==================== memory_access_controller
--- src/rtl/memory_access_controller.sv ---
// memory_access_controller
//
// Turns level load/store strobes from the load/store unit into one or two
// byte-wide beats on an external memory bus. Halfword accesses run as two
// little-endian beats (A, then A+1 with 16-bit wrap). The controller answers
// with a one-cycle reset_memory_access pulse. A beat that waits too long for
// mem_ready is abandoned; error then stays set until reset.
//
// Ports
//   clock                         system clock, rising edge
//   reset                         asynchronous, active-low
//   memory_access_load_byte       load byte request (highest priority)
//   memory_access_load_halfword   load halfword request
//   memory_access_store_byte      store byte request
//   memory_access_store_halfword  store halfword request (lowest priority)
//   target_address[15:0]          access byte address, latched at start
//   target_data[15:0]             store data, latched at start
//   reset_memory_access           one-cycle completion pulse (DONE)
//   memory_data[15:0]             registered load result
//   mem_request                   bus request, high in BEAT0/BEAT1
//   mem_write                     bus write qualifier (stores only)
//   mem_address[15:0]             bus byte address
//   mem_write_data[7:0]           bus write byte
//   mem_ready                     bus beat accept/complete
//   mem_read_data[7:0]            bus read byte, sampled on completion
//   busy                          controller not IDLE
//   error                         sticky timeout flag
//
// state | meaning
// ------+-------------------------------------------------------------
// IDLE  | waiting for a strobe; latches op, address and data
// BEAT0 | bus beat at A, byte [7:0]
// BEAT1 | bus beat at A+1, byte [15:8] (halfword ops only)
// DONE  | completion pulse for one cycle, then back to IDLE

module memory_access_controller (
    input  logic        clock,
    input  logic        reset,
    input  logic        memory_access_load_byte,
    input  logic        memory_access_load_halfword,
    input  logic        memory_access_store_byte,
    input  logic        memory_access_store_halfword,
    input  logic [15:0] target_address,
    input  logic [15:0] target_data,
    output logic        reset_memory_access,
    output logic [15:0] memory_data,
    output logic        mem_request,
    output logic        mem_write,
    output logic [15:0] mem_address,
    output logic [7:0]  mem_write_data,
    input  logic        mem_ready,
    input  logic [7:0]  mem_read_data,
    output logic        busy,
    output logic        error
);

    typedef enum logic [1:0] {IDLE, BEAT0, BEAT1, DONE} state_t;
    typedef enum logic [1:0] {OP_LB, OP_LH, OP_SB, OP_SH} op_t;

    // A beat gives up when its wait counter would reach this value.
    localparam logic [7:0] WAIT_LAST = 8'd254;

    state_t      state_q, state_d;
    op_t         op_q, op_sel;
    logic [15:0] addr_q;
    logic [15:0] data_q;
    logic [7:0]  byte0_q;
    logic [7:0]  wait_cnt_q;
    logic        any_strobe;
    logic        is_halfword;
    logic        is_store;
    logic        beat_done;
    logic        timeout;

    assign any_strobe  = memory_access_load_byte | memory_access_load_halfword |
                         memory_access_store_byte | memory_access_store_halfword;
    assign is_halfword = (op_q == OP_LH) || (op_q == OP_SH);
    assign is_store    = (op_q == OP_SB) || (op_q == OP_SH);

    always_comb begin
        op_sel = OP_SH;
        if (memory_access_load_byte)
            op_sel = OP_LB;
        else if (memory_access_load_halfword)
            op_sel = OP_LH;
        else if (memory_access_store_byte)
            op_sel = OP_SB;
    end

    always_ff @(posedge clock or negedge reset) begin
        if (!reset)
            state_q <= IDLE;
        else
            state_q <= state_d;
    end

    always_comb begin
        state_d             = state_q;
        mem_request         = 1'b0;
        mem_write           = 1'b0;
        mem_address         = 16'h0000;
        mem_write_data      = 8'h00;
        reset_memory_access = 1'b0;
        busy                = 1'b1;
        beat_done           = 1'b0;
        timeout             = 1'b0;
        case (state_q)
            IDLE: begin
                busy = 1'b0;
                if (any_strobe)
                    state_d = BEAT0;
            end
            BEAT0: begin
                mem_request    = 1'b1;
                mem_write      = is_store;
                mem_address    = addr_q;
                mem_write_data = data_q[7:0];
                beat_done      = mem_ready;
                // A ready on the last allowed wait cycle still completes.
                timeout        = !mem_ready && (wait_cnt_q == WAIT_LAST);
                if (beat_done)
                    state_d = is_halfword ? BEAT1 : DONE;
                else if (timeout)
                    state_d = DONE;
            end
            BEAT1: begin
                mem_request    = 1'b1;
                mem_write      = is_store;
                mem_address    = addr_q + 16'd1;
                mem_write_data = data_q[15:8];
                beat_done      = mem_ready;
                timeout        = !mem_ready && (wait_cnt_q == WAIT_LAST);
                if (beat_done || timeout)
                    state_d = DONE;
            end
            DONE: begin
                reset_memory_access = 1'b1;
                state_d             = IDLE;
            end
            default: state_d = IDLE;
        endcase
    end

    always_ff @(posedge clock or negedge reset) begin
        if (!reset) begin
            op_q        <= OP_LB;
            addr_q      <= 16'h0000;
            data_q      <= 16'h0000;
            byte0_q     <= 8'h00;
            wait_cnt_q  <= 8'h00;
            memory_data <= 16'h0000;
            error       <= 1'b0;
        end else begin
            if ((state_q == IDLE) && any_strobe) begin
                op_q   <= op_sel;
                addr_q <= target_address;
                data_q <= target_data;
            end

            // Counting only while staying in the same beat clears the counter
            // automatically whenever a new beat begins.
            if (mem_request && !mem_ready && (state_d == state_q))
                wait_cnt_q <= wait_cnt_q + 8'd1;
            else
                wait_cnt_q <= 8'h00;

            // The low byte of a halfword load is parked until the high byte
            // arrives so a BEAT1 timeout leaves memory_data untouched.
            if ((state_q == BEAT0) && beat_done) begin
                byte0_q <= mem_read_data;
                if (op_q == OP_LB)
                    memory_data <= {8'h00, mem_read_data};
            end
            if ((state_q == BEAT1) && beat_done && (op_q == OP_LH))
                memory_data <= {mem_read_data, byte0_q};

            if (timeout)
                error <= 1'b1;
        end
    end

endmodule

--- config.mk ---
export PLATFORM = sky130hd
export DESIGN_NAME = memory_access_controller
export DESIGN_NICKNAME = d
export VERILOG_FILES = /design/src/rtl/memory_access_controller.sv
export SDC_FILE = /design/constraint.sdc
export NUM_CORES = 1
export LEC_CHECK = 0
export ABC_AREA = 1
export CAP_MARGIN = 10
export CORE_MARGIN = 2
export CORE_UTILIZATION = 25
export DETAILED_ROUTE_END_ITERATION = 6
export GPL_TIMING_DRIVEN = 1
export HOLD_SLACK_MARGIN = 0.08
export PLACE_DENSITY = 0.5
export SKIP_CTS_REPAIR_TIMING = 1
export SYNTH_ARGS = -nofsm -noshare
export SYNTH_HDL_FRONTEND = slang
export SYNTH_SLANG_ARGS = --single-unit
--- constraint.sdc ---
create_clock -name clock -period 3.95 [get_ports clock]
set_clock_uncertainty 0.2 [all_clocks]
set_input_delay 0.395 -clock clock [delete_from_list [all_inputs] [get_ports clock]]
set_output_delay 0.395 -clock clock [all_outputs]
set_load 0.01 [all_outputs]
==================== bram_req_responder
[src/rtl/bram_bus_pkg.sv]
// Shared definitions for the BRAM trig/done request bus responder.
package bram_bus_pkg;

   localparam int BRAM_ADDR_W = 13;
   localparam int BRAM_DATA_W = 32;

   typedef enum logic [1:0] {
      IDLE    = 2'd0,
      RD_WAIT = 2'd1,
      RD_ACK  = 2'd2,
      WR_ACK  = 2'd3
   } state_t;

   localparam logic CH_RD = 1'b0;
   localparam logic CH_WR = 1'b1;

endpackage

[src/rtl/bram_req_chan.sv]
// One request channel: edge-qualifying armed flag, pending request and
// payload (address, plus data for writes) latched at the grant edge.
module bram_req_chan #(
   parameter int PAY_W = 13
) (
   input  logic             clk,
   input  logic             rst_n,
   input  logic             trig,
   input  logic [PAY_W-1:0] payload,
   input  logic             grant,
   input  logic             done,
   output logic             pending,
   output logic [PAY_W-1:0] payload_q
);

   logic armed;

   assign pending = trig & armed;

   // A low trig always re-arms, so a trig that drops mid-transaction
   // cannot leave the channel disarmed and swallow its next request.
   always_ff @(posedge clk or negedge rst_n) begin
      if (!rst_n) begin
         armed     <= 1'b1;
         payload_q <= '0;
      end else begin
         if (!trig) begin
            armed <= 1'b1;
         end else if (done) begin
            armed <= 1'b0;
         end
         if (grant) begin
            payload_q <= payload;
         end
      end
   end

endmodule

[src/rtl/bram_req_responder.sv]
// Responder for the BRAM trig/done bus: arbitrates a read and a write
// channel onto one single-port BRAM and returns a one-cycle done pulse.
module bram_req_responder
   import bram_bus_pkg::*;
#(
   parameter int ADDR_W     = BRAM_ADDR_W,
   parameter int DATA_W     = BRAM_DATA_W,
   parameter int DEPTH      = 8192,
   parameter int RD_LATENCY = 2
) (
   input  logic              i_clk,
   input  logic              i_rstn,
   input  logic [ADDR_W-1:0] i_rd_bram_addr,
   input  logic              i_rd_bram_trig,
   output logic [DATA_W-1:0] o_rd_bram_data,
   output logic              o_rd_bram_done,
   input  logic [ADDR_W-1:0] i_wr_bram_addr,
   input  logic [DATA_W-1:0] i_wr_bram_data,
   input  logic              i_wr_bram_trig,
   output logic              o_wr_bram_done,
   output logic              o_bram_en,
   output logic              o_bram_we,
   output logic [ADDR_W-1:0] o_bram_addr,
   output logic [DATA_W-1:0] o_bram_wdata,
   input  logic [DATA_W-1:0] i_bram_rdata,
   output logic              o_addr_err
);

   localparam logic [ADDR_W:0] DEPTH_V  = (ADDR_W + 1)'(DEPTH);
   localparam logic [1:0]      CNT_INIT = 2'(RD_LATENCY - 1);

   function automatic logic out_of_range(input logic [ADDR_W-1:0] a);
      return ({1'b0, a} >= DEPTH_V);
   endfunction

   state_t                     state;
   logic                       ptr;
   logic [1:0]                 cnt;
   logic                       rd_pend, wr_pend;
   logic                       rd_grant, wr_grant;
   logic [ADDR_W-1:0]          rd_addr_q, wr_addr_q;
   logic [DATA_W-1:0]          wr_data_q;
   logic [ADDR_W+DATA_W-1:0]   wr_pay_q;

   bram_req_chan #(.PAY_W(ADDR_W)) u_rd_chan (
      .clk       (i_clk),
      .rst_n     (i_rstn),
      .trig      (i_rd_bram_trig),
      .payload   (i_rd_bram_addr),
      .grant     (rd_grant),
      .done      (state == RD_ACK),
      .pending   (rd_pend),
      .payload_q (rd_addr_q)
   );

   bram_req_chan #(.PAY_W(ADDR_W + DATA_W)) u_wr_chan (
      .clk       (i_clk),
      .rst_n     (i_rstn),
      .trig      (i_wr_bram_trig),
      .payload   ({i_wr_bram_data, i_wr_bram_addr}),
      .grant     (wr_grant),
      .done      (state == WR_ACK),
      .pending   (wr_pend),
      .payload_q (wr_pay_q)
   );

   assign wr_addr_q    = wr_pay_q[ADDR_W-1:0];
   assign wr_data_q    = wr_pay_q[ADDR_W+DATA_W-1:ADDR_W];
   // The write latch is itself a flop loaded at the grant edge, so it
   // serves directly as the registered BRAM write-data output.
   assign o_bram_wdata = wr_data_q;

   always_comb begin
      rd_grant = 1'b0;
      wr_grant = 1'b0;
      if (state == IDLE) begin
         if (rd_pend && wr_pend) begin
            rd_grant = (ptr == CH_RD);
            wr_grant = (ptr == CH_WR);
         end else begin
            rd_grant = rd_pend;
            wr_grant = wr_pend;
         end
      end
   end

   // Single-transaction FSM; strobes default low so every pulse lasts one cycle.
   always_ff @(posedge i_clk or negedge i_rstn) begin
      if (!i_rstn) begin
         state          <= IDLE;
         ptr            <= CH_RD;
         cnt            <= '0;
         o_rd_bram_data <= '0;
         o_rd_bram_done <= 1'b0;
         o_wr_bram_done <= 1'b0;
         o_bram_en      <= 1'b0;
         o_bram_we      <= 1'b0;
         o_bram_addr    <= '0;
         o_addr_err     <= 1'b0;
      end else begin
         o_rd_bram_done <= 1'b0;
         o_wr_bram_done <= 1'b0;
         o_bram_en      <= 1'b0;
         o_bram_we      <= 1'b0;
         o_addr_err     <= 1'b0;
         case (state)
            IDLE: begin
               if (rd_grant) begin
                  o_bram_en   <= !out_of_range(i_rd_bram_addr);
                  o_bram_addr <= i_rd_bram_addr;
                  cnt         <= CNT_INIT;
                  state       <= RD_WAIT;
                  if (wr_pend) begin
                     ptr <= CH_WR;
                  end
               end else if (wr_grant) begin
                  o_bram_en   <= !out_of_range(i_wr_bram_addr);
                  o_bram_we   <= !out_of_range(i_wr_bram_addr);
                  o_bram_addr <= i_wr_bram_addr;
                  state       <= WR_ACK;
                  if (rd_pend) begin
                     ptr <= CH_RD;
                  end
               end
            end
            RD_WAIT: begin
               if (cnt == 2'd0) begin
                  state <= RD_ACK;
               end else begin
                  cnt <= cnt - 2'd1;
               end
            end
            RD_ACK: begin
               o_rd_bram_done <= 1'b1;
               o_rd_bram_data <= out_of_range(rd_addr_q) ? '0 : i_bram_rdata;
               o_addr_err     <= out_of_range(rd_addr_q);
               state          <= IDLE;
            end
            WR_ACK: begin
               o_wr_bram_done <= 1'b1;
               o_addr_err     <= out_of_range(wr_addr_q);
               state          <= IDLE;
            end
            default: state <= IDLE;
         endcase
      end
   end

endmodule

[config.mk]
export PLATFORM = sky130hd
export DESIGN_NAME = bram_req_responder
export DESIGN_NICKNAME = d
export VERILOG_FILES = /design/src/rtl/bram_bus_pkg.sv /design/src/rtl/bram_req_chan.sv /design/src/rtl/bram_req_responder.sv
export SDC_FILE = /design/constraint.sdc
export NUM_CORES = 1
export LEC_CHECK = 0
export ABC_CLOCK_PERIOD_IN_PS = 2400
export CAP_MARGIN = 20
export CORE_UTILIZATION = 41
export DETAILED_ROUTE_END_ITERATION = 16
export GPL_TIMING_DRIVEN = 0
export PLACE_DENSITY = 0.88
export SYNTH_ARGS = -nofsm -noshare
export SYNTH_HDL_FRONTEND = slang
export SYNTH_SLANG_ARGS = --single-unit
[constraint.sdc]
create_clock -name i_clk -period 2.4 [get_ports i_clk]
set_input_delay 0.24 -clock i_clk [delete_from_list [all_inputs] [get_ports i_clk]]
set_output_delay 0.24 -clock i_clk [all_outputs]
set_load 0.01 [all_outputs]
**bram_req_responder: track usage over the die**

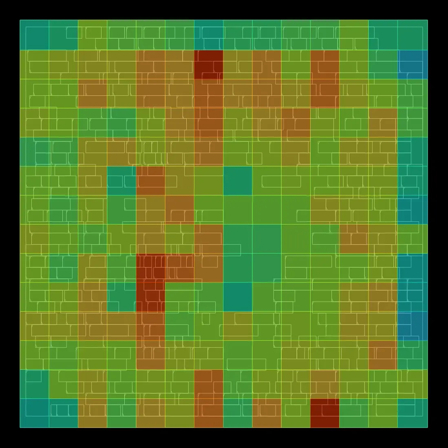
Total Routing Usage GR: 0.184
GR Util met2: 0.304

==> changes_impl.md, bram_req_responder <==
### Changed

- R2r startpoint: u_wr_chan.armed
- H-tree Lvls: 3
- Crit path to: o_bram_addr[8]
- Synth Seq Share: 0.598
- Comb pwr: 3.63 mW
- Final Cycle Share: 0.812
- Clock share of power: 0.137
- Status: complete, no violations
- Antenna violations before repair: 0
- Startpoint Class: flop
- Core ar.: 8720 um^2
- Flop count: approximately 88
- Total power: 7.27 mW
- Synth Area in Simple Gates: 0.0268
- Tally of OpenROAD warnings: 26
- Largest cell class: sequential cells
- WL met1: ~3.5 mm
## bram_req_responder: cell usage in the layout, fill, tap and decap left out, types with 2 or more instances in the layout
master	synthesis	final
a211oi_1	2	2
and2_1	2	2
mux2_2	57	57
clkbuf_1	0	2
clkinvlp_4	0	2
nand3_1	2	2
buf_6	6	6
mux2_4	30	30
o21ai_0	2	2
dfrtp_1	86	86
inv_1	8	8
dfstp_2	2	2
buf_4	3	4
nand2_1	4	4
a311oi_1	2	2
a221oi_1	2	2
clkbuf_8	0	9
buf_2	4	4
a221o_1	3	3
clkdlybuf4s50_1	0	173
**memory_access_controller: track usage over the die**

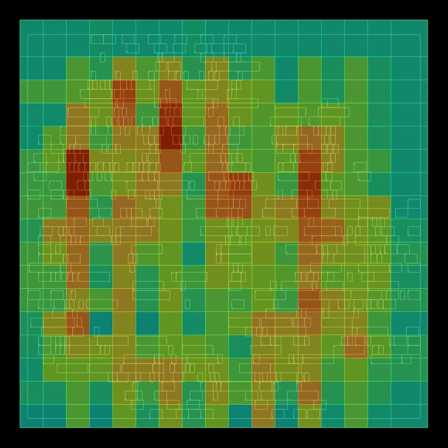
GR Layer Usage met1: 0.177
GR Util met2: 0.214
met3 usage: 0.0385
utilization after layout: 0.363

==> changes_impl.md, memory_access_controller <==
### Changed

- Status: complete, no violations
- Core ar.: 13,300 um^2
- Clk_buf instances: 10
- Dominant logic cell type in the layout: nand2_1
- Well tap count: 176
- Non-clock buffers: 94
- Hpwl dp: 6.60 mm
- Crit path max-delay family: buffers and inverters
- Reg2reg path depth: 7
- DR pass1 iterations: 4
- Logic share of the area: 0.310
- WHS: between 0.2 and 0.3 ns
- Hold Path Origin: error
- Antenna violations before repair: 0
- Max Fclk: roughly 280 MHz
[memory_access_controller: cells in the mapped netlist (all sizes together) (2+ instances only)]
cell type and n:
nand2 166, nand3 11, o21ai 47, a21oi 11
buf 8, o22ai 2, dfrtp 69, nor3 2
inv 40, clkbuf 4, a22o 9, xor2 5
o211ai 6, xnor2 3, ha 8, nor2 32
[memory_access_controller: registers in the layout, summed over array words and instances (netlist names)]
register / count
state_q: 2
op_q: 2
addr_q: 16
error: 1
data_q: 16
memory_data: 16
wait_cnt_q: 8
byte0_q: 8

==> gallery <==
Signal wires on met2.
The bar under the picture is 20 um long.
image #1
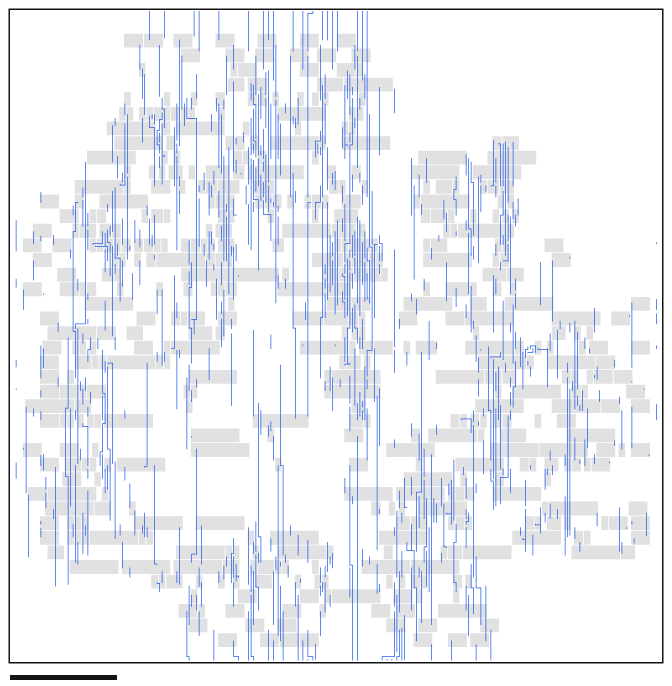
image #2
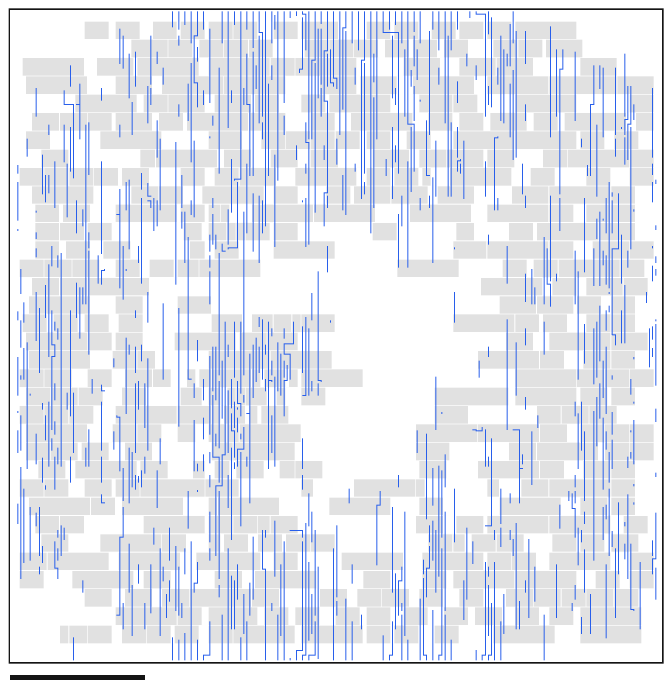
| picture | from |
|---|---|
| image #2 | bram_req_responder |
| image #1 | memory_access_controller |
Of these, largest die: image #1

Key to image #2:
476 nets have wire on it. The layer holds 50% of the routed length.


==================== hex_line_rx
**hex_line_rx: M1 wires**

The bar under the picture is 20 um long.
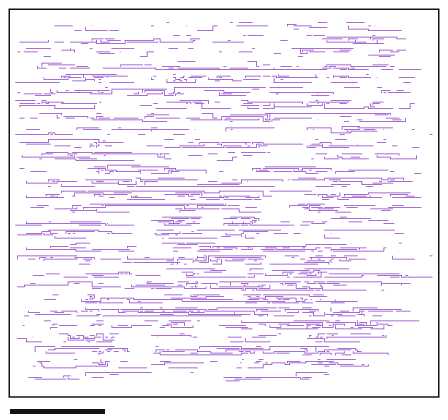

--- src/rtl/hex_line_rx_pkg.sv ---
// Shared types and constants for the serial hex-line receiver.
// Holds the receiver/parser state encodings, error codes and ASCII constants.
// Also provides the ASCII-hex digit decoder used by the line parser.
package hex_line_rx_pkg;

  typedef enum logic [1:0] {
    RX_IDLE,
    RX_START,
    RX_DATA,
    RX_STOP
  } rx_state_t;

  typedef enum logic [1:0] {
    P_IDLE,
    P_ACC,
    P_DISCARD
  } parse_state_t;

  typedef enum logic [1:0] {
    E_NONE     = 2'd0,
    E_FRAME    = 2'd1,
    E_BADCHAR  = 2'd2,
    E_OVERFLOW = 2'd3
  } err_code_t;

  localparam logic [7:0] CH_CR = 8'h0D;
  localparam logic [7:0] CH_LF = 8'h0A;
  localparam logic [7:0] CH_SP = 8'h20;

  // Returns {is_hex, nibble}; nibble is zero when the byte is not a hex digit.
  function automatic logic [4:0] hex_nib(input logic [7:0] c);
    logic [7:0] d;
    d = 8'h00;
    if (c >= 8'h30 && c <= 8'h39) begin
      d = c - 8'h30;
      return {1'b1, d[3:0]};
    end else if (c >= 8'h41 && c <= 8'h46) begin
      d = c - 8'h37;
      return {1'b1, d[3:0]};
    end else if (c >= 8'h61 && c <= 8'h66) begin
      d = c - 8'h57;
      return {1'b1, d[3:0]};
    end
    return 5'd0;
  endfunction

endpackage

--- src/rtl/hex_line_rx_uart_rx_byte.sv ---
// 8N1 UART byte receiver with 2-FF input synchronizer and false-start rejection.
// Latency: byte_stb/frame_err are combinational in the stop-bit sample cycle.
// Backpressure: none; every received byte is strobed once and must be consumed.
module uart_rx_byte
  import hex_line_rx_pkg::*;
#(
  parameter int DIV = 434
) (
  input  logic       clk_50MHz,
  input  logic       reset_n,
  input  logic       uart_rx,
  output logic [7:0] rx_byte,
  output logic       byte_stb,
  output logic       frame_err,
  output logic       rx_busy
);

  localparam int CW = $clog2(DIV);
  localparam logic [CW-1:0] LAST = CW'(DIV - 1);
  localparam logic [CW-1:0] HALF = CW'(DIV / 2);

  rx_state_t     state, state_nxt;
  logic [CW-1:0] cnt, cnt_nxt;
  logic [2:0]    bit_idx, bit_nxt;
  logic [7:0]    shreg, sh_nxt;
  logic          hold, hold_nxt;
  logic          rx_s1, rx_s2, rx_d;

  // Synchronize the asynchronous line and keep one delayed copy for edge detection.
  always_ff @(posedge clk_50MHz) begin
    if (!reset_n) begin
      rx_s1 <= 1'b1;
      rx_s2 <= 1'b1;
      rx_d  <= 1'b1;
    end else begin
      rx_s1 <= uart_rx;
      rx_s2 <= rx_s1;
      rx_d  <= rx_s2;
    end
  end

  // Receiver state register; a reset drops any partially received byte.
  always_ff @(posedge clk_50MHz) begin
    if (!reset_n) begin
      state   <= RX_IDLE;
      cnt     <= '0;
      bit_idx <= 3'd0;
      shreg   <= 8'h00;
      hold    <= 1'b0;
    end else begin
      state   <= state_nxt;
      cnt     <= cnt_nxt;
      bit_idx <= bit_nxt;
      shreg   <= sh_nxt;
      hold    <= hold_nxt;
    end
  end

  // Next-state logic: mid-bit sampling; after a bad stop bit, park in STOP until the line is high.
  always_comb begin
    state_nxt = state;
    cnt_nxt   = cnt + CW'(1);
    bit_nxt   = bit_idx;
    sh_nxt    = shreg;
    hold_nxt  = hold;
    byte_stb  = 1'b0;
    frame_err = 1'b0;
    case (state)
      RX_IDLE: begin
        cnt_nxt = '0;
        if (rx_d && !rx_s2) state_nxt = RX_START;
      end
      RX_START: begin
        if (cnt == HALF) begin
          cnt_nxt = '0;
          bit_nxt = 3'd0;
          state_nxt = rx_s2 ? RX_IDLE : RX_DATA;
        end
      end
      RX_DATA: begin
        if (cnt == LAST) begin
          cnt_nxt = '0;
          sh_nxt  = {rx_s2, shreg[7:1]};
          bit_nxt = bit_idx + 3'd1;
          if (bit_idx == 3'd7) state_nxt = RX_STOP;
        end
      end
      RX_STOP: begin
        if (hold) begin
          cnt_nxt = '0;
          if (rx_s2) begin
            hold_nxt  = 1'b0;
            state_nxt = RX_IDLE;
          end
        end else if (cnt == LAST) begin
          cnt_nxt = '0;
          if (rx_s2) begin
            byte_stb  = 1'b1;
            state_nxt = RX_IDLE;
          end else begin
            frame_err = 1'b1;
            hold_nxt  = 1'b1;
          end
        end
      end
      default: state_nxt = RX_IDLE;
    endcase
  end

  assign rx_byte = shreg;
  assign rx_busy = (state != RX_IDLE);

endmodule

--- src/rtl/hex_line_rx.sv ---
// UART receiver plus ASCII-hex line parser producing a binary value per text line.
// Latency: valid/err rise 1 clk after the stop-bit sample of the deciding byte.
// Backpressure: none; valid and err are single-cycle pulses, value/err_code hold.
module hex_line_rx
  import hex_line_rx_pkg::*;
#(
  parameter int CLK_HZ     = 50_000_000,
  parameter int BAUD       = 115200,
  parameter int MAX_DIGITS = 8
) (
  input  logic                    clk_50MHz,
  input  logic                    reset_n,
  input  logic                    uart_rx,
  output logic [4*MAX_DIGITS-1:0] value,
  output logic [3:0]              ndigits,
  output logic                    valid,
  output logic                    err,
  output logic [1:0]              err_code,
  output logic                    busy
);

  localparam int DIV = (CLK_HZ + BAUD / 2) / BAUD;
  localparam int W   = 4 * MAX_DIGITS;
  localparam logic [3:0] MAXD = 4'(MAX_DIGITS);

  logic [7:0] rx_byte;
  logic       byte_stb, frame_err, rx_busy;

  uart_rx_byte #(.DIV(DIV)) u_rx (
    .clk_50MHz (clk_50MHz),
    .reset_n   (reset_n),
    .uart_rx   (uart_rx),
    .rx_byte   (rx_byte),
    .byte_stb  (byte_stb),
    .frame_err (frame_err),
    .rx_busy   (rx_busy)
  );

  parse_state_t p_state, p_nxt;
  logic [W-1:0] acc, acc_nxt, value_nxt;
  logic [3:0]   dcnt, dcnt_nxt, nd_nxt;
  logic         valid_nxt, err_nxt;
  err_code_t    code_q, code_nxt;
  logic [4:0]   hexd;
  logic         is_term;

  assign hexd    = hex_nib(rx_byte);
  assign is_term = (rx_byte == CH_CR) || (rx_byte == CH_LF);

  // Parser state and registered outputs; a reset discards any partial line.
  always_ff @(posedge clk_50MHz) begin
    if (!reset_n) begin
      p_state <= P_IDLE;
      acc     <= '0;
      dcnt    <= 4'd0;
      value   <= '0;
      ndigits <= 4'd0;
      valid   <= 1'b0;
      err     <= 1'b0;
      code_q  <= E_NONE;
    end else begin
      p_state <= p_nxt;
      acc     <= acc_nxt;
      dcnt    <= dcnt_nxt;
      value   <= value_nxt;
      ndigits <= nd_nxt;
      valid   <= valid_nxt;
      err     <= err_nxt;
      code_q  <= code_nxt;
    end
  end

  // Per-byte parsing: accumulate digits, publish on terminator, discard the rest of a bad line.
  always_comb begin
    p_nxt     = p_state;
    acc_nxt   = acc;
    dcnt_nxt  = dcnt;
    value_nxt = value;
    nd_nxt    = ndigits;
    valid_nxt = 1'b0;
    err_nxt   = 1'b0;
    code_nxt  = code_q;
    if (frame_err) begin
      err_nxt  = 1'b1;
      code_nxt = E_FRAME;
      p_nxt    = P_DISCARD;
    end else if (byte_stb && rx_byte != CH_SP) begin
      if (p_state == P_DISCARD) begin
        if (is_term) begin
          p_nxt    = P_IDLE;
          acc_nxt  = '0;
          dcnt_nxt = 4'd0;
        end
      end else if (is_term) begin
        // A terminator with no digits (blank line, second half of CR LF) is silent.
        if (p_state == P_ACC) begin
          valid_nxt = 1'b1;
          value_nxt = acc;
          nd_nxt    = dcnt;
        end
        p_nxt    = P_IDLE;
        acc_nxt  = '0;
        dcnt_nxt = 4'd0;
      end else if (hexd[4]) begin
        if (dcnt == MAXD) begin
          err_nxt  = 1'b1;
          code_nxt = E_OVERFLOW;
          p_nxt    = P_DISCARD;
        end else begin
          acc_nxt  = {acc[W-5:0], hexd[3:0]};
          dcnt_nxt = dcnt + 4'd1;
          p_nxt    = P_ACC;
        end
      end else begin
        err_nxt  = 1'b1;
        code_nxt = E_BADCHAR;
        p_nxt    = P_DISCARD;
      end
    end
  end

  assign err_code = code_q;
  assign busy     = rx_busy | (p_state != P_IDLE);

endmodule

--- config.mk ---
export PLATFORM = sky130hd
export DESIGN_NAME = hex_line_rx
export DESIGN_NICKNAME = d
export VERILOG_FILES = /design/src/rtl/hex_line_rx_pkg.sv /design/src/rtl/hex_line_rx_uart_rx_byte.sv /design/src/rtl/hex_line_rx.sv
export SDC_FILE = /design/constraint.sdc
export NUM_CORES = 1
export LEC_CHECK = 0
export CAP_MARGIN = 20
export CORE_ASPECT_RATIO = 0.9
export CORE_UTILIZATION = 60
export DETAILED_ROUTE_END_ITERATION = 12
export GPL_ROUTABILITY_DRIVEN = 0
export PLACE_DENSITY_LB_ADDON = 0.05
export SYNTH_ARGS = -nofsm -noshare
export SYNTH_HDL_FRONTEND = slang
export SYNTH_SLANG_ARGS = --single-unit
--- constraint.sdc ---
create_clock -name clk_50MHz -period 3.6 [get_ports clk_50MHz]
set_clock_uncertainty 0.05 [all_clocks]
set_input_delay 1.08 -clock clk_50MHz [delete_from_list [all_inputs] [get_ports clk_50MHz]]
set_output_delay 1.08 -clock clk_50MHz [all_outputs]
set_load 0.01 [all_outputs]
==================== frame_scanout
### src/rtl/frame_scanout.sv
// Video timing generator and framebuffer scan-out with optional double buffering.
// Define FRAME_SCANOUT_DOUBLE_BUF_EN to enable the front/back buffer swap logic.
module frame_scanout #(
  parameter int H_ACTIVE = 1024,
  parameter int H_FP     = 110,
  parameter int H_SYNC   = 40,
  parameter int H_BP     = 476,
  parameter int V_ACTIVE = 720,
  parameter int V_FP     = 5,
  parameter int V_SYNC   = 5,
  parameter int V_BP     = 20
) (
  input  logic        clk_in,
  input  logic        rst_n_in,
  output logic [20:0] fb_addr_out,
  output logic        fb_rd_en_out,
  input  logic [23:0] fb_data_in,
  input  logic        swap_req_in,
  output logic        swap_ack_out,
  output logic        back_buf_out,
  output logic [23:0] rgb_out,
  output logic        hsync_out,
  output logic        vsync_out,
  output logic        de_out,
  output logic        frame_start_out
);

  localparam int H_TOTAL = H_ACTIVE + H_FP + H_SYNC + H_BP;
  localparam int V_TOTAL = V_ACTIVE + V_FP + V_SYNC + V_BP;
  localparam int HW = $clog2(H_TOTAL + 1);
  localparam int VW = $clog2(V_TOTAL + 1);

  localparam logic [HW-1:0] H_LAST = HW'(H_TOTAL - 1);
  localparam logic [HW-1:0] H_ACT  = HW'(H_ACTIVE);
  localparam logic [HW-1:0] HS_BEG = HW'(H_ACTIVE + H_FP);
  localparam logic [HW-1:0] HS_END = HW'(H_ACTIVE + H_FP + H_SYNC);
  localparam logic [VW-1:0] V_LAST = VW'(V_TOTAL - 1);
  localparam logic [VW-1:0] V_ACT  = VW'(V_ACTIVE);
  localparam logic [VW-1:0] VS_BEG = VW'(V_ACTIVE + V_FP);
  localparam logic [VW-1:0] VS_END = VW'(V_ACTIVE + V_FP + V_SYNC);

  localparam logic [20:0] FRAME_WORDS = 21'(H_ACTIVE * V_ACTIVE);
  localparam logic [20:0] LINE_WORDS  = 21'(H_ACTIVE);

  // ---------------------------------------------------------------------------
  // Raster counters; line_base tracks vcount*H_ACTIVE without a multiplier.
  // ---------------------------------------------------------------------------
  logic [HW-1:0] hcount;
  logic [VW-1:0] vcount;
  logic [20:0]   line_base;
  logic          h_wrap;
  logic          v_wrap;
  logic          frame_end;
  logic          at_origin;

  assign h_wrap    = (hcount == H_LAST);
  assign v_wrap    = (vcount == V_LAST);
  assign frame_end = h_wrap && v_wrap;
  assign at_origin = (hcount == '0) && (vcount == '0);

  always_ff @(posedge clk_in or negedge rst_n_in) begin
    if (!rst_n_in) begin
      hcount    <= '0;
      vcount    <= '0;
      line_base <= '0;
    end else if (h_wrap) begin
      hcount <= '0;
      if (v_wrap) begin
        vcount    <= '0;
        line_base <= '0;
      end else begin
        vcount    <= vcount + 1'b1;
        line_base <= line_base + LINE_WORDS;
      end
    end else begin
      hcount <= hcount + 1'b1;
    end
  end

  // ---------------------------------------------------------------------------
  // Buffer selection and swap handshake
  // ---------------------------------------------------------------------------
  logic front_buf;

`ifdef FRAME_SCANOUT_DOUBLE_BUF_EN
  typedef enum logic {
    IDLE    = 1'b0,
    PENDING = 1'b1
  } swap_state_t;

  swap_state_t swap_state;
  swap_state_t swap_state_nxt;
  logic        front_buf_nxt;
  logic        swap_ack_nxt;

  always_ff @(posedge clk_in or negedge rst_n_in) begin
    if (!rst_n_in) begin
      swap_state   <= IDLE;
      front_buf    <= 1'b0;
      swap_ack_out <= 1'b0;
    end else begin
      swap_state   <= swap_state_nxt;
      front_buf    <= front_buf_nxt;
      swap_ack_out <= swap_ack_nxt;
    end
  end

  // A request on the boundary cycle itself still swaps at that boundary.
  always_comb begin
    swap_state_nxt = swap_state;
    front_buf_nxt  = front_buf;
    swap_ack_nxt   = 1'b0;
    if (frame_end) begin
      if ((swap_state == PENDING) || swap_req_in) begin
        front_buf_nxt = ~front_buf;
        swap_ack_nxt  = 1'b1;
      end
      swap_state_nxt = IDLE;
    end else if (swap_req_in) begin
      swap_state_nxt = PENDING;
    end
  end

  assign back_buf_out = ~front_buf;
`else
  logic unused_swap_req;

  assign unused_swap_req = swap_req_in;
  assign front_buf       = 1'b0;
  assign swap_ack_out    = 1'b0;
  assign back_buf_out    = 1'b0;
`endif

  // The frame's buffer index is latched at (0,0); the origin pixel itself
  // reads front_buf directly since the latch lands one cycle later.
  logic        frame_buf;
  logic        addr_buf;
  logic [20:0] pix_addr;

  always_ff @(posedge clk_in or negedge rst_n_in) begin
    if (!rst_n_in) begin
      frame_buf <= 1'b0;
    end else if (at_origin) begin
      frame_buf <= front_buf;
    end
  end

  assign addr_buf = at_origin ? front_buf : frame_buf;
  assign pix_addr = (addr_buf ? FRAME_WORDS : 21'd0) + line_base + 21'(hcount);

  // ---------------------------------------------------------------------------
  // Timing decode, read request and 2-stage alignment pipeline
  // ---------------------------------------------------------------------------
  logic active;
  logic hs_now;
  logic vs_now;

  assign active = (hcount < H_ACT) && (vcount < V_ACT);
  assign hs_now = (hcount >= HS_BEG) && (hcount < HS_END);
  assign vs_now = (vcount >= VS_BEG) && (vcount < VS_END);

  // Tap vectors are packed {frame_start, vsync, hsync, de}.
  logic [3:0] tap_p0;
  logic [3:0] tap_d1;
  logic [3:0] tap_d2;

  always_ff @(posedge clk_in or negedge rst_n_in) begin
    if (!rst_n_in) begin
      fb_addr_out  <= '0;
      fb_rd_en_out <= 1'b0;
      tap_p0       <= '0;
      tap_d1       <= '0;
      tap_d2       <= '0;
    end else begin
      fb_rd_en_out <= active;
      if (active) begin
        fb_addr_out <= pix_addr;
      end
      tap_p0 <= {at_origin, vs_now, hs_now, active};
      tap_d1 <= tap_p0;
      tap_d2 <= tap_d1;
    end
  end

  assign de_out          = tap_d2[0];
  assign hsync_out       = tap_d2[1];
  assign vsync_out       = tap_d2[2];
  assign frame_start_out = tap_d2[3];
  assign rgb_out         = de_out ? fb_data_in : 24'h0;

endmodule
### config.mk
export PLATFORM = sky130hd
export DESIGN_NAME = frame_scanout
export DESIGN_NICKNAME = d
export VERILOG_FILES = /design/src/rtl/frame_scanout.sv
export SDC_FILE = /design/constraint.sdc
export NUM_CORES = 1
export LEC_CHECK = 0
export CAP_MARGIN = 20
export CORE_AREA = 4 4 87 89
export DETAILED_ROUTE_END_ITERATION = 7
export DIE_AREA = 0 0 91 93
export GPL_TIMING_DRIVEN = 0
export HOLD_SLACK_MARGIN = 0.02
export PLACE_DENSITY = 0.78
export SKIP_LAST_GASP = 1
export SLEW_MARGIN = 20
export SYNTH_ARGS = -nofsm -noshare
export SYNTH_HDL_FRONTEND = slang
export SYNTH_SLANG_ARGS = --single-unit
### constraint.sdc
create_clock -name clk_in -period 2.7 [get_ports clk_in]
set_input_delay 0.54 -clock clk_in [delete_from_list [all_inputs] [get_ports clk_in]]
set_output_delay 0.54 -clock clk_in [all_outputs]
set_load 0.03 [all_outputs]
==================== bitstream_decoder
<file path="src/rtl/bitstream_decoder.sv">
// Multi-channel stochastic bitstream decoder: counts ones per lane over a window
// of 2^WINDOW_BITS valid samples and presents unipolar or bipolar results.

module bitstream_decoder_lane #(
    parameter int CW = 9
) (
    input  logic          clk,
    input  logic          rst,
    input  logic          clr,
    input  logic          en,
    input  logic          bit_in,
    output logic [CW-1:0] sum
);
    logic [CW-1:0] count;

    always_ff @(posedge clk) begin
        if (rst || clr)
            count <= '0;
        else if (en && bit_in)
            count <= count + 1'b1;
    end

    // Includes the current sample so the window-closing sample is counted.
    assign sum = count + CW'(en & bit_in);
endmodule

module bitstream_decoder #(
    parameter int CHANNELS    = 2,
    parameter int WINDOW_BITS = 8,
    parameter bit BIPOLAR     = 1'b0,
    localparam int CW = WINDOW_BITS + 1,
    localparam int OW = WINDOW_BITS + 2
) (
    input  logic                   clk,
    input  logic                   rst,
    input  logic                   start,
    input  logic                   continuous,
    input  logic [CHANNELS-1:0]    bits_in,
    input  logic                   bits_valid,
    output logic                   busy,
    output logic                   out_valid,
    input  logic                   out_ready,
    output logic [CHANNELS*OW-1:0] out_value,
    output logic                   overrun
);
    localparam int N_SAMPLES = 1 << WINDOW_BITS;

    typedef enum logic [1:0] {IDLE, ACCUM, HOLD} state_t;

    state_t                       state, state_next;
    logic [CW-1:0]                sample_cnt;
    logic                         mode;
    logic                         win_end, accept, clr, en;
    logic [CHANNELS-1:0][CW-1:0]  sum;
    logic [CHANNELS-1:0][OW-1:0]  result;

    assign win_end = (state == ACCUM) && bits_valid && (sample_cnt == CW'(N_SAMPLES - 1));
    assign accept  = out_valid && out_ready;
    assign en      = (state == ACCUM) && bits_valid;
    // Continuous runs clear on the window edge so the next sample starts a fresh window.
    assign clr     = ((state == IDLE) && start) || (win_end && mode);
    assign busy    = (state == ACCUM);

    always_ff @(posedge clk) begin
        if (rst)
            state <= IDLE;
        else
            state <= state_next;
    end

    always_comb begin
        state_next = state;
        case (state)
            IDLE:    if (start) state_next = ACCUM;
            ACCUM:   if (win_end && !mode) state_next = HOLD;
            HOLD:    if (accept) state_next = IDLE;
            default: state_next = IDLE;
        endcase
    end

    always_ff @(posedge clk) begin
        if (rst || clr)
            sample_cnt <= '0;
        else if (en)
            sample_cnt <= sample_cnt + 1'b1;
    end

    always_ff @(posedge clk) begin
        if (rst)
            mode <= 1'b0;
        else if (((state == IDLE) && start) || (state == ACCUM))
            mode <= continuous;
    end

    for (genvar c = 0; c < CHANNELS; c++) begin : g_lane
        bitstream_decoder_lane #(.CW(CW)) u_lane (
            .clk    (clk),
            .rst    (rst),
            .clr    (clr),
            .en     (en),
            .bit_in (bits_in[c]),
            .sum    (sum[c])
        );

        if (BIPOLAR) begin : g_bip
            assign result[c] = {sum[c], 1'b0} - OW'(N_SAMPLES);
        end else begin : g_uni
            assign result[c] = {1'b0, sum[c]};
        end
    end

    always_ff @(posedge clk) begin
        if (rst) begin
            out_valid <= 1'b0;
            out_value <= '0;
            overrun   <= 1'b0;
        end else if (win_end) begin
            out_valid <= 1'b1;
            out_value <= result;
            if (out_valid && !out_ready)
                overrun <= 1'b1;
        end else if (accept) begin
            out_valid <= 1'b0;
        end
    end
endmodule

</file>
<file path="config.mk">
export PLATFORM = sky130hd
export DESIGN_NAME = bitstream_decoder
export DESIGN_NICKNAME = d
export VERILOG_FILES = /design/src/rtl/bitstream_decoder.sv
export SDC_FILE = /design/constraint.sdc
export NUM_CORES = 1
export LEC_CHECK = 0
export CAP_MARGIN = 10
export CORE_UTILIZATION = 50
export CTS_CLUSTER_DIAMETER = 40
export CTS_CLUSTER_SIZE = 20
export DETAILED_ROUTE_END_ITERATION = 6
export GPL_TIMING_DRIVEN = 0
export PLACE_DENSITY_LB_ADDON = 0.3
export SLEW_MARGIN = 20
export SYNTH_ARGS = -nofsm -noshare
export SYNTH_HDL_FRONTEND = slang
export SYNTH_SLANG_ARGS = --single-unit
</file>
<file path="constraint.sdc">
create_clock -name clk -period 6.6 [get_ports clk]
set_clock_uncertainty 0.1 [all_clocks]
set_input_delay 0.99 -clock clk [delete_from_list [all_inputs] [get_ports clk]]
set_output_delay 0.99 -clock clk [all_outputs]
set_load 0.005 [all_outputs]
</file>
**frame_scanout: the metal 3 layer**

The bar under the picture is 20 um long.
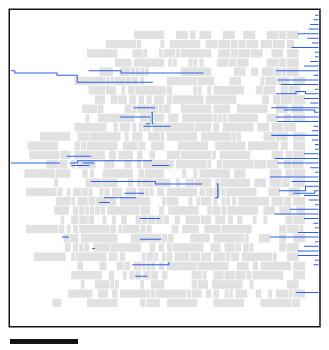
The layer holds 6.8% of the routed length. The longest straight run is 24.2 um. The layer carries 554 um of wire. The wires run mostly horizontal. 77 nets have wire on it.

==> changes_impl.md, frame_scanout <==
### Changed

- Status: complete, no violations
- Rel. slew slack: 0.557
- CP Capture Type: flop
- R2r startpoint: vcount[0]
- Cell area leaders: dfrtp_1, nand2_1, o21ai_0
- Synth Instances: around 350
- Avg Inst Size Synth: 9.46 um^2
- Most frequent cells after synthesis: dfrtp_1, nand2_1, o21ai_0, and2_1, nor2_1
- WHS: 0.0809 ns
- RD Place Congestion: 0.863
- P_seq: slightly below 1 mW
- Placed cell count: a little over 500
- Flop area: 1660 um^2
- Post-synth EDFFs: 0
- Max Fclk: 385 MHz
- Startpoint Class: flop
- Clk_buf instances: 10
- H-tree Lvls: 3
## frame_scanout: kinds of logic after synthesis
kind of cell,synth area share
flip-flops,0.499
other,0.00113
adder cells (fa/ha/maj),0.0492
XOR/XNOR,0.0476
multiplexers,0.00907
AND/OR/NAND/NOR,0.238
buffers and inverters,0.0405
AND-OR/OR-AND,0.116
## frame_scanout: timing repair
action | in CTS | in global routing
buffers inserted | 2 | 2
cloned | 0 | 0
pin swaps | 1 | 7
gates resized | 6 | 14
endpoints found under the setup margin | 3 | 3
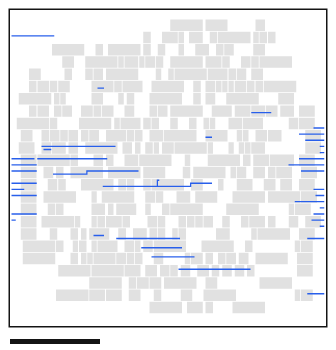
**Above:** bitstream_decoder (the metal 3 layer).
The bar under the picture is 20 um long.
35 nets have wire on it. The layer carries 231 um of wire. The layer holds 4.6% of the routed length.

==> changes_impl.md, bitstream_decoder <==
### Changed

- DR pass1 iterations: 4
- Tally of OpenROAD warnings: 26
- Worst Tran Pin Value: about 0.51 ns
- Library cells used by synthesis: 37
- DIE AREA: roughly 4900 um^2
- Pwr per Cell Area: 187 nW/um^2
- Fin nets: around 320
- CP cell instances: clkdlybuf4s50_1, nand4b_1, buf_2, inv_1, ha_1, ha_1, nand3_1, or3_1, a31oi_1
- Status: complete, no violations
- Top-Level Pins: 31
- Crit path max-delay family: buffers and inverters
- Hold Path Origin: out_value[1]
- Top layer reached by signal wires: met4
- Sequential power share: 0.589
- Clock slew at the register clock pins of the worst setup and hold paths: 0.09 ns
- First-pass GRT wire length: 8.22 mm
[bitstream_decoder: synth_stat cells, drive strengths merged (2+ instances only)]
library cell	number
xnor2	4
or3	17
buf	11
clkbuf	4
o21ai	29
dfxtp	50
xor2	6
nand4b	4
a31oi	8
a21oi	30
o31ai	9
o211ai	2
nand2b	2
a211oi	2
ha	8
inv	8
nand4	6
nand3	11
nand3b	2
nor2	11
mux2i	4
or4	9
nand2	19
**hex_line_rx: signal wires on met2**

The bar under the picture is 20 um long.
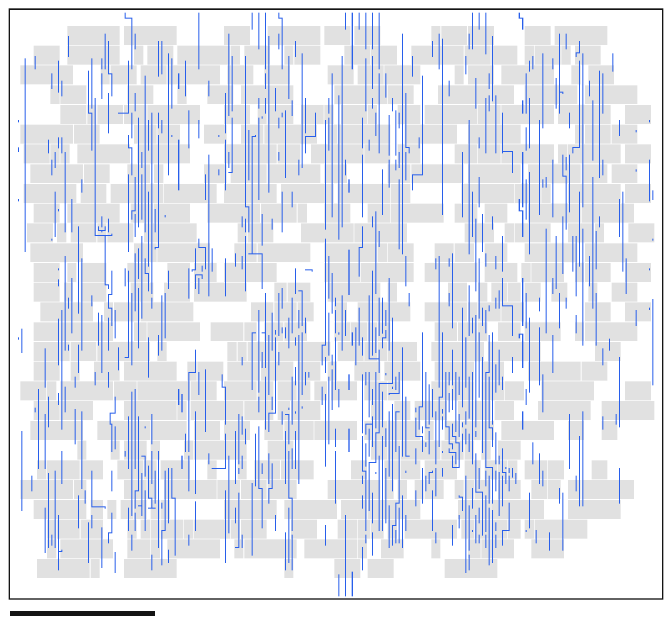
The longest straight run is 30.3 um. The wires run mostly vertical. The layer holds 43% of the routed length.

**hex_line_rx: cell density map**

9 x 8 tiles, from white (low) to dark blue (high), 0 to 100% covered.
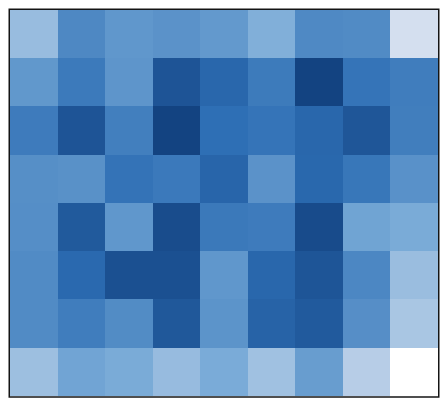
28% of the tiles are over 75% full. The mean over all tiles is 65%. The fullest tile reaches 93%. The emptiest ninth of the die: lower right. 1.4% of the tiles are nearly empty.

Notes on 'M1 wires' of hex_line_rx above:
424 nets have wire on it. The wires run mostly horizontal.

==> changes_impl.md, hex_line_rx <==
### Changed

- Share of cells above drive strength 1: 0.0880
- Antenna violations before repair: 0
- Die Height: about 80 um
- Total Routing Usage GR: 0.220
- CP Capture Type: output port
- Largest registers: acc (32), value (32), u_rx.cnt (9)
- Hold Path Origin: u_rx.rx_s1
- Proportion of cell area occupied by registers: 0.434
- Largest cell class: sequential cells
- Hpwl dp: around 5.3 mm
- Logic pwr share: 0.052
- Min Clock Period, post-route: 2.88 ns
- Status: complete, no violations
- Unrepaired setup endpoints after global routing: false
- Setup ws final: about 0.72 ns
- CP Class: flop to output port
- Yosys top cell by instances: dfxtp_1
- Multi-In Gates: 264
- Dominant Register Cell: dfxtp_1
- Vias in the first global route: 2,620
- Flop area: 2080 um^2
- R2r endpoint: value[2]
-- hex_line_rx: power by group through the flow --
stage               registers [mW]  logic [mW]  clock network [mW]
floorplan                     1.19      0.0796                   0
global placement              1.20      0.0978                   0
detailed placement            1.20       0.100                   0
CTS                           1.18       0.101               0.684
global route                  1.18       0.110               0.728
finish                        1.18       0.101               0.668
-- hex_line_rx: worst register-to-register path, stage by stage (launching register included) --
cell      delay, ns
dfxtp_1        0.39
ha_1           0.19
nand4b_1       0.23
or4_1          0.59
nor4_2         0.16
buf_4          0.54
mux2i_1        0.31
nor2_1         0.05

==================== term_ctrl
**term_ctrl: M1 wires**

The bar under the picture is 20 um long.
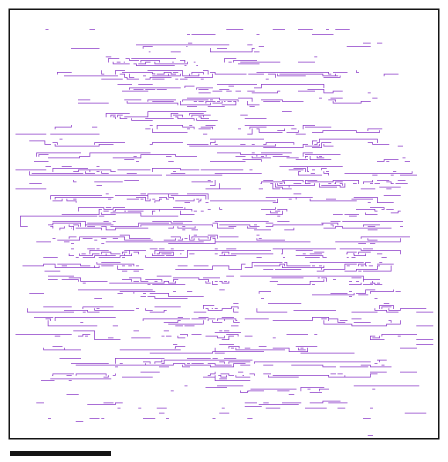

<file path="config.mk">
export PLATFORM = sky130hd
export DESIGN_NAME = term_ctrl
export DESIGN_NICKNAME = d
export VERILOG_FILES = /design/src/rtl/term_ctrl.sv
export SDC_FILE = /design/constraint.sdc
export NUM_CORES = 1
export LEC_CHECK = 0
export ABC_AREA = 1
export CAP_MARGIN = 25
export CORE_MARGIN = 2
export CORE_UTILIZATION = 45
export CTS_CLUSTER_SIZE = 8
export DETAILED_ROUTE_END_ITERATION = 10
export GPL_ROUTABILITY_DRIVEN = 0
export PLACE_DENSITY_LB_ADDON = 0.05
export SYNTH_ARGS = -nofsm -noshare
export SYNTH_HDL_FRONTEND = slang
export SYNTH_SLANG_ARGS = --single-unit
</file>
<file path="constraint.sdc">
create_clock -name clk100 -period 2.35 [get_ports clk100]
set_clock_uncertainty 0.2 [all_clocks]
set_input_delay 0.47 -clock clk100 [delete_from_list [all_inputs] [get_ports clk100]]
set_output_delay 0.47 -clock clk100 [all_outputs]
set_load 0.02 [all_outputs]
</file>
<file path="src/rtl/term_ctrl.sv">
// rtl/term_ctrl.sv - text terminal controller: byte stream to index-RAM writes and scroll/clear blits
module term_ctrl #(
   parameter int COLS = 80,
   parameter int ROWS = 25
) (
   input  logic        clk100,
   input  logic        rst_n,
   input  logic        in_valid,
   input  logic [7:0]  in_data,
   output logic        in_ready,
   output logic        wr_en,
   output logic [10:0] wr_addr,
   output logic [7:0]  wr_data,
   output logic        blit_en,
   output logic [10:0] blit_start,
   output logic [10:0] blit_end,
   output logic [7:0]  blit_offset,
   input  logic        blit_complete,
   output logic [6:0]  cursor_col,
   output logic [4:0]  cursor_row,
   output logic        busy
);

   localparam logic [6:0]  LAST_COL     = 7'(COLS - 1);
   localparam logic [4:0]  LAST_ROW     = 5'(ROWS - 1);
   localparam logic [10:0] COLS_W       = 11'(COLS);
   localparam logic [10:0] SCREEN_CELLS = 11'(ROWS * COLS);
   localparam logic [10:0] LAST_LINE    = 11'((ROWS - 1) * COLS);
   localparam logic [7:0]  LINE_CELLS   = 8'(COLS);

   typedef enum logic [2:0] {
      IDLE,
      WRITE,
      SCROLL_REQ,
      SCROLL_WAIT,
      CLEAR_REQ,
      CLEAR_WAIT
   } state_t;

   state_t      state;
   logic [6:0]  col;
   logic [4:0]  row;
   logic        scroll_pend;   // printable byte wrapped off the bottom row
   logic [10:0] cell_addr;

   assign cell_addr  = 11'(row) * COLS_W + 11'(col);
   assign in_ready   = (state == IDLE);
   assign busy       = (state != IDLE);
   assign cursor_col = col;
   assign cursor_row = row;

   // Byte decode, cursor tracking and the scroll/clear blit sequencer
   always_ff @(posedge clk100 or negedge rst_n) begin
      if (!rst_n) begin
         state       <= IDLE;
         col         <= '0;
         row         <= '0;
         scroll_pend <= 1'b0;
         wr_en       <= 1'b0;
         wr_addr     <= '0;
         wr_data     <= '0;
         blit_en     <= 1'b0;
         blit_start  <= '0;
         blit_end    <= '0;
         blit_offset <= '0;
      end else begin
         wr_en   <= 1'b0;
         blit_en <= 1'b0;
         case (state)
            IDLE: begin
               if (in_valid) begin
                  if (in_data >= 8'h20 && in_data <= 8'h7E) begin
                     wr_en       <= 1'b1;
                     wr_addr     <= cell_addr;
                     wr_data     <= in_data;
                     state       <= WRITE;
                     scroll_pend <= 1'b0;
                     if (col == LAST_COL) begin
                        col <= '0;
                        if (row < LAST_ROW) row <= row + 5'd1;
                        else                scroll_pend <= 1'b1;
                     end else begin
                        col <= col + 7'd1;
                     end
                  end else begin
                     case (in_data)
                        8'h0A: begin
                           if (row < LAST_ROW) begin
                              row <= row + 5'd1;
                           end else begin
                              state       <= SCROLL_REQ;
                              blit_en     <= 1'b1;
                              blit_start  <= '0;
                              blit_end    <= LAST_LINE;
                              blit_offset <= LINE_CELLS;
                           end
                        end
                        8'h0D: col <= '0;
                        8'h08: if (col != 7'd0) col <= col - 7'd1;
                        8'h0C: begin
                           col         <= '0;
                           row         <= '0;
                           state       <= CLEAR_REQ;
                           blit_en     <= 1'b1;
                           blit_start  <= '0;
                           blit_end    <= SCREEN_CELLS;
                           blit_offset <= '0;
                        end
                        default: ;
                     endcase
                  end
               end
            end
            WRITE: begin
               if (scroll_pend) begin
                  state       <= SCROLL_REQ;
                  blit_en     <= 1'b1;
                  blit_start  <= '0;
                  blit_end    <= LAST_LINE;
                  blit_offset <= LINE_CELLS;
               end else begin
                  state <= IDLE;
               end
            end
            SCROLL_REQ: state <= SCROLL_WAIT;
            SCROLL_WAIT: begin
               if (blit_complete) begin
                  state       <= CLEAR_REQ;
                  blit_en     <= 1'b1;
                  blit_start  <= LAST_LINE;
                  blit_end    <= SCREEN_CELLS;
                  blit_offset <= '0;
               end
            end
            CLEAR_REQ: state <= CLEAR_WAIT;
            CLEAR_WAIT: if (blit_complete) state <= IDLE;
            default: state <= IDLE;
         endcase
      end
   end

endmodule

</file>
==================== pong_ball
<file path="src/rtl/pong_ball.sv">
// Per-frame ball physics for the pong top level.
// Moves the ball once per video frame (on the vsync leading edge), handling
// wall bounces, paddle bounces, misses with score pulses, and the
// hold-then-serve sequence after a point.
//
//   state | meaning
//   IDLE  | ball centred and frozen, waiting for a serve on a frame tick
//   PLAY  | ball advancing every frame tick
//   SCORE | ball frozen at its miss position for HOLD_FRAMES ticks
module pong_ball #(
  parameter int   H_ACTIVE    = 640,
  parameter int   V_ACTIVE    = 480,
  parameter int   BALL_SIZE   = 8,
  parameter int   SPEED_X     = 2,
  parameter int   SPEED_Y     = 2,
  parameter int   PAD_X_L     = 16,
  parameter int   PAD_X_R     = 616,
  parameter int   PAD_W       = 8,
  parameter int   PAD_H       = 64,
  parameter int   HOLD_FRAMES = 60,
  parameter logic VSYNC_POL   = 1'b0
) (
  input  logic        clk,
  input  logic        rst_n,
  input  logic        vsync,
  input  logic        serve,
  input  logic [10:0] lpad_y,
  input  logic [10:0] rpad_y,
  output logic [10:0] ball_x,
  output logic [10:0] ball_y,
  output logic        in_play,
  output logic        l_point,
  output logic        r_point
);

  typedef enum logic [1:0] {IDLE, PLAY, SCORE} state_t;

  // 12-bit geometry so sums like pad_y + PAD_H never wrap
  localparam logic [11:0] X_MAX     = 12'(H_ACTIVE - BALL_SIZE);
  localparam logic [11:0] Y_MAX     = 12'(V_ACTIVE - BALL_SIZE);
  localparam logic [11:0] X_CTR     = 12'((H_ACTIVE - BALL_SIZE) / 2);
  localparam logic [11:0] Y_CTR     = 12'((V_ACTIVE - BALL_SIZE) / 2);
  localparam logic [11:0] SX        = 12'(SPEED_X);
  localparam logic [11:0] SY        = 12'(SPEED_Y);
  localparam logic [11:0] BS        = 12'(BALL_SIZE);
  localparam logic [11:0] PH        = 12'(PAD_H);
  localparam logic [11:0] R_FACE    = 12'(PAD_X_R);
  localparam logic [11:0] L_FACE    = 12'(PAD_X_L + PAD_W);
  localparam logic [11:0] X_HIT_R   = 12'(PAD_X_R - BALL_SIZE);
  localparam logic [7:0]  HOLD_LAST = 8'(HOLD_FRAMES - 1);

  state_t      state, state_d;
  logic [10:0] ball_x_d, ball_y_d;
  logic        dx, dx_d, dy, dy_d;   // 1 = increasing coordinate
  logic [7:0]  hold_cnt, hold_cnt_d;
  logic        l_point_d, r_point_d;
  logic        vs_q, tick;
  logic [11:0] bx, by, nx, ny, lp, rp;
  logic        ov_l, ov_r;

  // Free-running vsync history; a reset during active vsync must not fake a second tick
  always_ff @(posedge clk) begin
    vs_q <= vsync;
  end

  assign tick = (vsync == VSYNC_POL) && (vs_q != VSYNC_POL);

  assign bx   = {1'b0, ball_x};
  assign by   = {1'b0, ball_y};
  assign lp   = {1'b0, lpad_y};
  assign rp   = {1'b0, rpad_y};
  assign nx   = dx ? bx + SX : bx - SX;
  assign ny   = dy ? by + SY : by - SY;
  assign ov_l = (by + BS > lp) && (by < lp + PH);
  assign ov_r = (by + BS > rp) && (by < rp + PH);

  // Next-state and next-position logic, evaluated only on frame ticks
  always_comb begin
    state_d    = state;
    ball_x_d   = ball_x;
    ball_y_d   = ball_y;
    dx_d       = dx;
    dy_d       = dy;
    hold_cnt_d = hold_cnt;
    l_point_d  = 1'b0;
    r_point_d  = 1'b0;
    if (tick) begin
      unique case (state)
        IDLE: begin
          if (serve) state_d = PLAY;
        end
        PLAY: begin
          if (!dy && by < SY) begin
            ball_y_d = '0;
            dy_d     = 1'b1;
          end else if (dy && ny > Y_MAX) begin
            ball_y_d = Y_MAX[10:0];
            dy_d     = 1'b0;
          end else begin
            ball_y_d = ny[10:0];
          end
          if (dx) begin
            if (bx + BS <= R_FACE && nx + BS > R_FACE && ov_r) begin
              ball_x_d = X_HIT_R[10:0];
              dx_d     = 1'b0;
            end else if (nx > X_MAX) begin
              ball_x_d   = X_MAX[10:0];
              l_point_d  = 1'b1;
              state_d    = SCORE;
              hold_cnt_d = '0;
              dx_d       = 1'b1;   // next serve heads toward the right player, who conceded
            end else begin
              ball_x_d = nx[10:0];
            end
          end else begin
            if (bx >= L_FACE && nx < L_FACE && ov_l) begin
              ball_x_d = L_FACE[10:0];
              dx_d     = 1'b1;
            end else if (bx < SX) begin
              ball_x_d   = '0;
              r_point_d  = 1'b1;
              state_d    = SCORE;
              hold_cnt_d = '0;
              dx_d       = 1'b0;   // next serve heads toward the left player, who conceded
            end else begin
              ball_x_d = nx[10:0];
            end
          end
        end
        SCORE: begin
          if (hold_cnt == HOLD_LAST) begin
            state_d  = IDLE;
            ball_x_d = X_CTR[10:0];
            ball_y_d = Y_CTR[10:0];
          end else begin
            hold_cnt_d = hold_cnt + 8'd1;
          end
        end
        default: state_d = IDLE;
      endcase
    end
  end

  // State and output registers; reset overrides a coincident tick
  always_ff @(posedge clk) begin
    if (!rst_n) begin
      state    <= IDLE;
      ball_x   <= X_CTR[10:0];
      ball_y   <= Y_CTR[10:0];
      dx       <= 1'b1;
      dy       <= 1'b1;
      hold_cnt <= '0;
      in_play  <= 1'b0;
      l_point  <= 1'b0;
      r_point  <= 1'b0;
    end else begin
      state    <= state_d;
      ball_x   <= ball_x_d;
      ball_y   <= ball_y_d;
      dx       <= dx_d;
      dy       <= dy_d;
      hold_cnt <= hold_cnt_d;
      in_play  <= (state_d == PLAY);
      l_point  <= l_point_d;
      r_point  <= r_point_d;
    end
  end

endmodule

</file>
<file path="config.mk">
export PLATFORM = sky130hd
export DESIGN_NAME = pong_ball
export DESIGN_NICKNAME = d
export VERILOG_FILES = /design/src/rtl/pong_ball.sv
export SDC_FILE = /design/constraint.sdc
export NUM_CORES = 1
export LEC_CHECK = 0
export ABC_AREA = 0
export CAP_MARGIN = 5
export CORE_MARGIN = 5
export CORE_UTILIZATION = 45
export DETAILED_ROUTE_END_ITERATION = 7
export PLACE_DENSITY = 0.64
export SYNTH_ARGS = -nofsm -noshare
export SYNTH_HDL_FRONTEND = slang
export SYNTH_SLANG_ARGS = --single-unit
</file>
<file path="constraint.sdc">
create_clock -name clk -period 4.7 [get_ports clk]
set_clock_uncertainty 0.1 [all_clocks]
set_input_delay 1.41 -clock clk [delete_from_list [all_inputs] [get_ports clk]]
set_output_delay 1.41 -clock clk [all_outputs]
set_load 0.03 [all_outputs]
</file>
==================== next_pc_unit
`config.mk`:
```
export PLATFORM = sky130hd
export DESIGN_NAME = next_pc_unit
export DESIGN_NICKNAME = d
export VERILOG_FILES = /design/src/rtl/next_pc_unit.sv
export SDC_FILE = /design/constraint.sdc
export NUM_CORES = 1
export LEC_CHECK = 0
export ABC_AREA = 1
export CAP_MARGIN = 20
export CORE_MARGIN = 4
export CORE_UTILIZATION = 28
export CTS_BUF_LIST = sky130_fd_sc_hd__clkbuf_8
export DETAILED_ROUTE_END_ITERATION = 10
export MAX_ROUTING_LAYER = met4
export PLACE_DENSITY = 0.5
export SYNTH_ARGS = -nofsm -noshare
export SYNTH_HDL_FRONTEND = slang
export SYNTH_SLANG_ARGS = --single-unit
```
`constraint.sdc`:
```
create_clock -name clk -period 4.4 [get_ports clk]
set_clock_uncertainty 0.05 [all_clocks]
set_input_delay 1.32 -clock clk [delete_from_list [all_inputs] [get_ports clk]]
set_output_delay 1.32 -clock clk [all_outputs]
set_load 0.005 [all_outputs]
```
`src/rtl/next_pc_unit.sv`:
```
// Program-counter stage: holds the architectural PC, selects the next fetch
// address, and provides stall/halt control with a retired-update counter.
module next_pc_unit #(
    parameter logic [31:0] RESET_PC    = 32'h0000_0000,
    parameter int unsigned COUNT_WIDTH = 32
) (
    input  logic                   clk,
    input  logic                   rst_n,
    input  logic [25:0]            jump_target,
    input  logic [15:0]            branch_offset,
    input  logic [1:0]             pc_sel,
    input  logic                   branch_taken,
    input  logic [31:0]            jr_addr,
    input  logic                   stall,
    input  logic                   halt_req,
    output logic [31:0]            pc,
    output logic [31:0]            pc_plus4,
    output logic                   halted,
    output logic                   align_err,
    output logic [COUNT_WIDTH-1:0] retired_count
);

    typedef enum logic {
        RUN,
        HALT
    } state_t;

    state_t      state;
    logic [31:0] branch_disp;
    logic [31:0] next_pc;
    logic        jr_misaligned;

    assign pc_plus4      = pc + 32'd4;
    assign branch_disp   = {{14{branch_offset[15]}}, branch_offset, 2'b00};
    assign jr_misaligned = (pc_sel == 2'b11) && (jr_addr[1:0] != 2'b00);

    always_comb begin
        next_pc = pc_plus4;
        unique case (pc_sel)
            2'b00: next_pc = pc_plus4;
            2'b01: next_pc = branch_taken ? (pc_plus4 + branch_disp) : pc_plus4;
            2'b10: next_pc = {pc_plus4[31:28], jump_target, 2'b00};
            2'b11: next_pc = jr_addr;
            default: next_pc = pc_plus4;
        endcase
    end

    // Priority within RUN: halt request, then stall, then misaligned jr, then update.
    always_ff @(posedge clk or negedge rst_n) begin
        if (!rst_n) begin
            state         <= RUN;
            pc            <= RESET_PC;
            halted        <= 1'b0;
            align_err     <= 1'b0;
            retired_count <= '0;
        end else begin
            unique case (state)
                RUN: begin
                    if (halt_req) begin
                        state  <= HALT;
                        halted <= 1'b1;
                    end else if (stall) begin
                        state <= RUN;
                    end else if (jr_misaligned) begin
                        state     <= HALT;
                        halted    <= 1'b1;
                        align_err <= 1'b1;
                    end else begin
                        pc            <= next_pc;
                        retired_count <= retired_count + {{(COUNT_WIDTH-1){1'b0}}, 1'b1};
                    end
                end
                HALT: begin
                    state <= HALT;
                end
                default: begin
                    state <= HALT;
                end
            endcase
        end
    end

endmodule
```
==================== key_sched_ctrl
$ cat src/rtl/key_sched_ctrl.sv
// Round sequencer for the key expander / byte serializer pair.
// Steps kcnt FIRST_RND..LAST_RND with handshakes, backpressure and a wait-state watchdog.
module key_sched_ctrl #(
  parameter int FIRST_RND = 0,
  parameter int LAST_RND  = 10,
  parameter int TMO       = 64
) (
  input  logic         clk,
  input  logic         rst,
  input  logic         start,
  input  logic         abort,
  input  logic [127:0] key,
  input  logic         cons_rdy,
  input  logic         kx_done,
  input  logic         pts_ready,
  output logic         kx_en,
  output logic [3:0]   kx_kcnt,
  output logic [127:0] kx_key,
  output logic         pts_start,
  output logic         busy,
  output logic [3:0]   rnd,
  output logic         sched_done,
  output logic         err
);

  localparam int             WDW     = $clog2(TMO + 1);
  localparam logic [3:0]     FIRST   = 4'(FIRST_RND);
  localparam logic [3:0]     LAST    = 4'(LAST_RND);
  localparam logic [WDW-1:0] WD_LAST = WDW'(TMO - 1);

  typedef enum logic [2:0] {
    S_IDLE, S_EXP_REQ, S_EXP_WAIT, S_SER_START, S_SER_WAIT, S_GAP, S_DONE, S_ERR
  } state_t;

  state_t         state_q, state_d;
  logic [3:0]     rnd_q, rnd_d;
  logic [127:0]   key_q, key_d;
  logic [WDW-1:0] wd_q, wd_d;
  logic           err_q, err_d;
  logic           kx_en_q, kx_en_d;
  logic           pts_start_q, pts_start_d;
  logic           sched_done_q, sched_done_d;
  logic           busy_q, busy_d;

  always_comb begin
    state_d = state_q;
    rnd_d   = rnd_q;
    key_d   = key_q;
    err_d   = err_q;
    wd_d    = wd_q;

    case (state_q)
      S_IDLE, S_ERR: begin
        if (start) begin
          key_d   = key;
          rnd_d   = FIRST;
          err_d   = 1'b0;
          state_d = S_EXP_REQ;
        end
      end
      S_EXP_REQ:   state_d = S_EXP_WAIT;
      S_EXP_WAIT: begin
        if (kx_done) begin
          state_d = S_SER_START;
        end else if (wd_q == WD_LAST) begin
          err_d   = 1'b1;
          state_d = S_ERR;
        end else begin
          wd_d = wd_q + WDW'(1);
        end
      end
      S_SER_START: state_d = S_SER_WAIT;
      S_SER_WAIT: begin
        if (pts_ready) begin
          state_d = (rnd_q == LAST) ? S_DONE : S_GAP;
        end else if (wd_q == WD_LAST) begin
          err_d   = 1'b1;
          state_d = S_ERR;
        end else begin
          wd_d = wd_q + WDW'(1);
        end
      end
      // Backpressure may last arbitrarily long, so GAP is deliberately untimed.
      S_GAP: begin
        if (cons_rdy && (rnd_q < LAST)) begin
          rnd_d   = rnd_q + 4'd1;
          state_d = S_EXP_REQ;
        end
      end
      S_DONE:  state_d = S_IDLE;
      default: state_d = S_IDLE;
    endcase

    if (abort) begin
      state_d = S_IDLE;
      rnd_d   = FIRST;
      key_d   = key_q;
      err_d   = err_q;
    end

    if (state_d != state_q) wd_d = '0;

    // Strobes are decoded from the next state so they are high exactly while in that state.
    kx_en_d      = (state_d == S_EXP_REQ);
    pts_start_d  = (state_d == S_SER_START);
    sched_done_d = (state_d == S_DONE);
    busy_d       = !(state_d inside {S_IDLE, S_DONE, S_ERR});
  end

  always_ff @(posedge clk) begin
    if (rst) begin
      state_q      <= S_IDLE;
      rnd_q        <= FIRST;
      key_q        <= '0;
      wd_q         <= '0;
      err_q        <= 1'b0;
      kx_en_q      <= 1'b0;
      pts_start_q  <= 1'b0;
      sched_done_q <= 1'b0;
      busy_q       <= 1'b0;
    end else begin
      state_q      <= state_d;
      rnd_q        <= rnd_d;
      key_q        <= key_d;
      wd_q         <= wd_d;
      err_q        <= err_d;
      kx_en_q      <= kx_en_d;
      pts_start_q  <= pts_start_d;
      sched_done_q <= sched_done_d;
      busy_q       <= busy_d;
    end
  end

  assign kx_en      = kx_en_q;
  assign kx_kcnt    = rnd_q;
  assign rnd        = rnd_q;
  assign kx_key     = key_q;
  assign pts_start  = pts_start_q;
  assign busy       = busy_q;
  assign sched_done = sched_done_q;
  assign err        = err_q;

endmodule
$ cat config.mk
export PLATFORM = sky130hd
export DESIGN_NAME = key_sched_ctrl
export DESIGN_NICKNAME = d
export VERILOG_FILES = /design/src/rtl/key_sched_ctrl.sv
export SDC_FILE = /design/constraint.sdc
export NUM_CORES = 1
export LEC_CHECK = 0
export ABC_CLOCK_PERIOD_IN_PS = 3170
export CORE_MARGIN = 2
export CORE_UTILIZATION = 45
export CTS_BUF_LIST = sky130_fd_sc_hd__clkbuf_8
export DETAILED_ROUTE_END_ITERATION = 8
export HOLD_SLACK_MARGIN = 0.12
export PLACE_DENSITY_LB_ADDON = 0.25
export SKIP_LAST_GASP = 1
export SLEW_MARGIN = 20
export SYNTH_ARGS = -nofsm -noshare
export SYNTH_HDL_FRONTEND = slang
export SYNTH_SLANG_ARGS = --single-unit
$ cat constraint.sdc
create_clock -name clk -period 3.17 [get_ports clk]
set_clock_uncertainty 0.15 [all_clocks]
set_input_delay 0.634 -clock clk [delete_from_list [all_inputs] [get_ports clk]]
set_output_delay 0.634 -clock clk [all_outputs]
set_load 0.05 [all_outputs]

==> gallery <==
The metal 3 layer.
panel A
The bar under the picture is 20 um long.
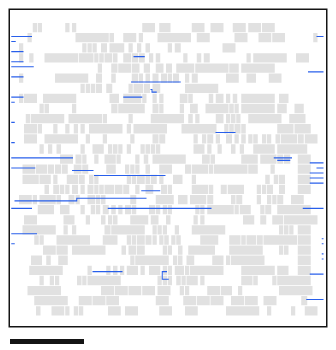
panel B
The bar under the picture is 50 um long.
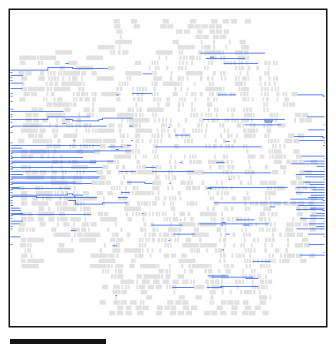
panel C
The bar under the picture is 20 um long.
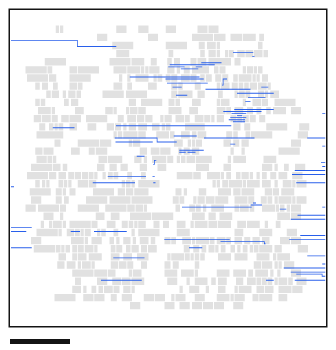
panel D
The bar under the picture is 20 um long.
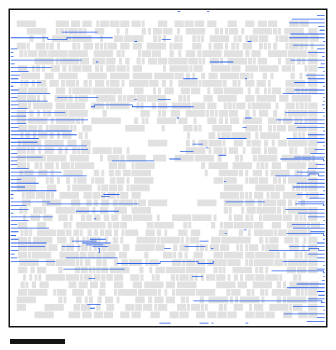
panel B: next_pc_unit
panel C: pong_ball
panel D: key_sched_ctrl
panel A: term_ctrl

**next_pc_unit: signal wires on met4**

The bar under the picture is 50 um long.
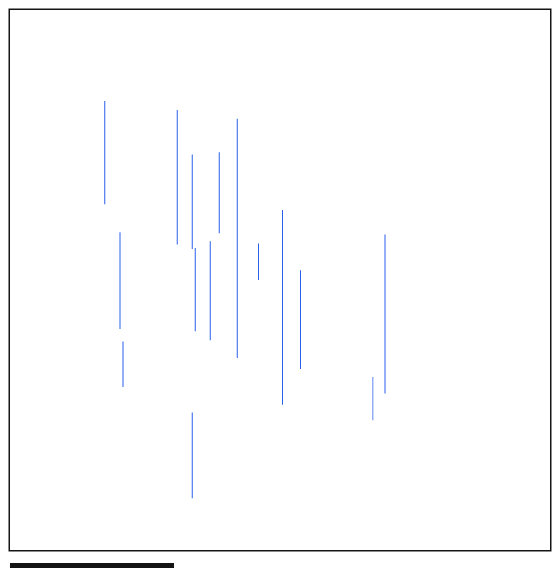
The wires run mostly vertical. 11 nets have wire on it. The longest straight run is 72.8 um. The layer carries 483 um of wire.

==> changes_impl.md, next_pc_unit <==
### Changed

- Synth Seq Share: 0.243
- Post-synth EDFFs: 0
- MI comb area: 4400 um^2
- Logic pwr share: 0.189
- Status: complete, no violations
- Dominant comb cell: simple AND/OR/NAND/NOR gates
- Non-Filler Instances: around 1.6k
- GR Util met2: 0.345
- Inverters: 193
- RD Place Congestion: about 0.97
- Synth area leader: dfrtp_1
- GRT overflow: 0
- Post-synthesis xor/xnor area fraction: 0.0597
- Synth Area in Simple Gates: 0.386
- Area Overhead vs Synth: 34.8%
- Library cells used by synthesis: 49
- Ys flops: 67
- CP required: slightly above 3 ns
- YS warnings: 0
- Reg2reg path depth: 18
- DIE AREA: 27,200 um^2
- Antenna Nets Post-Route: 0
- Utilization after layout: 0.384
- Flop count: 67
- Switching share of power: 0.282
- Startpoint Class: flop
- Mapped Area: 6900 um^2
- CTS tree: yes
next_pc_unit: cell usage in the layout, fill, tap and decap left out, types with 10 or more instances in the layout:
master / instances
o21ai_0: 34
ha_1: 37
xor2_1: 32
nand2_1: 327
nor3_1: 25
nor2_1: 99
inv_2: 12
a22o_1: 17
nand3b_1: 10
dfrtp_1: 67
xnor2_1: 15
nand4_1: 24
o21ai_1: 11
buf_4: 12
inv_1: 182
a21oi_1: 38
nand3_1: 68
clkdlybuf4s50_1: 177
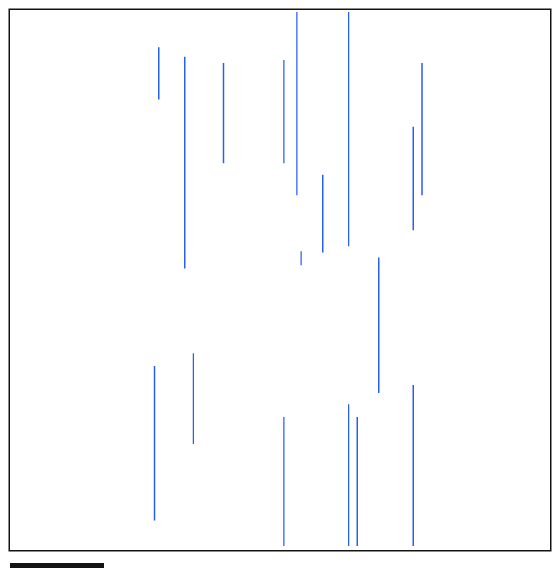
**Above:** key_sched_ctrl (signal wires on met4).
The bar under the picture is 20 um long.
The longest straight run is 49.6 um. The layer holds 2.8% of the routed length. The layer carries 454 um of wire. The wires run mostly vertical. 12 nets have wire on it.

==> changes_impl.md, key_sched_ctrl <==
### Changed

- Setup crit start: kx_kcnt[1]
- DIE WIDTH: 115 um
- Crit-path max cell delay: 0.86 ns
- Cell Rows: approximately 40
- First-pass GRT wire length: 25.3 mm
- Total power: 4.41 mW
- Met2 WL post-DR: 8.07 mm
- R2r startpoint: state_q[1]
- Status: complete, no violations
- Flop count: 147
- Largest net degree at the start of global routing: 101
- Mapped Area: 5560 um^2
- Non-Filler Instances: 1,137
- Fp util: 0.461
- Yosys adder share: 0.00675
- Inserted Diodes: 0
- Initial DRC Count: roughly 350
- Flop-to-flop setup slack: 0.77 ns
- Avg Inst Size Synth: 7.90 um^2
- Max Fclk: between 300 and 400 MHz
- Crit path to: rnd[1]
- Rel. slew slack: 0.506
- Multi-In Gates: slightly below 500
- Hold Path Origin: kx_key[34]
- Dominant logic cell type in the layout: clkdlybuf4s50_1
- Dominant comb cell: simple AND/OR/NAND/NOR gates
- Library cells used by synthesis: 45
- Met3 usage: 0.100
- Antenna violations before repair: 0
[key_sched_ctrl: flip-flops by register name (all words and copies together), names as in the netlist]
name / flops
pts_start: 1
wd_q: 7
err: 1
sched_done: 1
state_q: 3
kx_en: 1
busy: 1
kx_key: 128
kx_kcnt: 4
[key_sched_ctrl: power groups by stage]
stage	clock, mW	sequential [mW]	combinational (mW)
floorplan	0	2.30	0.204
global placement	0	2.01	0.871
detailed placement	0	2.01	0.875
CTS	1.60	1.97	0.880
global route	1.68	1.98	0.926
finish	1.56	1.97	0.874
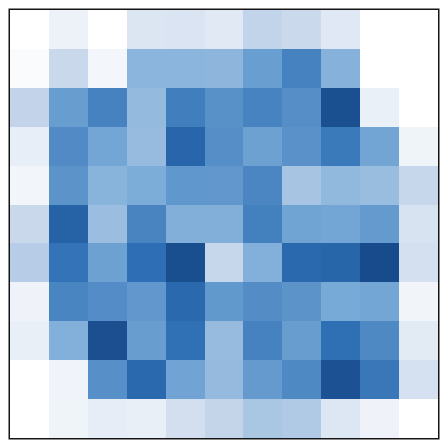
**Above:** pong_ball (cell density map).
11 x 11 tiles, from white (low) to dark blue (high), 0 to 100% covered.
9.1% of the tiles are over 75% full. The densest ninth of the die: center. 8.3% of the tiles are nearly empty. The mean over all tiles is 42%. The fullest tile reaches 89%.

==> changes_impl.md, pong_ball <==
### Changed

- Status: complete, no violations
- Cell area leaders: dfxtp_1, ha_1, nand3_1
- Met2 WL post-DR: 5.52 mm
- Initial DRC Count: 260
- Synth Seq Share: 0.175
- CP Class: input pin to flop
- Well tap count: 111
- Dominant Register Cell: dfxtp_1
- Core ar.: 9060 um^2
- Dpl ws: -0.0450 ns
- CP Capture Type: flop
- Unrepaired setup endpoints after global routing: true
- Instance count on the critical path: 16
- Root buffer selected by CTS: clkbuf_8
- Detailed-route wire length: 11.9 mm
- Post-synth EDFFs: 0
- Yosys cell count: 536
- Tally of OpenROAD warnings: 37
- Maximum VDD drop: 0.108 mV
==> pong_ball: registers in the layout, indices dropped and copies added, names as in the netlist, 2 cells and up <==
| register | flops |
|---|---|
| ball_x | 10 |
| ball_y | 10 |
| hold_cnt | 8 |
| state | 2 |
==> pong_ball: what timing repair did <==
item                                    4_1_cts  5_1_grt
hold buffers                                  0        0
endpoints found under the setup margin        0        4
resized                                       0        1
==> pong_ball: report_power, final <==
group	leakage, nW	internal [mW]	switching, mW
Combinational	1.64	0.0680	0.0765
Sequential	0.291	0.309	0.00621
Clock	0.0414	0.106	0.121
Total	1.97	0.482	0.204
**term_ctrl: track usage over the die**

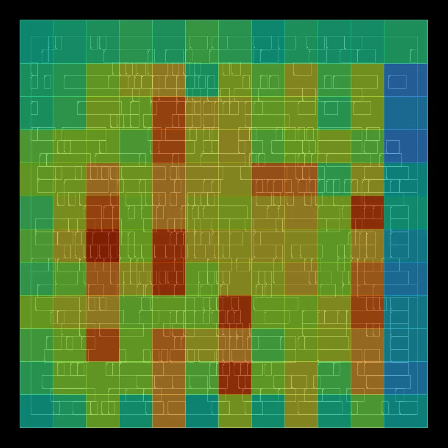
wire per inst: 12.1 um
Total Routing Usage GR: 0.191
GR Layer Usage met1: 0.252
met3 usage: 0.0321

Notes on 'M1 wires' of term_ctrl above:
The longest straight run is 26.2 um. The wires run mostly horizontal. The layer carries 3,050 um of wire. 433 nets have wire on it. The layer holds 47% of the routed length.

==> changes_impl.md, term_ctrl <==
### Changed

- Status: complete, no violations
- DR vias/cell: 4.83
- Inserted Diodes: 0
- Mux cell area share after synthesis: 0
- Slew Viols, Final: 0
- Hold Fails Final Rpt: 0
- Synth Instances: 398
- Yosys adder share: 0.0687
- Setup crit start: state[1]
- H-tree Lvls: 2
- Placed cell count: 529
- Late-Pin Clk Latency: 0.29 ns
- Clock group: 0.446 mW
- Area Overhead vs Synth: 23.1%
- Sw Pwr: 2.12 mW
- P_seq: roughly 1.2 mW
- Cell Rows: 29
- Arrival time worst endpoint: 1.59 ns
- Detailed-route wire length: 6.51 mm
- Dominant comb cell: simple AND/OR/NAND/NOR gates
- First-pass GRT wire length: 11.2 mm
- DR pass1 iterations: 4
- DIE AREA: around 7200 um^2
- YS warnings: 0
- Synth area leader: dfrtp_1
- Synth Area in Simple Gates: 0.339
- Yosys cell count: 398
- Avg Inst Size Synth: 7.41 um^2
- Area share, top type: 0.348
term_ctrl: repair_timing:
action | in CTS | in global routing
endpoints found under the hold margin | 13 | 0
setup endpoints to repair | 1 | 1
hold buffers | 1 | 0
resized | 1 | 3
cloned | 0 | 0
term_ctrl: state kept, by name, indices dropped and copies added (netlist names):
register,count
cursor_col,7
cursor_row,5
wr_data,8
blit_end,2
blit_offset,1
wr_en,1
wr_addr,11
scroll_pend,1
blit_start,1
blit_en,1
state,3
term_ctrl: routing by layer:
layer,track usage,share of wire
met1,0.252,0.47
met2,0.318,0.48
met3,0.0321,0.036
met4,0.0649,0.011
met5,0,0

==================== ndma_rd_engine
**ndma_rd_engine: M1 wires**

The bar under the picture is 20 um long.
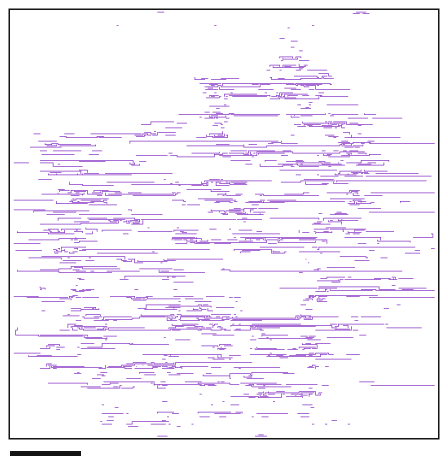

**src/rtl/ndma_rd_engine.sv**
```systemverilog
// NanoDMA source-side read engine: issues word reads on an OBI manager port and
// pushes every response into the downstream FIFO, throttled by FIFO free space.
module ndma_rd_engine #(
    parameter int unsigned MaxTxSize      = 256,
    parameter int unsigned MaxOutstanding = 2,
    parameter int unsigned FifoDepth      = 4,
    localparam int unsigned LenBits  = $clog2(MaxTxSize) + 1,
    localparam int unsigned OutBits  = $clog2(MaxOutstanding + 1),
    localparam int unsigned FreeBits = $clog2(FifoDepth + 1)
) (
    input  logic                clk_i,
    input  logic                rst_ni,
    input  logic                start_i,
    input  logic [31:0]         src_addr_i,
    input  logic [LenBits-1:0]  len_i,
    output logic                busy_o,
    output logic                done_o,
    output logic                err_o,
    output logic                obi_req_o,
    input  logic                obi_gnt_i,
    output logic [31:0]         obi_addr_o,
    output logic                obi_we_o,
    output logic [3:0]          obi_be_o,
    input  logic                obi_rvalid_i,
    input  logic [31:0]         obi_rdata_i,
    input  logic                obi_err_i,
    input  logic [FreeBits-1:0] fifo_free_i,
    output logic                fifo_push_o,
    output logic [31:0]         fifo_data_o
);

    typedef enum logic [1:0] {StIdle, StIssue, StDrain} state_e;

    state_e              state_q;
    logic [31:0]         addr_q;
    logic [LenBits-1:0]  issue_rem_q;
    logic [LenBits-1:0]  recv_rem_q;
    logic [OutBits-1:0]  out_q;
    logic [OutBits-1:0]  out_d;
    logic                busy_q;
    logic                done_q;
    logic                err_q;
    logic                grant;
    logic                resp;
    logic                unused_addr_lsbs;

    assign unused_addr_lsbs = ^src_addr_i[1:0];

    // Credit check: every outstanding read needs a guaranteed FIFO slot, since
    // responses cannot be stalled.
    assign obi_req_o = (state_q == StIssue) && (issue_rem_q != '0)
                       && (32'(out_q) < MaxOutstanding)
                       && (32'(out_q) < 32'(fifo_free_i));
    assign grant     = obi_req_o && obi_gnt_i;
    // Responses are only honoured while a transfer is active.
    assign resp      = obi_rvalid_i && (state_q != StIdle);
    assign out_d     = out_q + OutBits'(grant) - OutBits'(resp);

    assign obi_addr_o  = addr_q;
    assign obi_we_o    = 1'b0;
    assign obi_be_o    = 4'hF;
    assign fifo_push_o = resp;
    assign fifo_data_o = obi_rdata_i;
    assign busy_o      = busy_q;
    assign done_o      = done_q;
    assign err_o       = err_q;

    always_ff @(posedge clk_i or negedge rst_ni) begin
        if (!rst_ni) begin
            state_q     <= StIdle;
            addr_q      <= '0;
            issue_rem_q <= '0;
            recv_rem_q  <= '0;
            out_q       <= '0;
            busy_q      <= 1'b0;
            done_q      <= 1'b0;
            err_q       <= 1'b0;
        end else begin
            done_q <= 1'b0;
            out_q  <= out_d;
            if (grant) begin
                addr_q      <= addr_q + 32'd4;
                issue_rem_q <= issue_rem_q - LenBits'(1);
            end
            if (resp) begin
                recv_rem_q <= recv_rem_q - LenBits'(1);
                if (obi_err_i) begin
                    err_q <= 1'b1;
                end
            end
            unique case (state_q)
                StIdle: begin
                    if (start_i) begin
                        err_q <= 1'b0;
                        if (len_i != '0) begin
                            addr_q      <= {src_addr_i[31:2], 2'b00};
                            issue_rem_q <= len_i;
                            recv_rem_q  <= len_i;
                            busy_q      <= 1'b1;
                            state_q     <= StIssue;
                        end else begin
                            done_q <= 1'b1;
                        end
                    end
                end
                StIssue: begin
                    if (grant && (issue_rem_q == LenBits'(1))) begin
                        state_q <= StDrain;
                    end
                end
                StDrain: begin
                    if (resp && (recv_rem_q == LenBits'(1))) begin
                        state_q <= StIdle;
                        busy_q  <= 1'b0;
                        done_q  <= 1'b1;
                    end
                end
                default: state_q <= StIdle;
            endcase
        end
    end

    // A pending request must hold with a stable address until granted.
    req_stable_a: assert property (@(posedge clk_i) disable iff (!rst_ni)
        (obi_req_o && !obi_gnt_i) |=> (obi_req_o && $stable(obi_addr_o)));

    out_bound_a: assert property (@(posedge clk_i) disable iff (!rst_ni)
        (32'(out_q) <= MaxOutstanding));

endmodule
```
**config.mk**
```make
export PLATFORM = sky130hd
export DESIGN_NAME = ndma_rd_engine
export DESIGN_NICKNAME = d
export VERILOG_FILES = /design/src/rtl/ndma_rd_engine.sv
export SDC_FILE = /design/constraint.sdc
export NUM_CORES = 1
export LEC_CHECK = 0
export CAP_MARGIN = 5
export CORE_MARGIN = 1.5
export CORE_UTILIZATION = 25
export CTS_BUF_LIST = sky130_fd_sc_hd__clkbuf_2
export CTS_CLUSTER_DIAMETER = 30
export DETAILED_ROUTE_END_ITERATION = 10
export PLACE_DENSITY_LB_ADDON = 0.12
export SLEW_MARGIN = 15
export SYNTH_ARGS = -nofsm -noshare
export SYNTH_HDL_FRONTEND = slang
export SYNTH_SLANG_ARGS = --single-unit
```
**constraint.sdc**
```tcl
create_clock -name clk_i -period 4.29 [get_ports clk_i]
set_input_delay 0.858 -clock clk_i [delete_from_list [all_inputs] [get_ports clk_i]]
set_output_delay 0.858 -clock clk_i [all_outputs]
set_load 0.02 [all_outputs]
```
==================== uart_mem_loader_flat
--- src/rtl/uart_mem_loader_if.sv ---
// uart_mem_loader_if: start/config, UART byte stream and RAM write port of uart_mem_loader
interface uart_mem_loader_if #(
  parameter int WORD_WIDTH = 96,
  parameter int ADDR_WIDTH = 12
);
  logic                  startN;
  logic [ADDR_WIDTH-1:0] baseAddr;
  logic [ADDR_WIDTH:0]   wordCount;
  logic [7:0]            rxData;
  logic                  rxValid;
  logic [ADDR_WIDTH-1:0] memAddr;
  logic [WORD_WIDTH-1:0] memDataOut;
  logic                  memWrEn;
  logic                  busy;
  logic                  done;
  logic                  chkError;
  modport master (
    output startN, baseAddr, wordCount, rxData, rxValid,
    input  memAddr, memDataOut, memWrEn, busy, done, chkError
  );
  modport slave (
    input  startN, baseAddr, wordCount, rxData, rxValid,
    output memAddr, memDataOut, memWrEn, busy, done, chkError
  );
endinterface

--- src/rtl/uart_mem_loader.sv ---
// uart_mem_loader: assembles UART bytes MSB-first into RAM words written from a base address.
// Define UART_MEM_LOADER_CHECKSUM_EN to require a trailing XOR checksum byte per load.
module uart_mem_loader #(
  parameter int WORD_WIDTH = 96,
  parameter int ADDR_WIDTH = 12
) (
  input  logic           clk,
  input  logic           rst,
  uart_mem_loader_if.slave bus
);
  localparam int BYTES_PER_WORD = (WORD_WIDTH + 7) / 8;
  localparam int BW = BYTES_PER_WORD > 1 ? $clog2(BYTES_PER_WORD) : 1;
  typedef enum logic [1:0] {
    IDLE,
    RECV,
`ifdef UART_MEM_LOADER_CHECKSUM_EN
    CHECK,
`endif
    DONE
  } state_t;
  state_t                r_state, w_next;
  logic [ADDR_WIDTH-1:0] r_base, r_addr;
  logic [ADDR_WIDTH:0]   r_count, r_word_idx;
  logic [BW-1:0]         r_byte_cnt;
  logic [WORD_WIDTH-1:0] r_shift, r_data, w_shift;
  logic                  r_wr;
  logic                  w_start, w_take, w_word_end;
`ifdef UART_MEM_LOADER_CHECKSUM_EN
  logic [7:0]            r_chk;
  logic                  r_chk_err;
`endif
  assign w_start    = !bus.startN && (r_state == IDLE || r_state == DONE);
  // once every word has been assembled no further data byte is accepted
  assign w_take     = bus.rxValid && r_state == RECV && r_word_idx != r_count;
  assign w_word_end = w_take && r_byte_cnt == BW'(BYTES_PER_WORD - 1);
  // truncation drops the bits of byte 0 that do not fit the word
  assign w_shift    = WORD_WIDTH'({r_shift, bus.rxData});
  always_ff @(posedge clk or posedge rst)
    if (rst) r_state <= IDLE;
    else     r_state <= w_next;
  always_comb begin
    w_next = r_state;
    if (w_start)
      w_next = bus.wordCount != '0 ? RECV : DONE;
`ifdef UART_MEM_LOADER_CHECKSUM_EN
    else if (w_word_end && r_word_idx + (ADDR_WIDTH+1)'(1) == r_count)
      w_next = CHECK;
    else if (r_state == CHECK && bus.rxValid)
      w_next = DONE;
    bus.busy     = r_state == RECV || r_state == CHECK;
    bus.chkError = r_chk_err;
`else
    else if (r_state == RECV && r_wr && r_word_idx == r_count)
      w_next = DONE;
    bus.busy     = r_state == RECV;
    bus.chkError = 1'b0;
`endif
    bus.done       = r_state == DONE;
    bus.memWrEn    = r_wr;
    bus.memAddr    = r_addr;
    bus.memDataOut = r_data;
  end
  always_ff @(posedge clk or posedge rst)
    if (rst) begin
      r_base     <= '0;
      r_count    <= '0;
      r_word_idx <= '0;
      r_byte_cnt <= '0;
      r_shift    <= '0;
      r_data     <= '0;
      r_addr     <= '0;
      r_wr       <= 1'b0;
`ifdef UART_MEM_LOADER_CHECKSUM_EN
      r_chk      <= '0;
      r_chk_err  <= 1'b0;
`endif
    end else begin
      r_wr <= w_word_end;
      if (w_start) begin
        r_base     <= bus.baseAddr;
        r_count    <= bus.wordCount;
        r_word_idx <= '0;
        r_byte_cnt <= '0;
        r_shift    <= '0;
`ifdef UART_MEM_LOADER_CHECKSUM_EN
        r_chk      <= '0;
        r_chk_err  <= 1'b0;
`endif
      end
      if (w_take) begin
        r_shift    <= w_shift;
        r_byte_cnt <= w_word_end ? '0 : r_byte_cnt + BW'(1);
`ifdef UART_MEM_LOADER_CHECKSUM_EN
        r_chk      <= r_chk ^ bus.rxData;
`endif
      end
      if (w_word_end) begin
        r_data     <= w_shift;
        r_addr     <= r_base + r_word_idx[ADDR_WIDTH-1:0];
        r_word_idx <= r_word_idx + (ADDR_WIDTH+1)'(1);
      end
`ifdef UART_MEM_LOADER_CHECKSUM_EN
      if (r_state == CHECK && bus.rxValid)
        r_chk_err <= bus.rxData != r_chk;
`endif
    end
endmodule

--- src/flat_wrapper.sv ---
// flat-port wrapper written by rule: the top's interface ports become plain ports
module uart_mem_loader_flat 
#(
  parameter int WORD_WIDTH = 96,
  parameter int ADDR_WIDTH = 12
)
  (clk, rst, bus_startN, bus_baseAddr, bus_wordCount, bus_rxData, bus_rxValid, bus_memAddr, bus_memDataOut, bus_memWrEn, bus_busy, bus_done, bus_chkError);
  uart_mem_loader_if #(.WORD_WIDTH(WORD_WIDTH), .ADDR_WIDTH(ADDR_WIDTH)) bus_i ();
  input  logic clk;
  input  logic rst;
  input wire logic [$bits(bus_i.startN)-1:0] bus_startN;
  input wire logic [$bits(bus_i.baseAddr)-1:0] bus_baseAddr;
  input wire logic [$bits(bus_i.wordCount)-1:0] bus_wordCount;
  input wire logic [$bits(bus_i.rxData)-1:0] bus_rxData;
  input wire logic [$bits(bus_i.rxValid)-1:0] bus_rxValid;
  output wire logic [$bits(bus_i.memAddr)-1:0] bus_memAddr;
  output wire logic [$bits(bus_i.memDataOut)-1:0] bus_memDataOut;
  output wire logic [$bits(bus_i.memWrEn)-1:0] bus_memWrEn;
  output wire logic [$bits(bus_i.busy)-1:0] bus_busy;
  output wire logic [$bits(bus_i.done)-1:0] bus_done;
  output wire logic [$bits(bus_i.chkError)-1:0] bus_chkError;
  assign bus_i.startN = bus_startN;
  assign bus_i.baseAddr = bus_baseAddr;
  assign bus_i.wordCount = bus_wordCount;
  assign bus_i.rxData = bus_rxData;
  assign bus_i.rxValid = bus_rxValid;
  assign bus_memAddr = bus_i.memAddr;
  assign bus_memDataOut = bus_i.memDataOut;
  assign bus_memWrEn = bus_i.memWrEn;
  assign bus_busy = bus_i.busy;
  assign bus_done = bus_i.done;
  assign bus_chkError = bus_i.chkError;
  uart_mem_loader #(.WORD_WIDTH(WORD_WIDTH), .ADDR_WIDTH(ADDR_WIDTH)) u_core (.clk(clk), .rst(rst), .bus(bus_i));
endmodule
--- config.mk ---
export PLATFORM = sky130hd
export DESIGN_NAME = uart_mem_loader_flat
export DESIGN_NICKNAME = d
export VERILOG_FILES = /design/src/rtl/uart_mem_loader_if.sv /design/src/rtl/uart_mem_loader.sv /design/src/flat_wrapper.sv
export SDC_FILE = /design/constraint.sdc
export NUM_CORES = 1
export LEC_CHECK = 0
export ABC_AREA = 1
export CORE_MARGIN = 2
export CORE_UTILIZATION = 40
export CTS_CLUSTER_DIAMETER = 150
export DETAILED_ROUTE_END_ITERATION = 16
export GPL_ROUTABILITY_DRIVEN = 0
export GPL_TIMING_DRIVEN = 0
export HOLD_SLACK_MARGIN = 0.08
export PLACE_DENSITY = 0.69
export SETUP_SLACK_MARGIN = 0.5
export SYNTH_ARGS = -nofsm -noshare
export SYNTH_HDL_FRONTEND = slang
export SYNTH_SLANG_ARGS = --single-unit
--- constraint.sdc ---
create_clock -name clk -period 12.2 [get_ports clk]
set_input_delay 1.22 -clock clk [delete_from_list [all_inputs] [get_ports clk]]
set_output_delay 1.22 -clock clk [all_outputs]
set_load 0.02 [all_outputs]
==================== booth_dot_accumulator
--- config.mk ---
export PLATFORM = sky130hd
export DESIGN_NAME = booth_dot_accumulator
export DESIGN_NICKNAME = d
export VERILOG_FILES = /design/src/rtl/booth_pkg.sv /design/src/rtl/booth_sat_add.sv /design/src/rtl/booth_dot_accumulator.sv
export SDC_FILE = /design/constraint.sdc
export NUM_CORES = 1
export LEC_CHECK = 0
export ABC_AREA = 1
export CAP_MARGIN = 20
export CORE_MARGIN = 3
export CORE_UTILIZATION = 58
export DETAILED_ROUTE_END_ITERATION = 10
export GPL_TIMING_DRIVEN = 0
export PLACE_DENSITY = 0.85
export RECOVER_POWER = 50
export SETUP_SLACK_MARGIN = 0.02
export SYNTH_ARGS = -nofsm -noshare
export SYNTH_HDL_FRONTEND = slang
export SYNTH_SLANG_ARGS = --single-unit
export TNS_END_PERCENT = 1
--- constraint.sdc ---
create_clock -name Clk -period 3.38 [get_ports Clk]
set_clock_uncertainty 0.15 [all_clocks]
set_input_delay 0.338 -clock Clk [delete_from_list [all_inputs] [get_ports Clk]]
set_output_delay 0.338 -clock Clk [all_outputs]
set_load 0.05 [all_outputs]
--- src/rtl/booth_pkg.sv ---
// Shared definitions for the Booth multiplier datapath: product width,
// accumulator FSM states and signed range helpers.
package booth_pkg;

    localparam int PROD_W = 8;

    typedef enum logic {
        ACCUM = 1'b0,
        HOLD  = 1'b1
    } state_t;

    function automatic logic signed [63:0] ACC_MAX(input int width);
        return (64'sd1 <<< (width - 1)) - 64'sd1;
    endfunction

    function automatic logic signed [63:0] ACC_MIN(input int width);
        return -(64'sd1 <<< (width - 1));
    endfunction

endpackage

--- src/rtl/booth_sat_add.sv ---
// Combinational signed adder with overflow detect. Clamps to the
// representable range when SATURATE_EN is defined, otherwise wraps.
import booth_pkg::*;

module booth_sat_add #(
    parameter int ACC_W = 16
) (
    input  logic signed [ACC_W-1:0] a,
    input  logic signed [ACC_W-1:0] b,
    output logic signed [ACC_W-1:0] sum,
    output logic                    overflow
);

`ifdef SATURATE_EN
    localparam logic signed [63:0]      MAX_WIDE = ACC_MAX(ACC_W);
    localparam logic signed [63:0]      MIN_WIDE = ACC_MIN(ACC_W);
    localparam logic signed [ACC_W-1:0] MAX_V    = MAX_WIDE[ACC_W-1:0];
    localparam logic signed [ACC_W-1:0] MIN_V    = MIN_WIDE[ACC_W-1:0];
`endif

    logic signed [ACC_W-1:0] raw;

    // Overflow only when both addends share a sign the raw result lacks.
    always_comb begin
        raw      = a + b;
        overflow = (a[ACC_W-1] == b[ACC_W-1]) && (raw[ACC_W-1] != a[ACC_W-1]);
`ifdef SATURATE_EN
        if (overflow) begin
            sum = a[ACC_W-1] ? MIN_V : MAX_V;
        end else begin
            sum = raw;
        end
`else
        sum = raw;
`endif
    end

endmodule

--- src/rtl/booth_dot_accumulator.sv ---
// Sums LEN signed Booth products into an ACC_W result with a valid/ready
// output and sticky overflow. Saturating arithmetic under SATURATE_EN.
module booth_dot_accumulator
    import booth_pkg::*;
#(
    parameter int ACC_W = 16,
    parameter int LEN   = 4,
    parameter int CNT_W = $clog2(LEN + 1)
) (
    input  logic                     Clk,
    input  logic                     Rst,
    input  logic                     Clear,
    input  logic                     In_Valid,
    output logic                     In_Ready,
    input  logic signed [PROD_W-1:0] Product,
    output logic                     Out_Valid,
    input  logic                     Out_Ready,
    output logic signed [ACC_W-1:0]  Acc_Out,
    output logic                     Overflow,
    output logic [CNT_W-1:0]         Term_Count
);

    localparam logic [CNT_W-1:0] LAST_IDX = CNT_W'(LEN - 1);

    state_t                  state;
    state_t                  next_state;
    logic signed [ACC_W-1:0] acc;
    logic signed [ACC_W-1:0] ext_product;
    logic signed [ACC_W-1:0] sum;
    logic                    add_ovf;
    logic                    sticky;
    logic                    accept;
    logic                    last_term;

    assign ext_product = ACC_W'(Product);
    assign accept      = In_Ready && In_Valid;
    assign last_term   = (Term_Count == LAST_IDX);

    booth_sat_add #(
        .ACC_W(ACC_W)
    ) u_add (
        .a       (acc),
        .b       (ext_product),
        .sum     (sum),
        .overflow(add_ovf)
    );

    always_ff @(posedge Clk) begin
        if (Rst) begin
            state <= ACCUM;
        end else begin
            state <= next_state;
        end
    end

    // Handshake outputs decode the state register only.
    always_comb begin
        next_state = state;
        In_Ready   = 1'b0;
        Out_Valid  = 1'b0;
        case (state)
            ACCUM: begin
                In_Ready = 1'b1;
                if (!Clear && In_Valid && last_term) begin
                    next_state = HOLD;
                end
            end
            HOLD: begin
                Out_Valid = 1'b1;
                if (Clear || Out_Ready) begin
                    next_state = ACCUM;
                end
            end
            default: next_state = ACCUM;
        endcase
    end

    // Acc_Out and Overflow only change on reset or a final accept.
    always_ff @(posedge Clk) begin
        if (Rst) begin
            acc        <= '0;
            Term_Count <= '0;
            sticky     <= 1'b0;
            Acc_Out    <= '0;
            Overflow   <= 1'b0;
        end else if (Clear) begin
            acc        <= '0;
            Term_Count <= '0;
            sticky     <= 1'b0;
        end else if (accept) begin
            acc        <= sum;
            Term_Count <= Term_Count + CNT_W'(1);
            sticky     <= sticky | add_ovf;
            if (last_term) begin
                Acc_Out  <= sum;
                Overflow <= sticky | add_ovf;
            end
        end else if (Out_Valid && Out_Ready) begin
            acc        <= '0;
            Term_Count <= '0;
            sticky     <= 1'b0;
        end
    end

endmodule
==================== head_position_tracker
--- src/rtl/head_position_tracker.sv ---
// rtl/head_position_tracker.sv - decodes stepper coil phases into head track, track-0 and settle status
module head_position_tracker #(
    parameter int MAX_TRACK    = 79,
    parameter int SETTLE_COUNT = 25,
    parameter int TRACK_W      = 7
) (
    input  logic               clk,
    input  logic               rst,
    input  logic [3:0]         coils,
    input  logic               fault_clr,
    output logic [TRACK_W-1:0] track,
    output logic               tr0,
    output logic               busy,
    output logic               step_done,
    output logic               fault
);

    localparam logic [TRACK_W-1:0] MAX_T         = TRACK_W'(MAX_TRACK);
    localparam logic [7:0]         SETTLE_RELOAD = 8'(SETTLE_COUNT);

    typedef enum logic {
        IDLE,
        SETTLE
    } state_t;

    state_t             state;
    logic [7:0]         counter;
    logic [3:0]         prev;
    logic               one_hot;
    logic               is_in;
    logic               is_out;
    logic               is_opp;
    logic               is_step;
    logic               fault_evt;
    logic [TRACK_W-1:0] track_nxt;

    // prev is always one-hot, so an exact match against a rotation implies coils is one-hot too
    always_comb begin
        one_hot   = (coils != 4'd0) && ((coils & (coils - 4'd1)) == 4'd0);
        is_in     = (coils == {prev[2:0], prev[3]});
        is_out    = (coils == {prev[0], prev[3:1]});
        is_opp    = (coils == {prev[1:0], prev[3:2]});
        is_step   = is_in || is_out;
        fault_evt = !one_hot || is_opp;
        track_nxt = track;
        if (is_in && (track != MAX_T)) begin
            track_nxt = track + TRACK_W'(1);
        end else if (is_out && (track != '0)) begin
            track_nxt = track - TRACK_W'(1);
        end
    end

    always_ff @(posedge clk or negedge rst) begin
        if (!rst) begin
            prev      <= 4'b0001;
            track     <= '0;
            tr0       <= 1'b1;
            busy      <= 1'b0;
            step_done <= 1'b0;
            fault     <= 1'b0;
            state     <= IDLE;
            counter   <= 8'd0;
        end else begin
            // a new fault event outranks a simultaneous clear
            fault <= fault_evt || (fault && !fault_clr);

            if (is_step || is_opp) begin
                prev <= coils;
            end

            if (is_step) begin
                track     <= track_nxt;
                tr0       <= (track_nxt == '0);
                state     <= SETTLE;
                counter   <= SETTLE_RELOAD;
                busy      <= 1'b1;
                step_done <= 1'b0;
            end else begin
                case (state)
                    IDLE: begin
                        busy      <= 1'b0;
                        step_done <= 1'b0;
                    end
                    SETTLE: begin
                        if (counter == 8'd0) begin
                            state     <= IDLE;
                            busy      <= 1'b0;
                            step_done <= 1'b1;
                        end else begin
                            counter   <= counter - 8'd1;
                            busy      <= 1'b1;
                            step_done <= 1'b0;
                        end
                    end
                    default: begin
                        state     <= IDLE;
                        busy      <= 1'b0;
                        step_done <= 1'b0;
                    end
                endcase
            end
        end
    end

endmodule

--- config.mk ---
export PLATFORM = sky130hd
export DESIGN_NAME = head_position_tracker
export DESIGN_NICKNAME = d
export VERILOG_FILES = /design/src/rtl/head_position_tracker.sv
export SDC_FILE = /design/constraint.sdc
export NUM_CORES = 1
export LEC_CHECK = 0
export CELL_PAD_IN_SITES_DETAIL_PLACEMENT = 1
export CELL_PAD_IN_SITES_GLOBAL_PLACEMENT = 2
export CORE_MARGIN = 1.5
export CORE_UTILIZATION = 30
export CTS_BUF_LIST = sky130_fd_sc_hd__clkbuf_16
export CTS_CLUSTER_SIZE = 16
export DETAILED_ROUTE_END_ITERATION = 8
export PLACE_DENSITY = 0.68
export SYNTH_ARGS = -nofsm -noshare
export SYNTH_HDL_FRONTEND = slang
export SYNTH_SLANG_ARGS = --single-unit
--- constraint.sdc ---
create_clock -name clk -period 3.2 [get_ports clk]
set_clock_uncertainty 0.05 [all_clocks]
set_input_delay 0.64 -clock clk [delete_from_list [all_inputs] [get_ports clk]]
set_output_delay 0.64 -clock clk [all_outputs]
set_load 0.1 [all_outputs]
**uart_mem_loader_flat: track usage over the die**

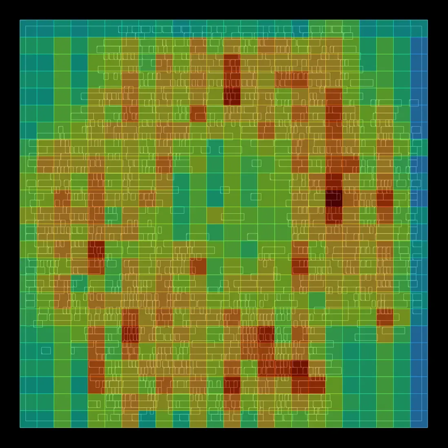
busiest grt layer: met2
utilization after layout: 0.511
GR Util met2: 0.312
wire per inst: 15.3 um

==> changes_impl.md, uart_mem_loader_flat <==
### Changed

- CP cell instances: clkdlybuf4s50_1, nor2_2, clkinv_1, clkbuf_1, clkbuf_1, nand2_1, o21ai_0
- Inserted Diodes: 0
- Max reg flops: 96
- Cell mode on critical path: clkbuf_1
- Logic pwr share: 0.171
- WHS: around 0.47 ns
- Largest cell class: sequential cells
- Worst Tran Pin Value: between 0.8 and 0.9 ns
- Well tap count: 335
- Vias in the first global route: 8,477
- Min Clock Period, post-route: 3.14 ns
- Fin area: 13,200 um^2
- Clock share of power: 0.363
- Status: complete, no violations
- Synth Area in Simple Gates: 0.191
- Hold Path Origin: u_core.r_shift[85]
- Critical path peak fanout: 10
- Slowest CP cell: clkbuf_1
- Reg2reg path depth: 6
- Mux cell area share after synthesis: 0
- Dpl ws: around 8.6 ns
- Root buffer selected by CTS: clkbuf_16
- Antenna violations before repair: 0
==> uart_mem_loader_flat: layer usage <==
| layer | part of all wire | up-vias | wire [um] | global-route usage |
|---|---|---|---|---|
| met5 | 0 | - | 0 | 0 |
| met4 | 0.025 | 0 | 638 | 0.0544 |
| met3 | 0.047 | 47 | 1220 | 0.0265 |
| met2 | 0.45 | 205 | 11800 | 0.312 |
| met1 | 0.47 | 4069 | 12300 | 0.266 |
| li1 | - | 4085 | - | - |
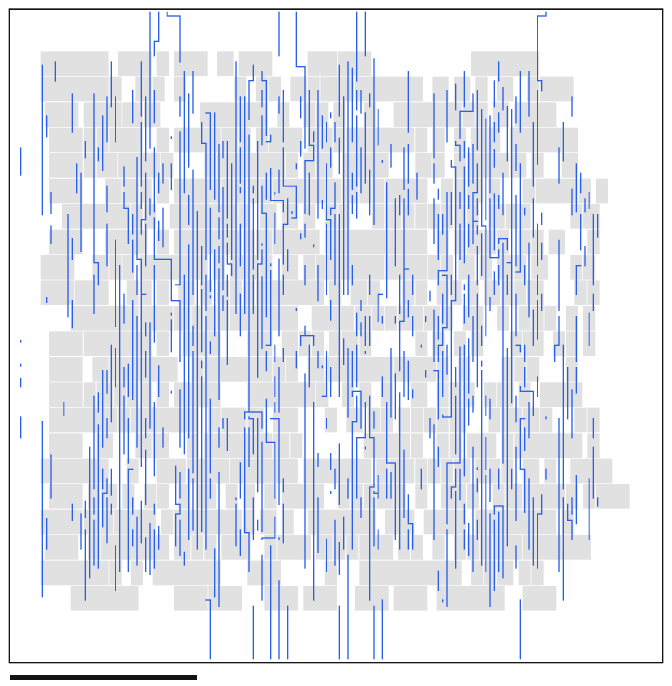
**Above:** booth_dot_accumulator (signal wires on met2).
The bar under the picture is 20 um long.
The layer carries 2,910 um of wire. 357 nets have wire on it.

==> changes_impl.md, booth_dot_accumulator <==
### Changed

- Placed cell count: ~450
- Cell Rows: 22
- Clock group: approximately 0.48 mW
- Post-synth EDFFs: 0
- Clock share of power: 0.432
- Setup-failing EPs final: 0
- Ys flops: 38
- Status: complete, no violations
- Yosys synthesis chip area: 2350 um^2
- Unrepaired setup endpoints after global routing: false
- Synth Instances: 365
- Maximum VDD drop: between 0.2 and 0.25 mV
- Tally of OpenROAD warnings: 26
- Setup crit start: In_Valid
- Worst Tran Pin Value: ~0.9 ns
- Area Overhead vs Synth: 21.7%
- DIE AREA: 4850 um^2
- Total power: 1.12 mW
- Vias: 2,399
==> booth_dot_accumulator: layer usage <==
| metal | share of wire | up-vias | global-route usage |
|---|---|---|---|
| met4 | 0.021 | 0 | 0.0915 |
| met5 | 0 | - | 0 |
| met3 | 0.075 | 15 | 0.0522 |
| met1 | 0.42 | 1077 | 0.312 |
| li1 | - | 1212 | - |
| met2 | 0.48 | 95 | 0.419 |
==> booth_dot_accumulator: flip-flops by register name, summed over array words and instances (netlist names) <==
signal,count
Acc_Out,16
Overflow,1
Term_Count,3
acc,16
state,1
sticky,1
**ndma_rd_engine: cell density map**

12 x 12 tiles, from white (low) to dark blue (high), 0 to 100% covered.
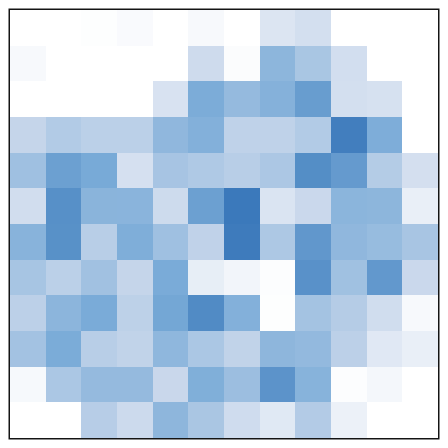
The emptiest ninth of the die: upper left. The mean over all tiles is 28%. The fullest tile reaches 70%.

Notes on 'M1 wires' of ndma_rd_engine above:
The longest straight run is 48.5 um. The layer holds 50% of the routed length. The wires run mostly horizontal. 423 nets have wire on it.

==> changes_impl.md, ndma_rd_engine <==
### Changed

- Final clock skew: 0.0131 ns
- Met2 WL post-DR: 4.03 mm
- Ys async rst share: 1.00
- Max Fclk: 276 MHz
- Die Height: 121 um
- Synth area leader: dfrtp_1
- Leakage: 1.55 nW
- Critical path peak fanout: 2
- Status: complete, no violations
- Vias in the first global route: 2,912
- CP Class: input pin to output port
- Yosys synthesis chip area: 3470 um^2
- Switching share of power: 0.445
- WL met1: between 4 and 5 mm
- Antenna violations before repair: 0
[ndma_rd_engine: stage by stage]
stage          area (um^2)  setup slack [ns]  cells
6_report              4260             0.669    610
5_1_grt               4260             0.498    610
4_1_cts               4260             0.627    610
3_5_place_dp          4220             0.647    602
3_3_place_gp          4220             0.676    602
2_1_floorplan         3490              1.03    394
[ndma_rd_engine: area by class of cell]
cell class	instances	area, um^2
Multi-Input combinational cell	272	1710
Timing Repair Buffer	88	873
Clock buffer	6	30.0
Fill cell	1434	9140
Tap cell	176	220
Clock inverter	2	7.51
Inverter	11	41.3
Sequential cell	55	1380
**head_position_tracker: track usage over the die**

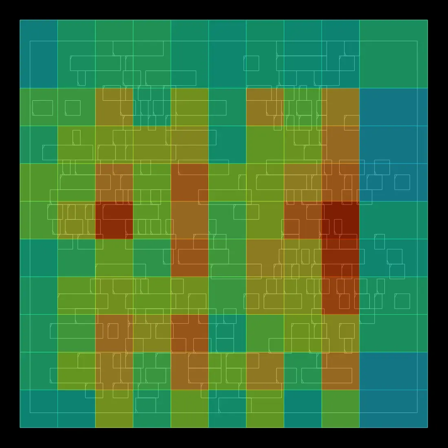
utilization after layout: 0.385
wire per inst: 14.8 um
GR Layer Usage met1: 0.189
Total Routing Usage GR: 0.148
GR Util met2: 0.255

==> changes_impl.md, head_position_tracker <==
### Changed

- Status: complete, no violations
- Synth Instances: 155
- Detailed-route wire length: 3.65 mm
- CP cell instances: clkdlybuf4s50_1, xnor2_1, nand4_1, o21bai_4, o32ai_1, xor2_1, or4_1, o31ai_2
- DIE AREA: 5560 um^2
- DR pass1 iterations: 4
- Setup crit start: coils[3]
- CTS Buffer Depth: 2
- Max Fclk: 345 MHz
- Fillers: 575
- Largest net degree at the start of global routing: 24
- Hold_buf cts: 0
- Avg Inst Size Synth: 9.91 um^2
- Antenna violations before repair: 0
- Leakage: 0.787 nW
- Sw Pwr: 1.08 mW
- Flop-to-flop setup slack: 0.58 ns
- Clock group: 0.274 mW
- Rel. slew slack: 0.771
- P_seq: 0.599 mW
- GRT overflow: 0
- Dpl ws: roughly 0.067 ns
- CTS tree: yes
- Placed cell count: 242
- Vias: 1,222
==> head_position_tracker: tightest hold or removal path: stages, from the launching register on <==
cell	delay, ns
dfstp_2	0.37
nand2_1	0.07
o31ai_2	0.06
==> head_position_tracker: cells by family (layout without fill, tap and decap cells) <==
| group | Yosys count | count (layout) | synth area share |
|---|---|---|---|
| buf+inv | 15 | 39 | 0.0562 |
| fa+ha+maj | 5 | 5 | 0.0407 |
| compound gates | 24 | 24 | 0.127 |
| simple gates | 61 | 61 | 0.219 |
| flops | 23 | 23 | 0.376 |
| xor+xnor | 22 | 22 | 0.145 |
| mux | 5 | 5 | 0.0358 |

==> screenshots <==
M1 wires.
Plate I
The bar under the picture is 20 um long.
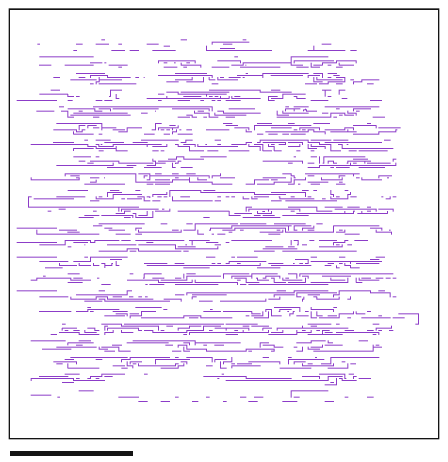
Plate II
The bar under the picture is 50 um long.
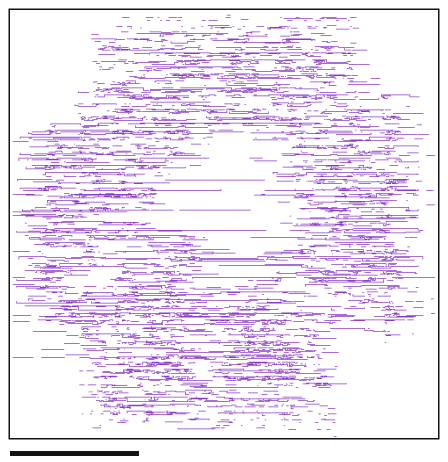
Plate III
The bar under the picture is 20 um long.
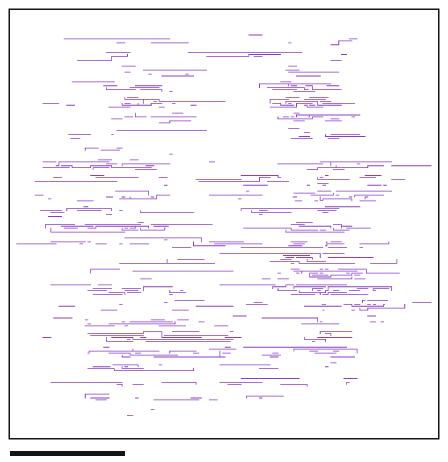
- Plate II = uart_mem_loader_flat
- Plate I = booth_dot_accumulator
- Plate III = head_position_tracker

Key to Plate III:
The longest straight run is 19.8 um. The layer holds 46% of the routed length.


==================== qspi_psram_ctrl
**qspi_psram_ctrl: signal wires on met4**

The bar under the picture is 50 um long.
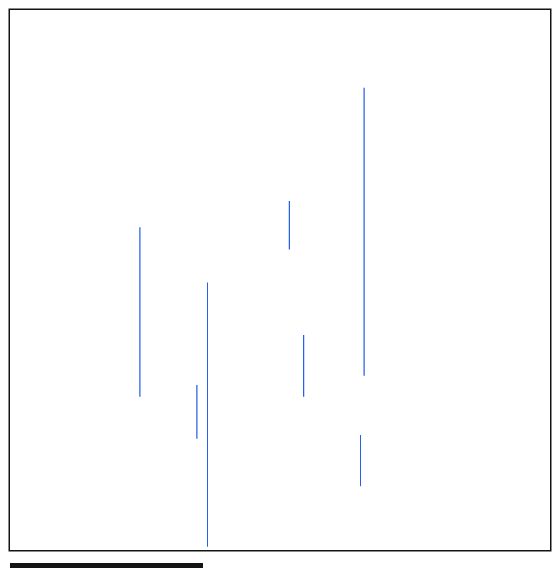
**qspi_psram_ctrl: the metal 3 layer**

The bar under the picture is 50 um long.
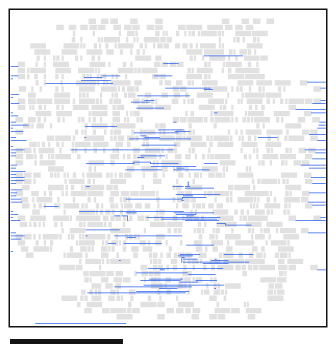
**qspi_psram_ctrl: track usage over the die**

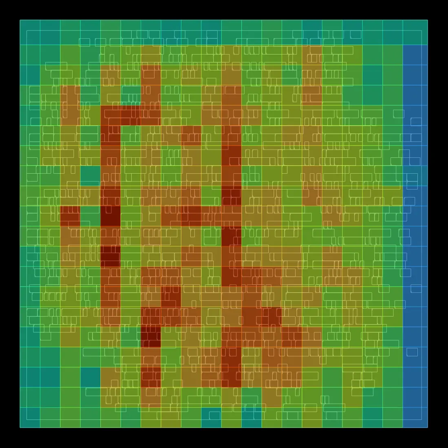
File: config.mk
export PLATFORM = sky130hd
export DESIGN_NAME = qspi_psram_ctrl
export DESIGN_NICKNAME = d
export VERILOG_FILES = /design/src/rtl/qspi_psram_ctrl.sv
export SDC_FILE = /design/constraint.sdc
export NUM_CORES = 1
export LEC_CHECK = 0
export CORE_MARGIN = 2
export CORE_UTILIZATION = 36
export CTS_CLUSTER_SIZE = 14
export DETAILED_ROUTE_END_ITERATION = 10
export GPL_TIMING_DRIVEN = 0
export HOLD_SLACK_MARGIN = 0.05
export PLACE_DENSITY = 0.57
export SYNTH_ARGS = -nofsm -noshare
export SYNTH_HDL_FRONTEND = slang
export SYNTH_SLANG_ARGS = --single-unit
File: constraint.sdc
create_clock -name clk -period 4.3 [get_ports clk]
set_input_delay 0.645 -clock clk [delete_from_list [all_inputs] [get_ports clk]]
set_output_delay 0.645 -clock clk [all_outputs]
set_load 0.05 [all_outputs]
File: src/rtl/qspi_psram_ctrl.sv
// qspi_psram_ctrl: host-side QSPI PSRAM controller (0xEB read, 0x38 write, 0x66/0x99 reset).
// Revision: 1.0
`default_nettype none

module qspi_psram_ctrl #(
    parameter int CLK_DIV = 4,
    parameter int RD_WAIT = 6,
    parameter int CE_HI   = 4
) (
    input  logic        clk,
    input  logic        rst,
    input  logic        i_req,
    input  logic        i_we,
    input  logic [23:0] i_addr,
    input  logic [31:0] i_wdata,
    output logic        o_ack,
    output logic [31:0] o_rdata,
    output logic        o_busy,
    output logic        o_init_done,
    output logic        o_sck,
    output logic        o_ce_n,
    output logic [3:0]  o_sio_out,
    output logic        o_sio_oe,
    input  logic [3:0]  i_sio_in
);

    localparam logic [3:0] c_DIV_MAX = 4'(CLK_DIV - 1);
    localparam logic [3:0] c_RDW_MAX = 4'(RD_WAIT - 1);
    localparam logic [3:0] c_CEH_MAX = 4'(2 * CE_HI - 1);

    typedef enum logic [3:0] {
        S_RST_EN, S_RST, S_IDLE, S_CMD, S_ADR, S_WAIT, S_WDAT, S_RDAT, S_DESEL
    } state_t;

    // Byte swap maps between the little-endian word and the nibble stream order.
    function automatic logic [31:0] swap32(input logic [31:0] v);
        return {v[7:0], v[15:8], v[23:16], v[31:24]};
    endfunction

    state_t      r_state;
    logic [3:0]  r_div;
    logic [3:0]  r_cnt;
    logic [31:0] r_sh;
    logic        r_end;
    logic [1:0]  r_init_step;
    logic        r_we;
    logic [21:0] r_addr;
    logic [31:0] r_wdata;
    logic        r_ack;
    logic [31:0] r_rdata;
    logic        r_busy;
    logic        r_init_done;
    logic        r_sck;
    logic        r_ce_n;
    logic [3:0]  r_sio;
    logic        r_sio_oe;

    logic        w_tick;
    logic        w_desel_done;
    logic        w_start;
    logic [7:0]  w_cmd;
    logic [31:0] w_wswap;
    logic        w_unused_ok;

    assign w_tick       = (r_div == c_DIV_MAX);
    assign w_desel_done = (r_state == S_DESEL) && w_tick && (r_cnt == c_CEH_MAX);
    assign w_start      = ((r_state == S_IDLE) && i_req) ||
                          (w_desel_done && !r_init_done && (r_init_step != 2'd2));
    assign w_cmd        = (r_state == S_IDLE) ? (i_we ? 8'h38 : 8'hEB) :
                          ((r_init_step == 2'd0) ? 8'h66 : 8'h99);
    assign w_wswap      = swap32(r_wdata);
    assign w_unused_ok  = &{1'b0, i_addr[1:0]};

    always_ff @(posedge clk) begin
        if (rst) begin
            // Counters preloaded so the 0x66 frame starts on the first clk after reset.
            r_state     <= S_DESEL;
            r_div       <= c_DIV_MAX;
            r_cnt       <= c_CEH_MAX;
            r_sh        <= '0;
            r_end       <= 1'b0;
            r_init_step <= 2'd0;
            r_we        <= 1'b0;
            r_addr      <= '0;
            r_wdata     <= '0;
            r_ack       <= 1'b0;
            r_rdata     <= '0;
            r_busy      <= 1'b1;
            r_init_done <= 1'b0;
            r_sck       <= 1'b0;
            r_ce_n      <= 1'b1;
            r_sio       <= '0;
            r_sio_oe    <= 1'b0;
        end else begin
            r_ack <= 1'b0;
            if (w_start) begin
                r_ce_n   <= 1'b0;
                r_div    <= '0;
                r_cnt    <= '0;
                r_end    <= 1'b0;
                r_sck    <= 1'b0;
                r_sio_oe <= 1'b1;
                r_sh     <= {w_cmd, 24'h0};
                r_sio    <= {3'b000, w_cmd[7]};
                r_busy   <= 1'b1;
                if (r_state == S_IDLE) begin
                    r_state <= S_CMD;
                    r_we    <= i_we;
                    r_addr  <= i_addr[23:2];
                    r_wdata <= i_wdata;
                end else begin
                    r_state     <= (r_init_step == 2'd0) ? S_RST_EN : S_RST;
                    r_init_step <= r_init_step + 2'd1;
                end
            end else if (r_state == S_DESEL) begin
                if (!w_tick) begin
                    r_div <= r_div + 4'd1;
                end else begin
                    r_div <= '0;
                    if (r_cnt == c_CEH_MAX) begin
                        r_cnt       <= '0;
                        r_state     <= S_IDLE;
                        r_busy      <= 1'b0;
                        r_init_done <= 1'b1;
                    end else begin
                        r_cnt <= r_cnt + 4'd1;
                    end
                end
            end else if (!r_ce_n) begin
                if (!w_tick) begin
                    r_div <= r_div + 4'd1;
                end else begin
                    r_div <= '0;
                    if (r_end) begin
                        // Tail: the slot of the next sck rise closes the frame instead.
                        r_ce_n   <= 1'b1;
                        r_sio_oe <= 1'b0;
                        r_sio    <= '0;
                        r_cnt    <= '0;
                        r_state  <= S_DESEL;
                        r_ack    <= r_init_done;
                        if (r_init_done && !r_we) begin
                            r_rdata <= swap32(r_sh);
                        end
                    end else if (!r_sck) begin
                        r_sck <= 1'b1;
                        if (r_state == S_RDAT) begin
                            r_sh <= {r_sh[27:0], i_sio_in};
                        end
                    end else begin
                        r_sck <= 1'b0;
                        case (r_state)
                            S_RST_EN, S_RST, S_CMD: begin
                                if (r_cnt != 4'd7) begin
                                    r_cnt <= r_cnt + 4'd1;
                                    r_sh  <= {r_sh[30:0], 1'b0};
                                    r_sio <= {3'b000, r_sh[30]};
                                end else if (r_state == S_CMD) begin
                                    r_state <= S_ADR;
                                    r_cnt   <= '0;
                                    r_sh    <= {r_addr, 2'b00, 8'h00};
                                    r_sio   <= r_addr[21:18];
                                end else begin
                                    r_end <= 1'b1;
                                end
                            end
                            S_ADR: begin
                                if (r_cnt != 4'd5) begin
                                    r_cnt <= r_cnt + 4'd1;
                                    r_sh  <= {r_sh[27:0], 4'h0};
                                    r_sio <= r_sh[27:24];
                                end else if (r_we) begin
                                    r_state <= S_WDAT;
                                    r_cnt   <= '0;
                                    r_sh    <= w_wswap;
                                    r_sio   <= w_wswap[31:28];
                                end else begin
                                    r_state  <= (RD_WAIT == 0) ? S_RDAT : S_WAIT;
                                    r_cnt    <= '0;
                                    r_sio_oe <= 1'b0;
                                    r_sio    <= '0;
                                end
                            end
                            S_WAIT: begin
                                if (r_cnt == c_RDW_MAX) begin
                                    r_state <= S_RDAT;
                                    r_cnt   <= '0;
                                end else begin
                                    r_cnt <= r_cnt + 4'd1;
                                end
                            end
                            S_WDAT: begin
                                if (r_cnt != 4'd7) begin
                                    r_cnt <= r_cnt + 4'd1;
                                    r_sh  <= {r_sh[27:0], 4'h0};
                                    r_sio <= r_sh[27:24];
                                end else begin
                                    r_end <= 1'b1;
                                end
                            end
                            S_RDAT: begin
                                if (r_cnt != 4'd7) begin
                                    r_cnt <= r_cnt + 4'd1;
                                end else begin
                                    r_end <= 1'b1;
                                end
                            end
                            default: r_state <= S_DESEL;
                        endcase
                    end
                end
            end
        end
    end

    assign o_ack       = r_ack;
    assign o_rdata     = r_rdata;
    assign o_busy      = r_busy;
    assign o_init_done = r_init_done;
    assign o_sck       = r_sck;
    assign o_ce_n      = r_ce_n;
    assign o_sio_out   = r_sio;
    assign o_sio_oe    = r_sio_oe;

endmodule

`default_nettype wire
==> changes_impl.md <==
### Changed

- Status: complete, no violations
- Vias in the first global route: 5,803
- Avg Inst Size Synth: slightly below 8 um^2
- Final clock skew: 0.00701 ns
- Internal power: ~2.9 mW
- Antenna violations before repair: 0
- Arrival time worst endpoint: 3.14 ns
- First-pass GRT wire length: 32.6 mm
- Clock Sinks: 144
- Max Fclk: 349 MHz
- Largest net degree at the start of global routing: 17
- Non-clock buffers: 172
- Inserted Diodes: 0
- Core ar.: 18,000 um^2
- Most frequent cells after synthesis: nand2_1, dfxtp_1, a21oi_1, nor2_1, clkbuf_1
- Well tap count: 229
- Vias: 6,393
- Post-synthesis xor/xnor area fraction: 0.00397
- Rel. slew slack: 0.519
About 'signal wires on met4' of qspi_psram_ctrl:
The longest straight run is 74.1 um. The layer holds 1.1% of the routed length. The wires run mostly vertical. 5 nets have wire on it. The layer carries 240 um of wire.

About 'the metal 3 layer' of qspi_psram_ctrl:
The wires run mostly horizontal. The layer carries 1,440 um of wire.

About 'track usage over the die' of qspi_psram_ctrl:
GR Layer Usage met1: 0.325
utilization after layout: 0.473
wire per inst: 17.5 um
met3 usage: 0.0416
GR Util met2: 0.306

-- path summary, 6_finish.rpt --
check        startpoint  endpoint  slack (ns)
min              o_busy    o_busy        0.45
max            r_cnt[0]     o_sck        1.44
max reg2reg    r_cnt[0]     o_sck        1.44
min reg2reg      o_busy    o_busy        0.45
-- layout by cell type (no fill, tap or decap), drive strengths merged, types with 22 or more instances in the layout --
cell type,netlist,final
a21oi,106,106
a221oi,23,23
buf,22,22
clkbuf,47,66
clkdlybuf4s50,0,103
dfxtp,144,144
nand2,225,225
nor2,58,58
nor3,27,27
o21ai,26,26


==> layout pictures side by side <==
Track usage over the die.
(a)
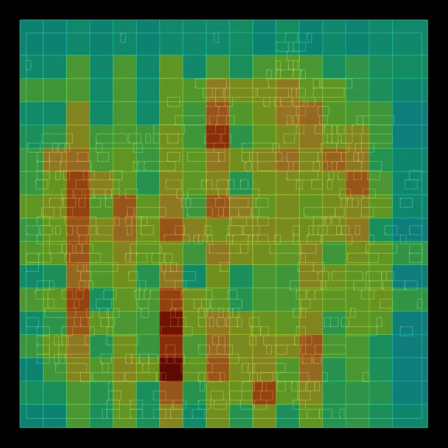
(b)
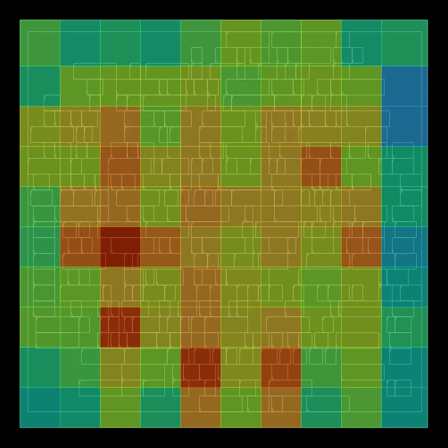
(c)
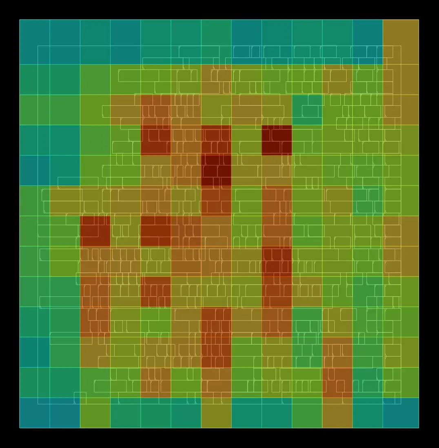
(d)
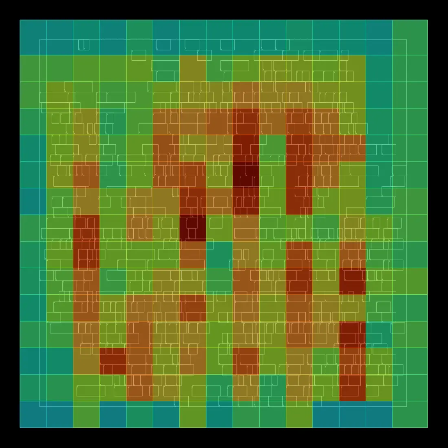
(e)
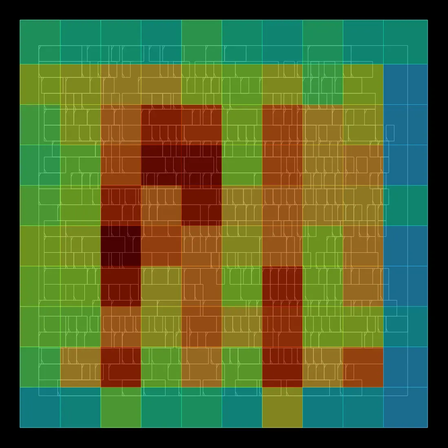
(f)
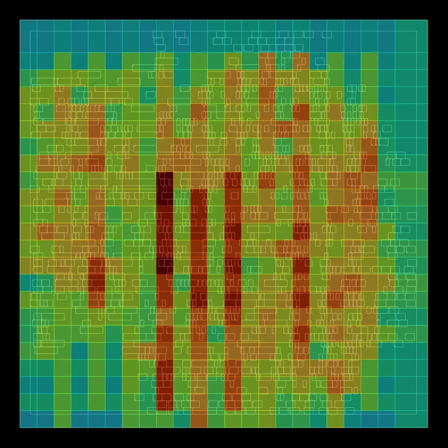
| picture | from |
|---|---|
| (f) | next_pc_unit |
| (c) | frame_scanout |
| (e) | booth_dot_accumulator |
| (a) | ndma_rd_engine |
| (d) | pong_ball |
| (b) | bitstream_decoder |
Of these, lowest utilization: (a)
Of these, lowest track usage: (a)


==> screenshots <==
Cell density map.
picture 1
7 x 7 tiles, from white (low) to dark blue (high), 0 to 100% covered.
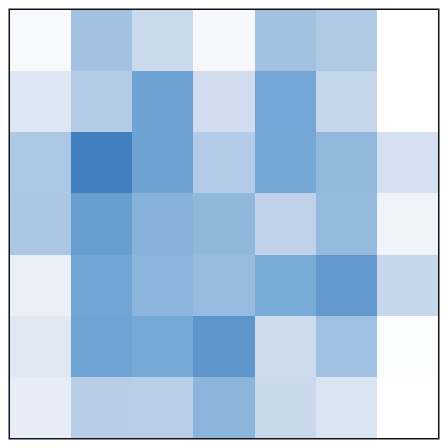
picture 2
7 x 7 tiles, from white (low) to dark blue (high), 0 to 100% covered.
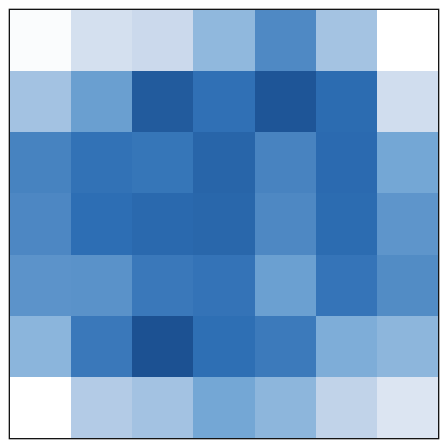
picture 3
9 x 9 tiles, from white (low) to dark blue (high), 0 to 100% covered.
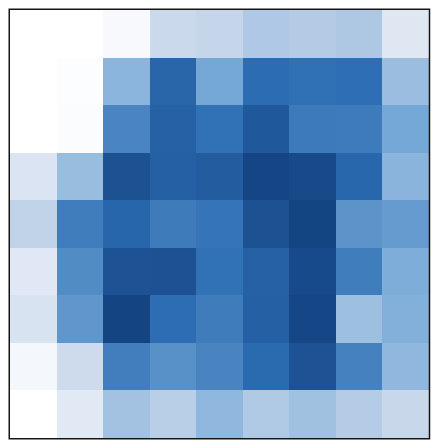
picture 4
8 x 8 tiles, from white (low) to dark blue (high), 0 to 100% covered.
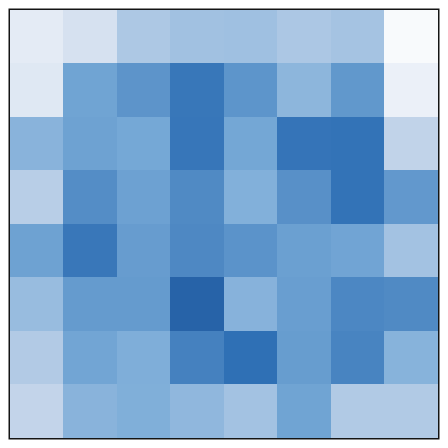
- lowest utilization: picture 1
- term_ctrl = picture 4
- frame_scanout = picture 3
- head_position_tracker = picture 1
- bitstream_decoder = picture 2

Key to picture 4:
1.6% of the tiles are over 75% full. The mean over all tiles is 49%. The fullest tile reaches 79%.

Power and IR drop assume default switching activity.
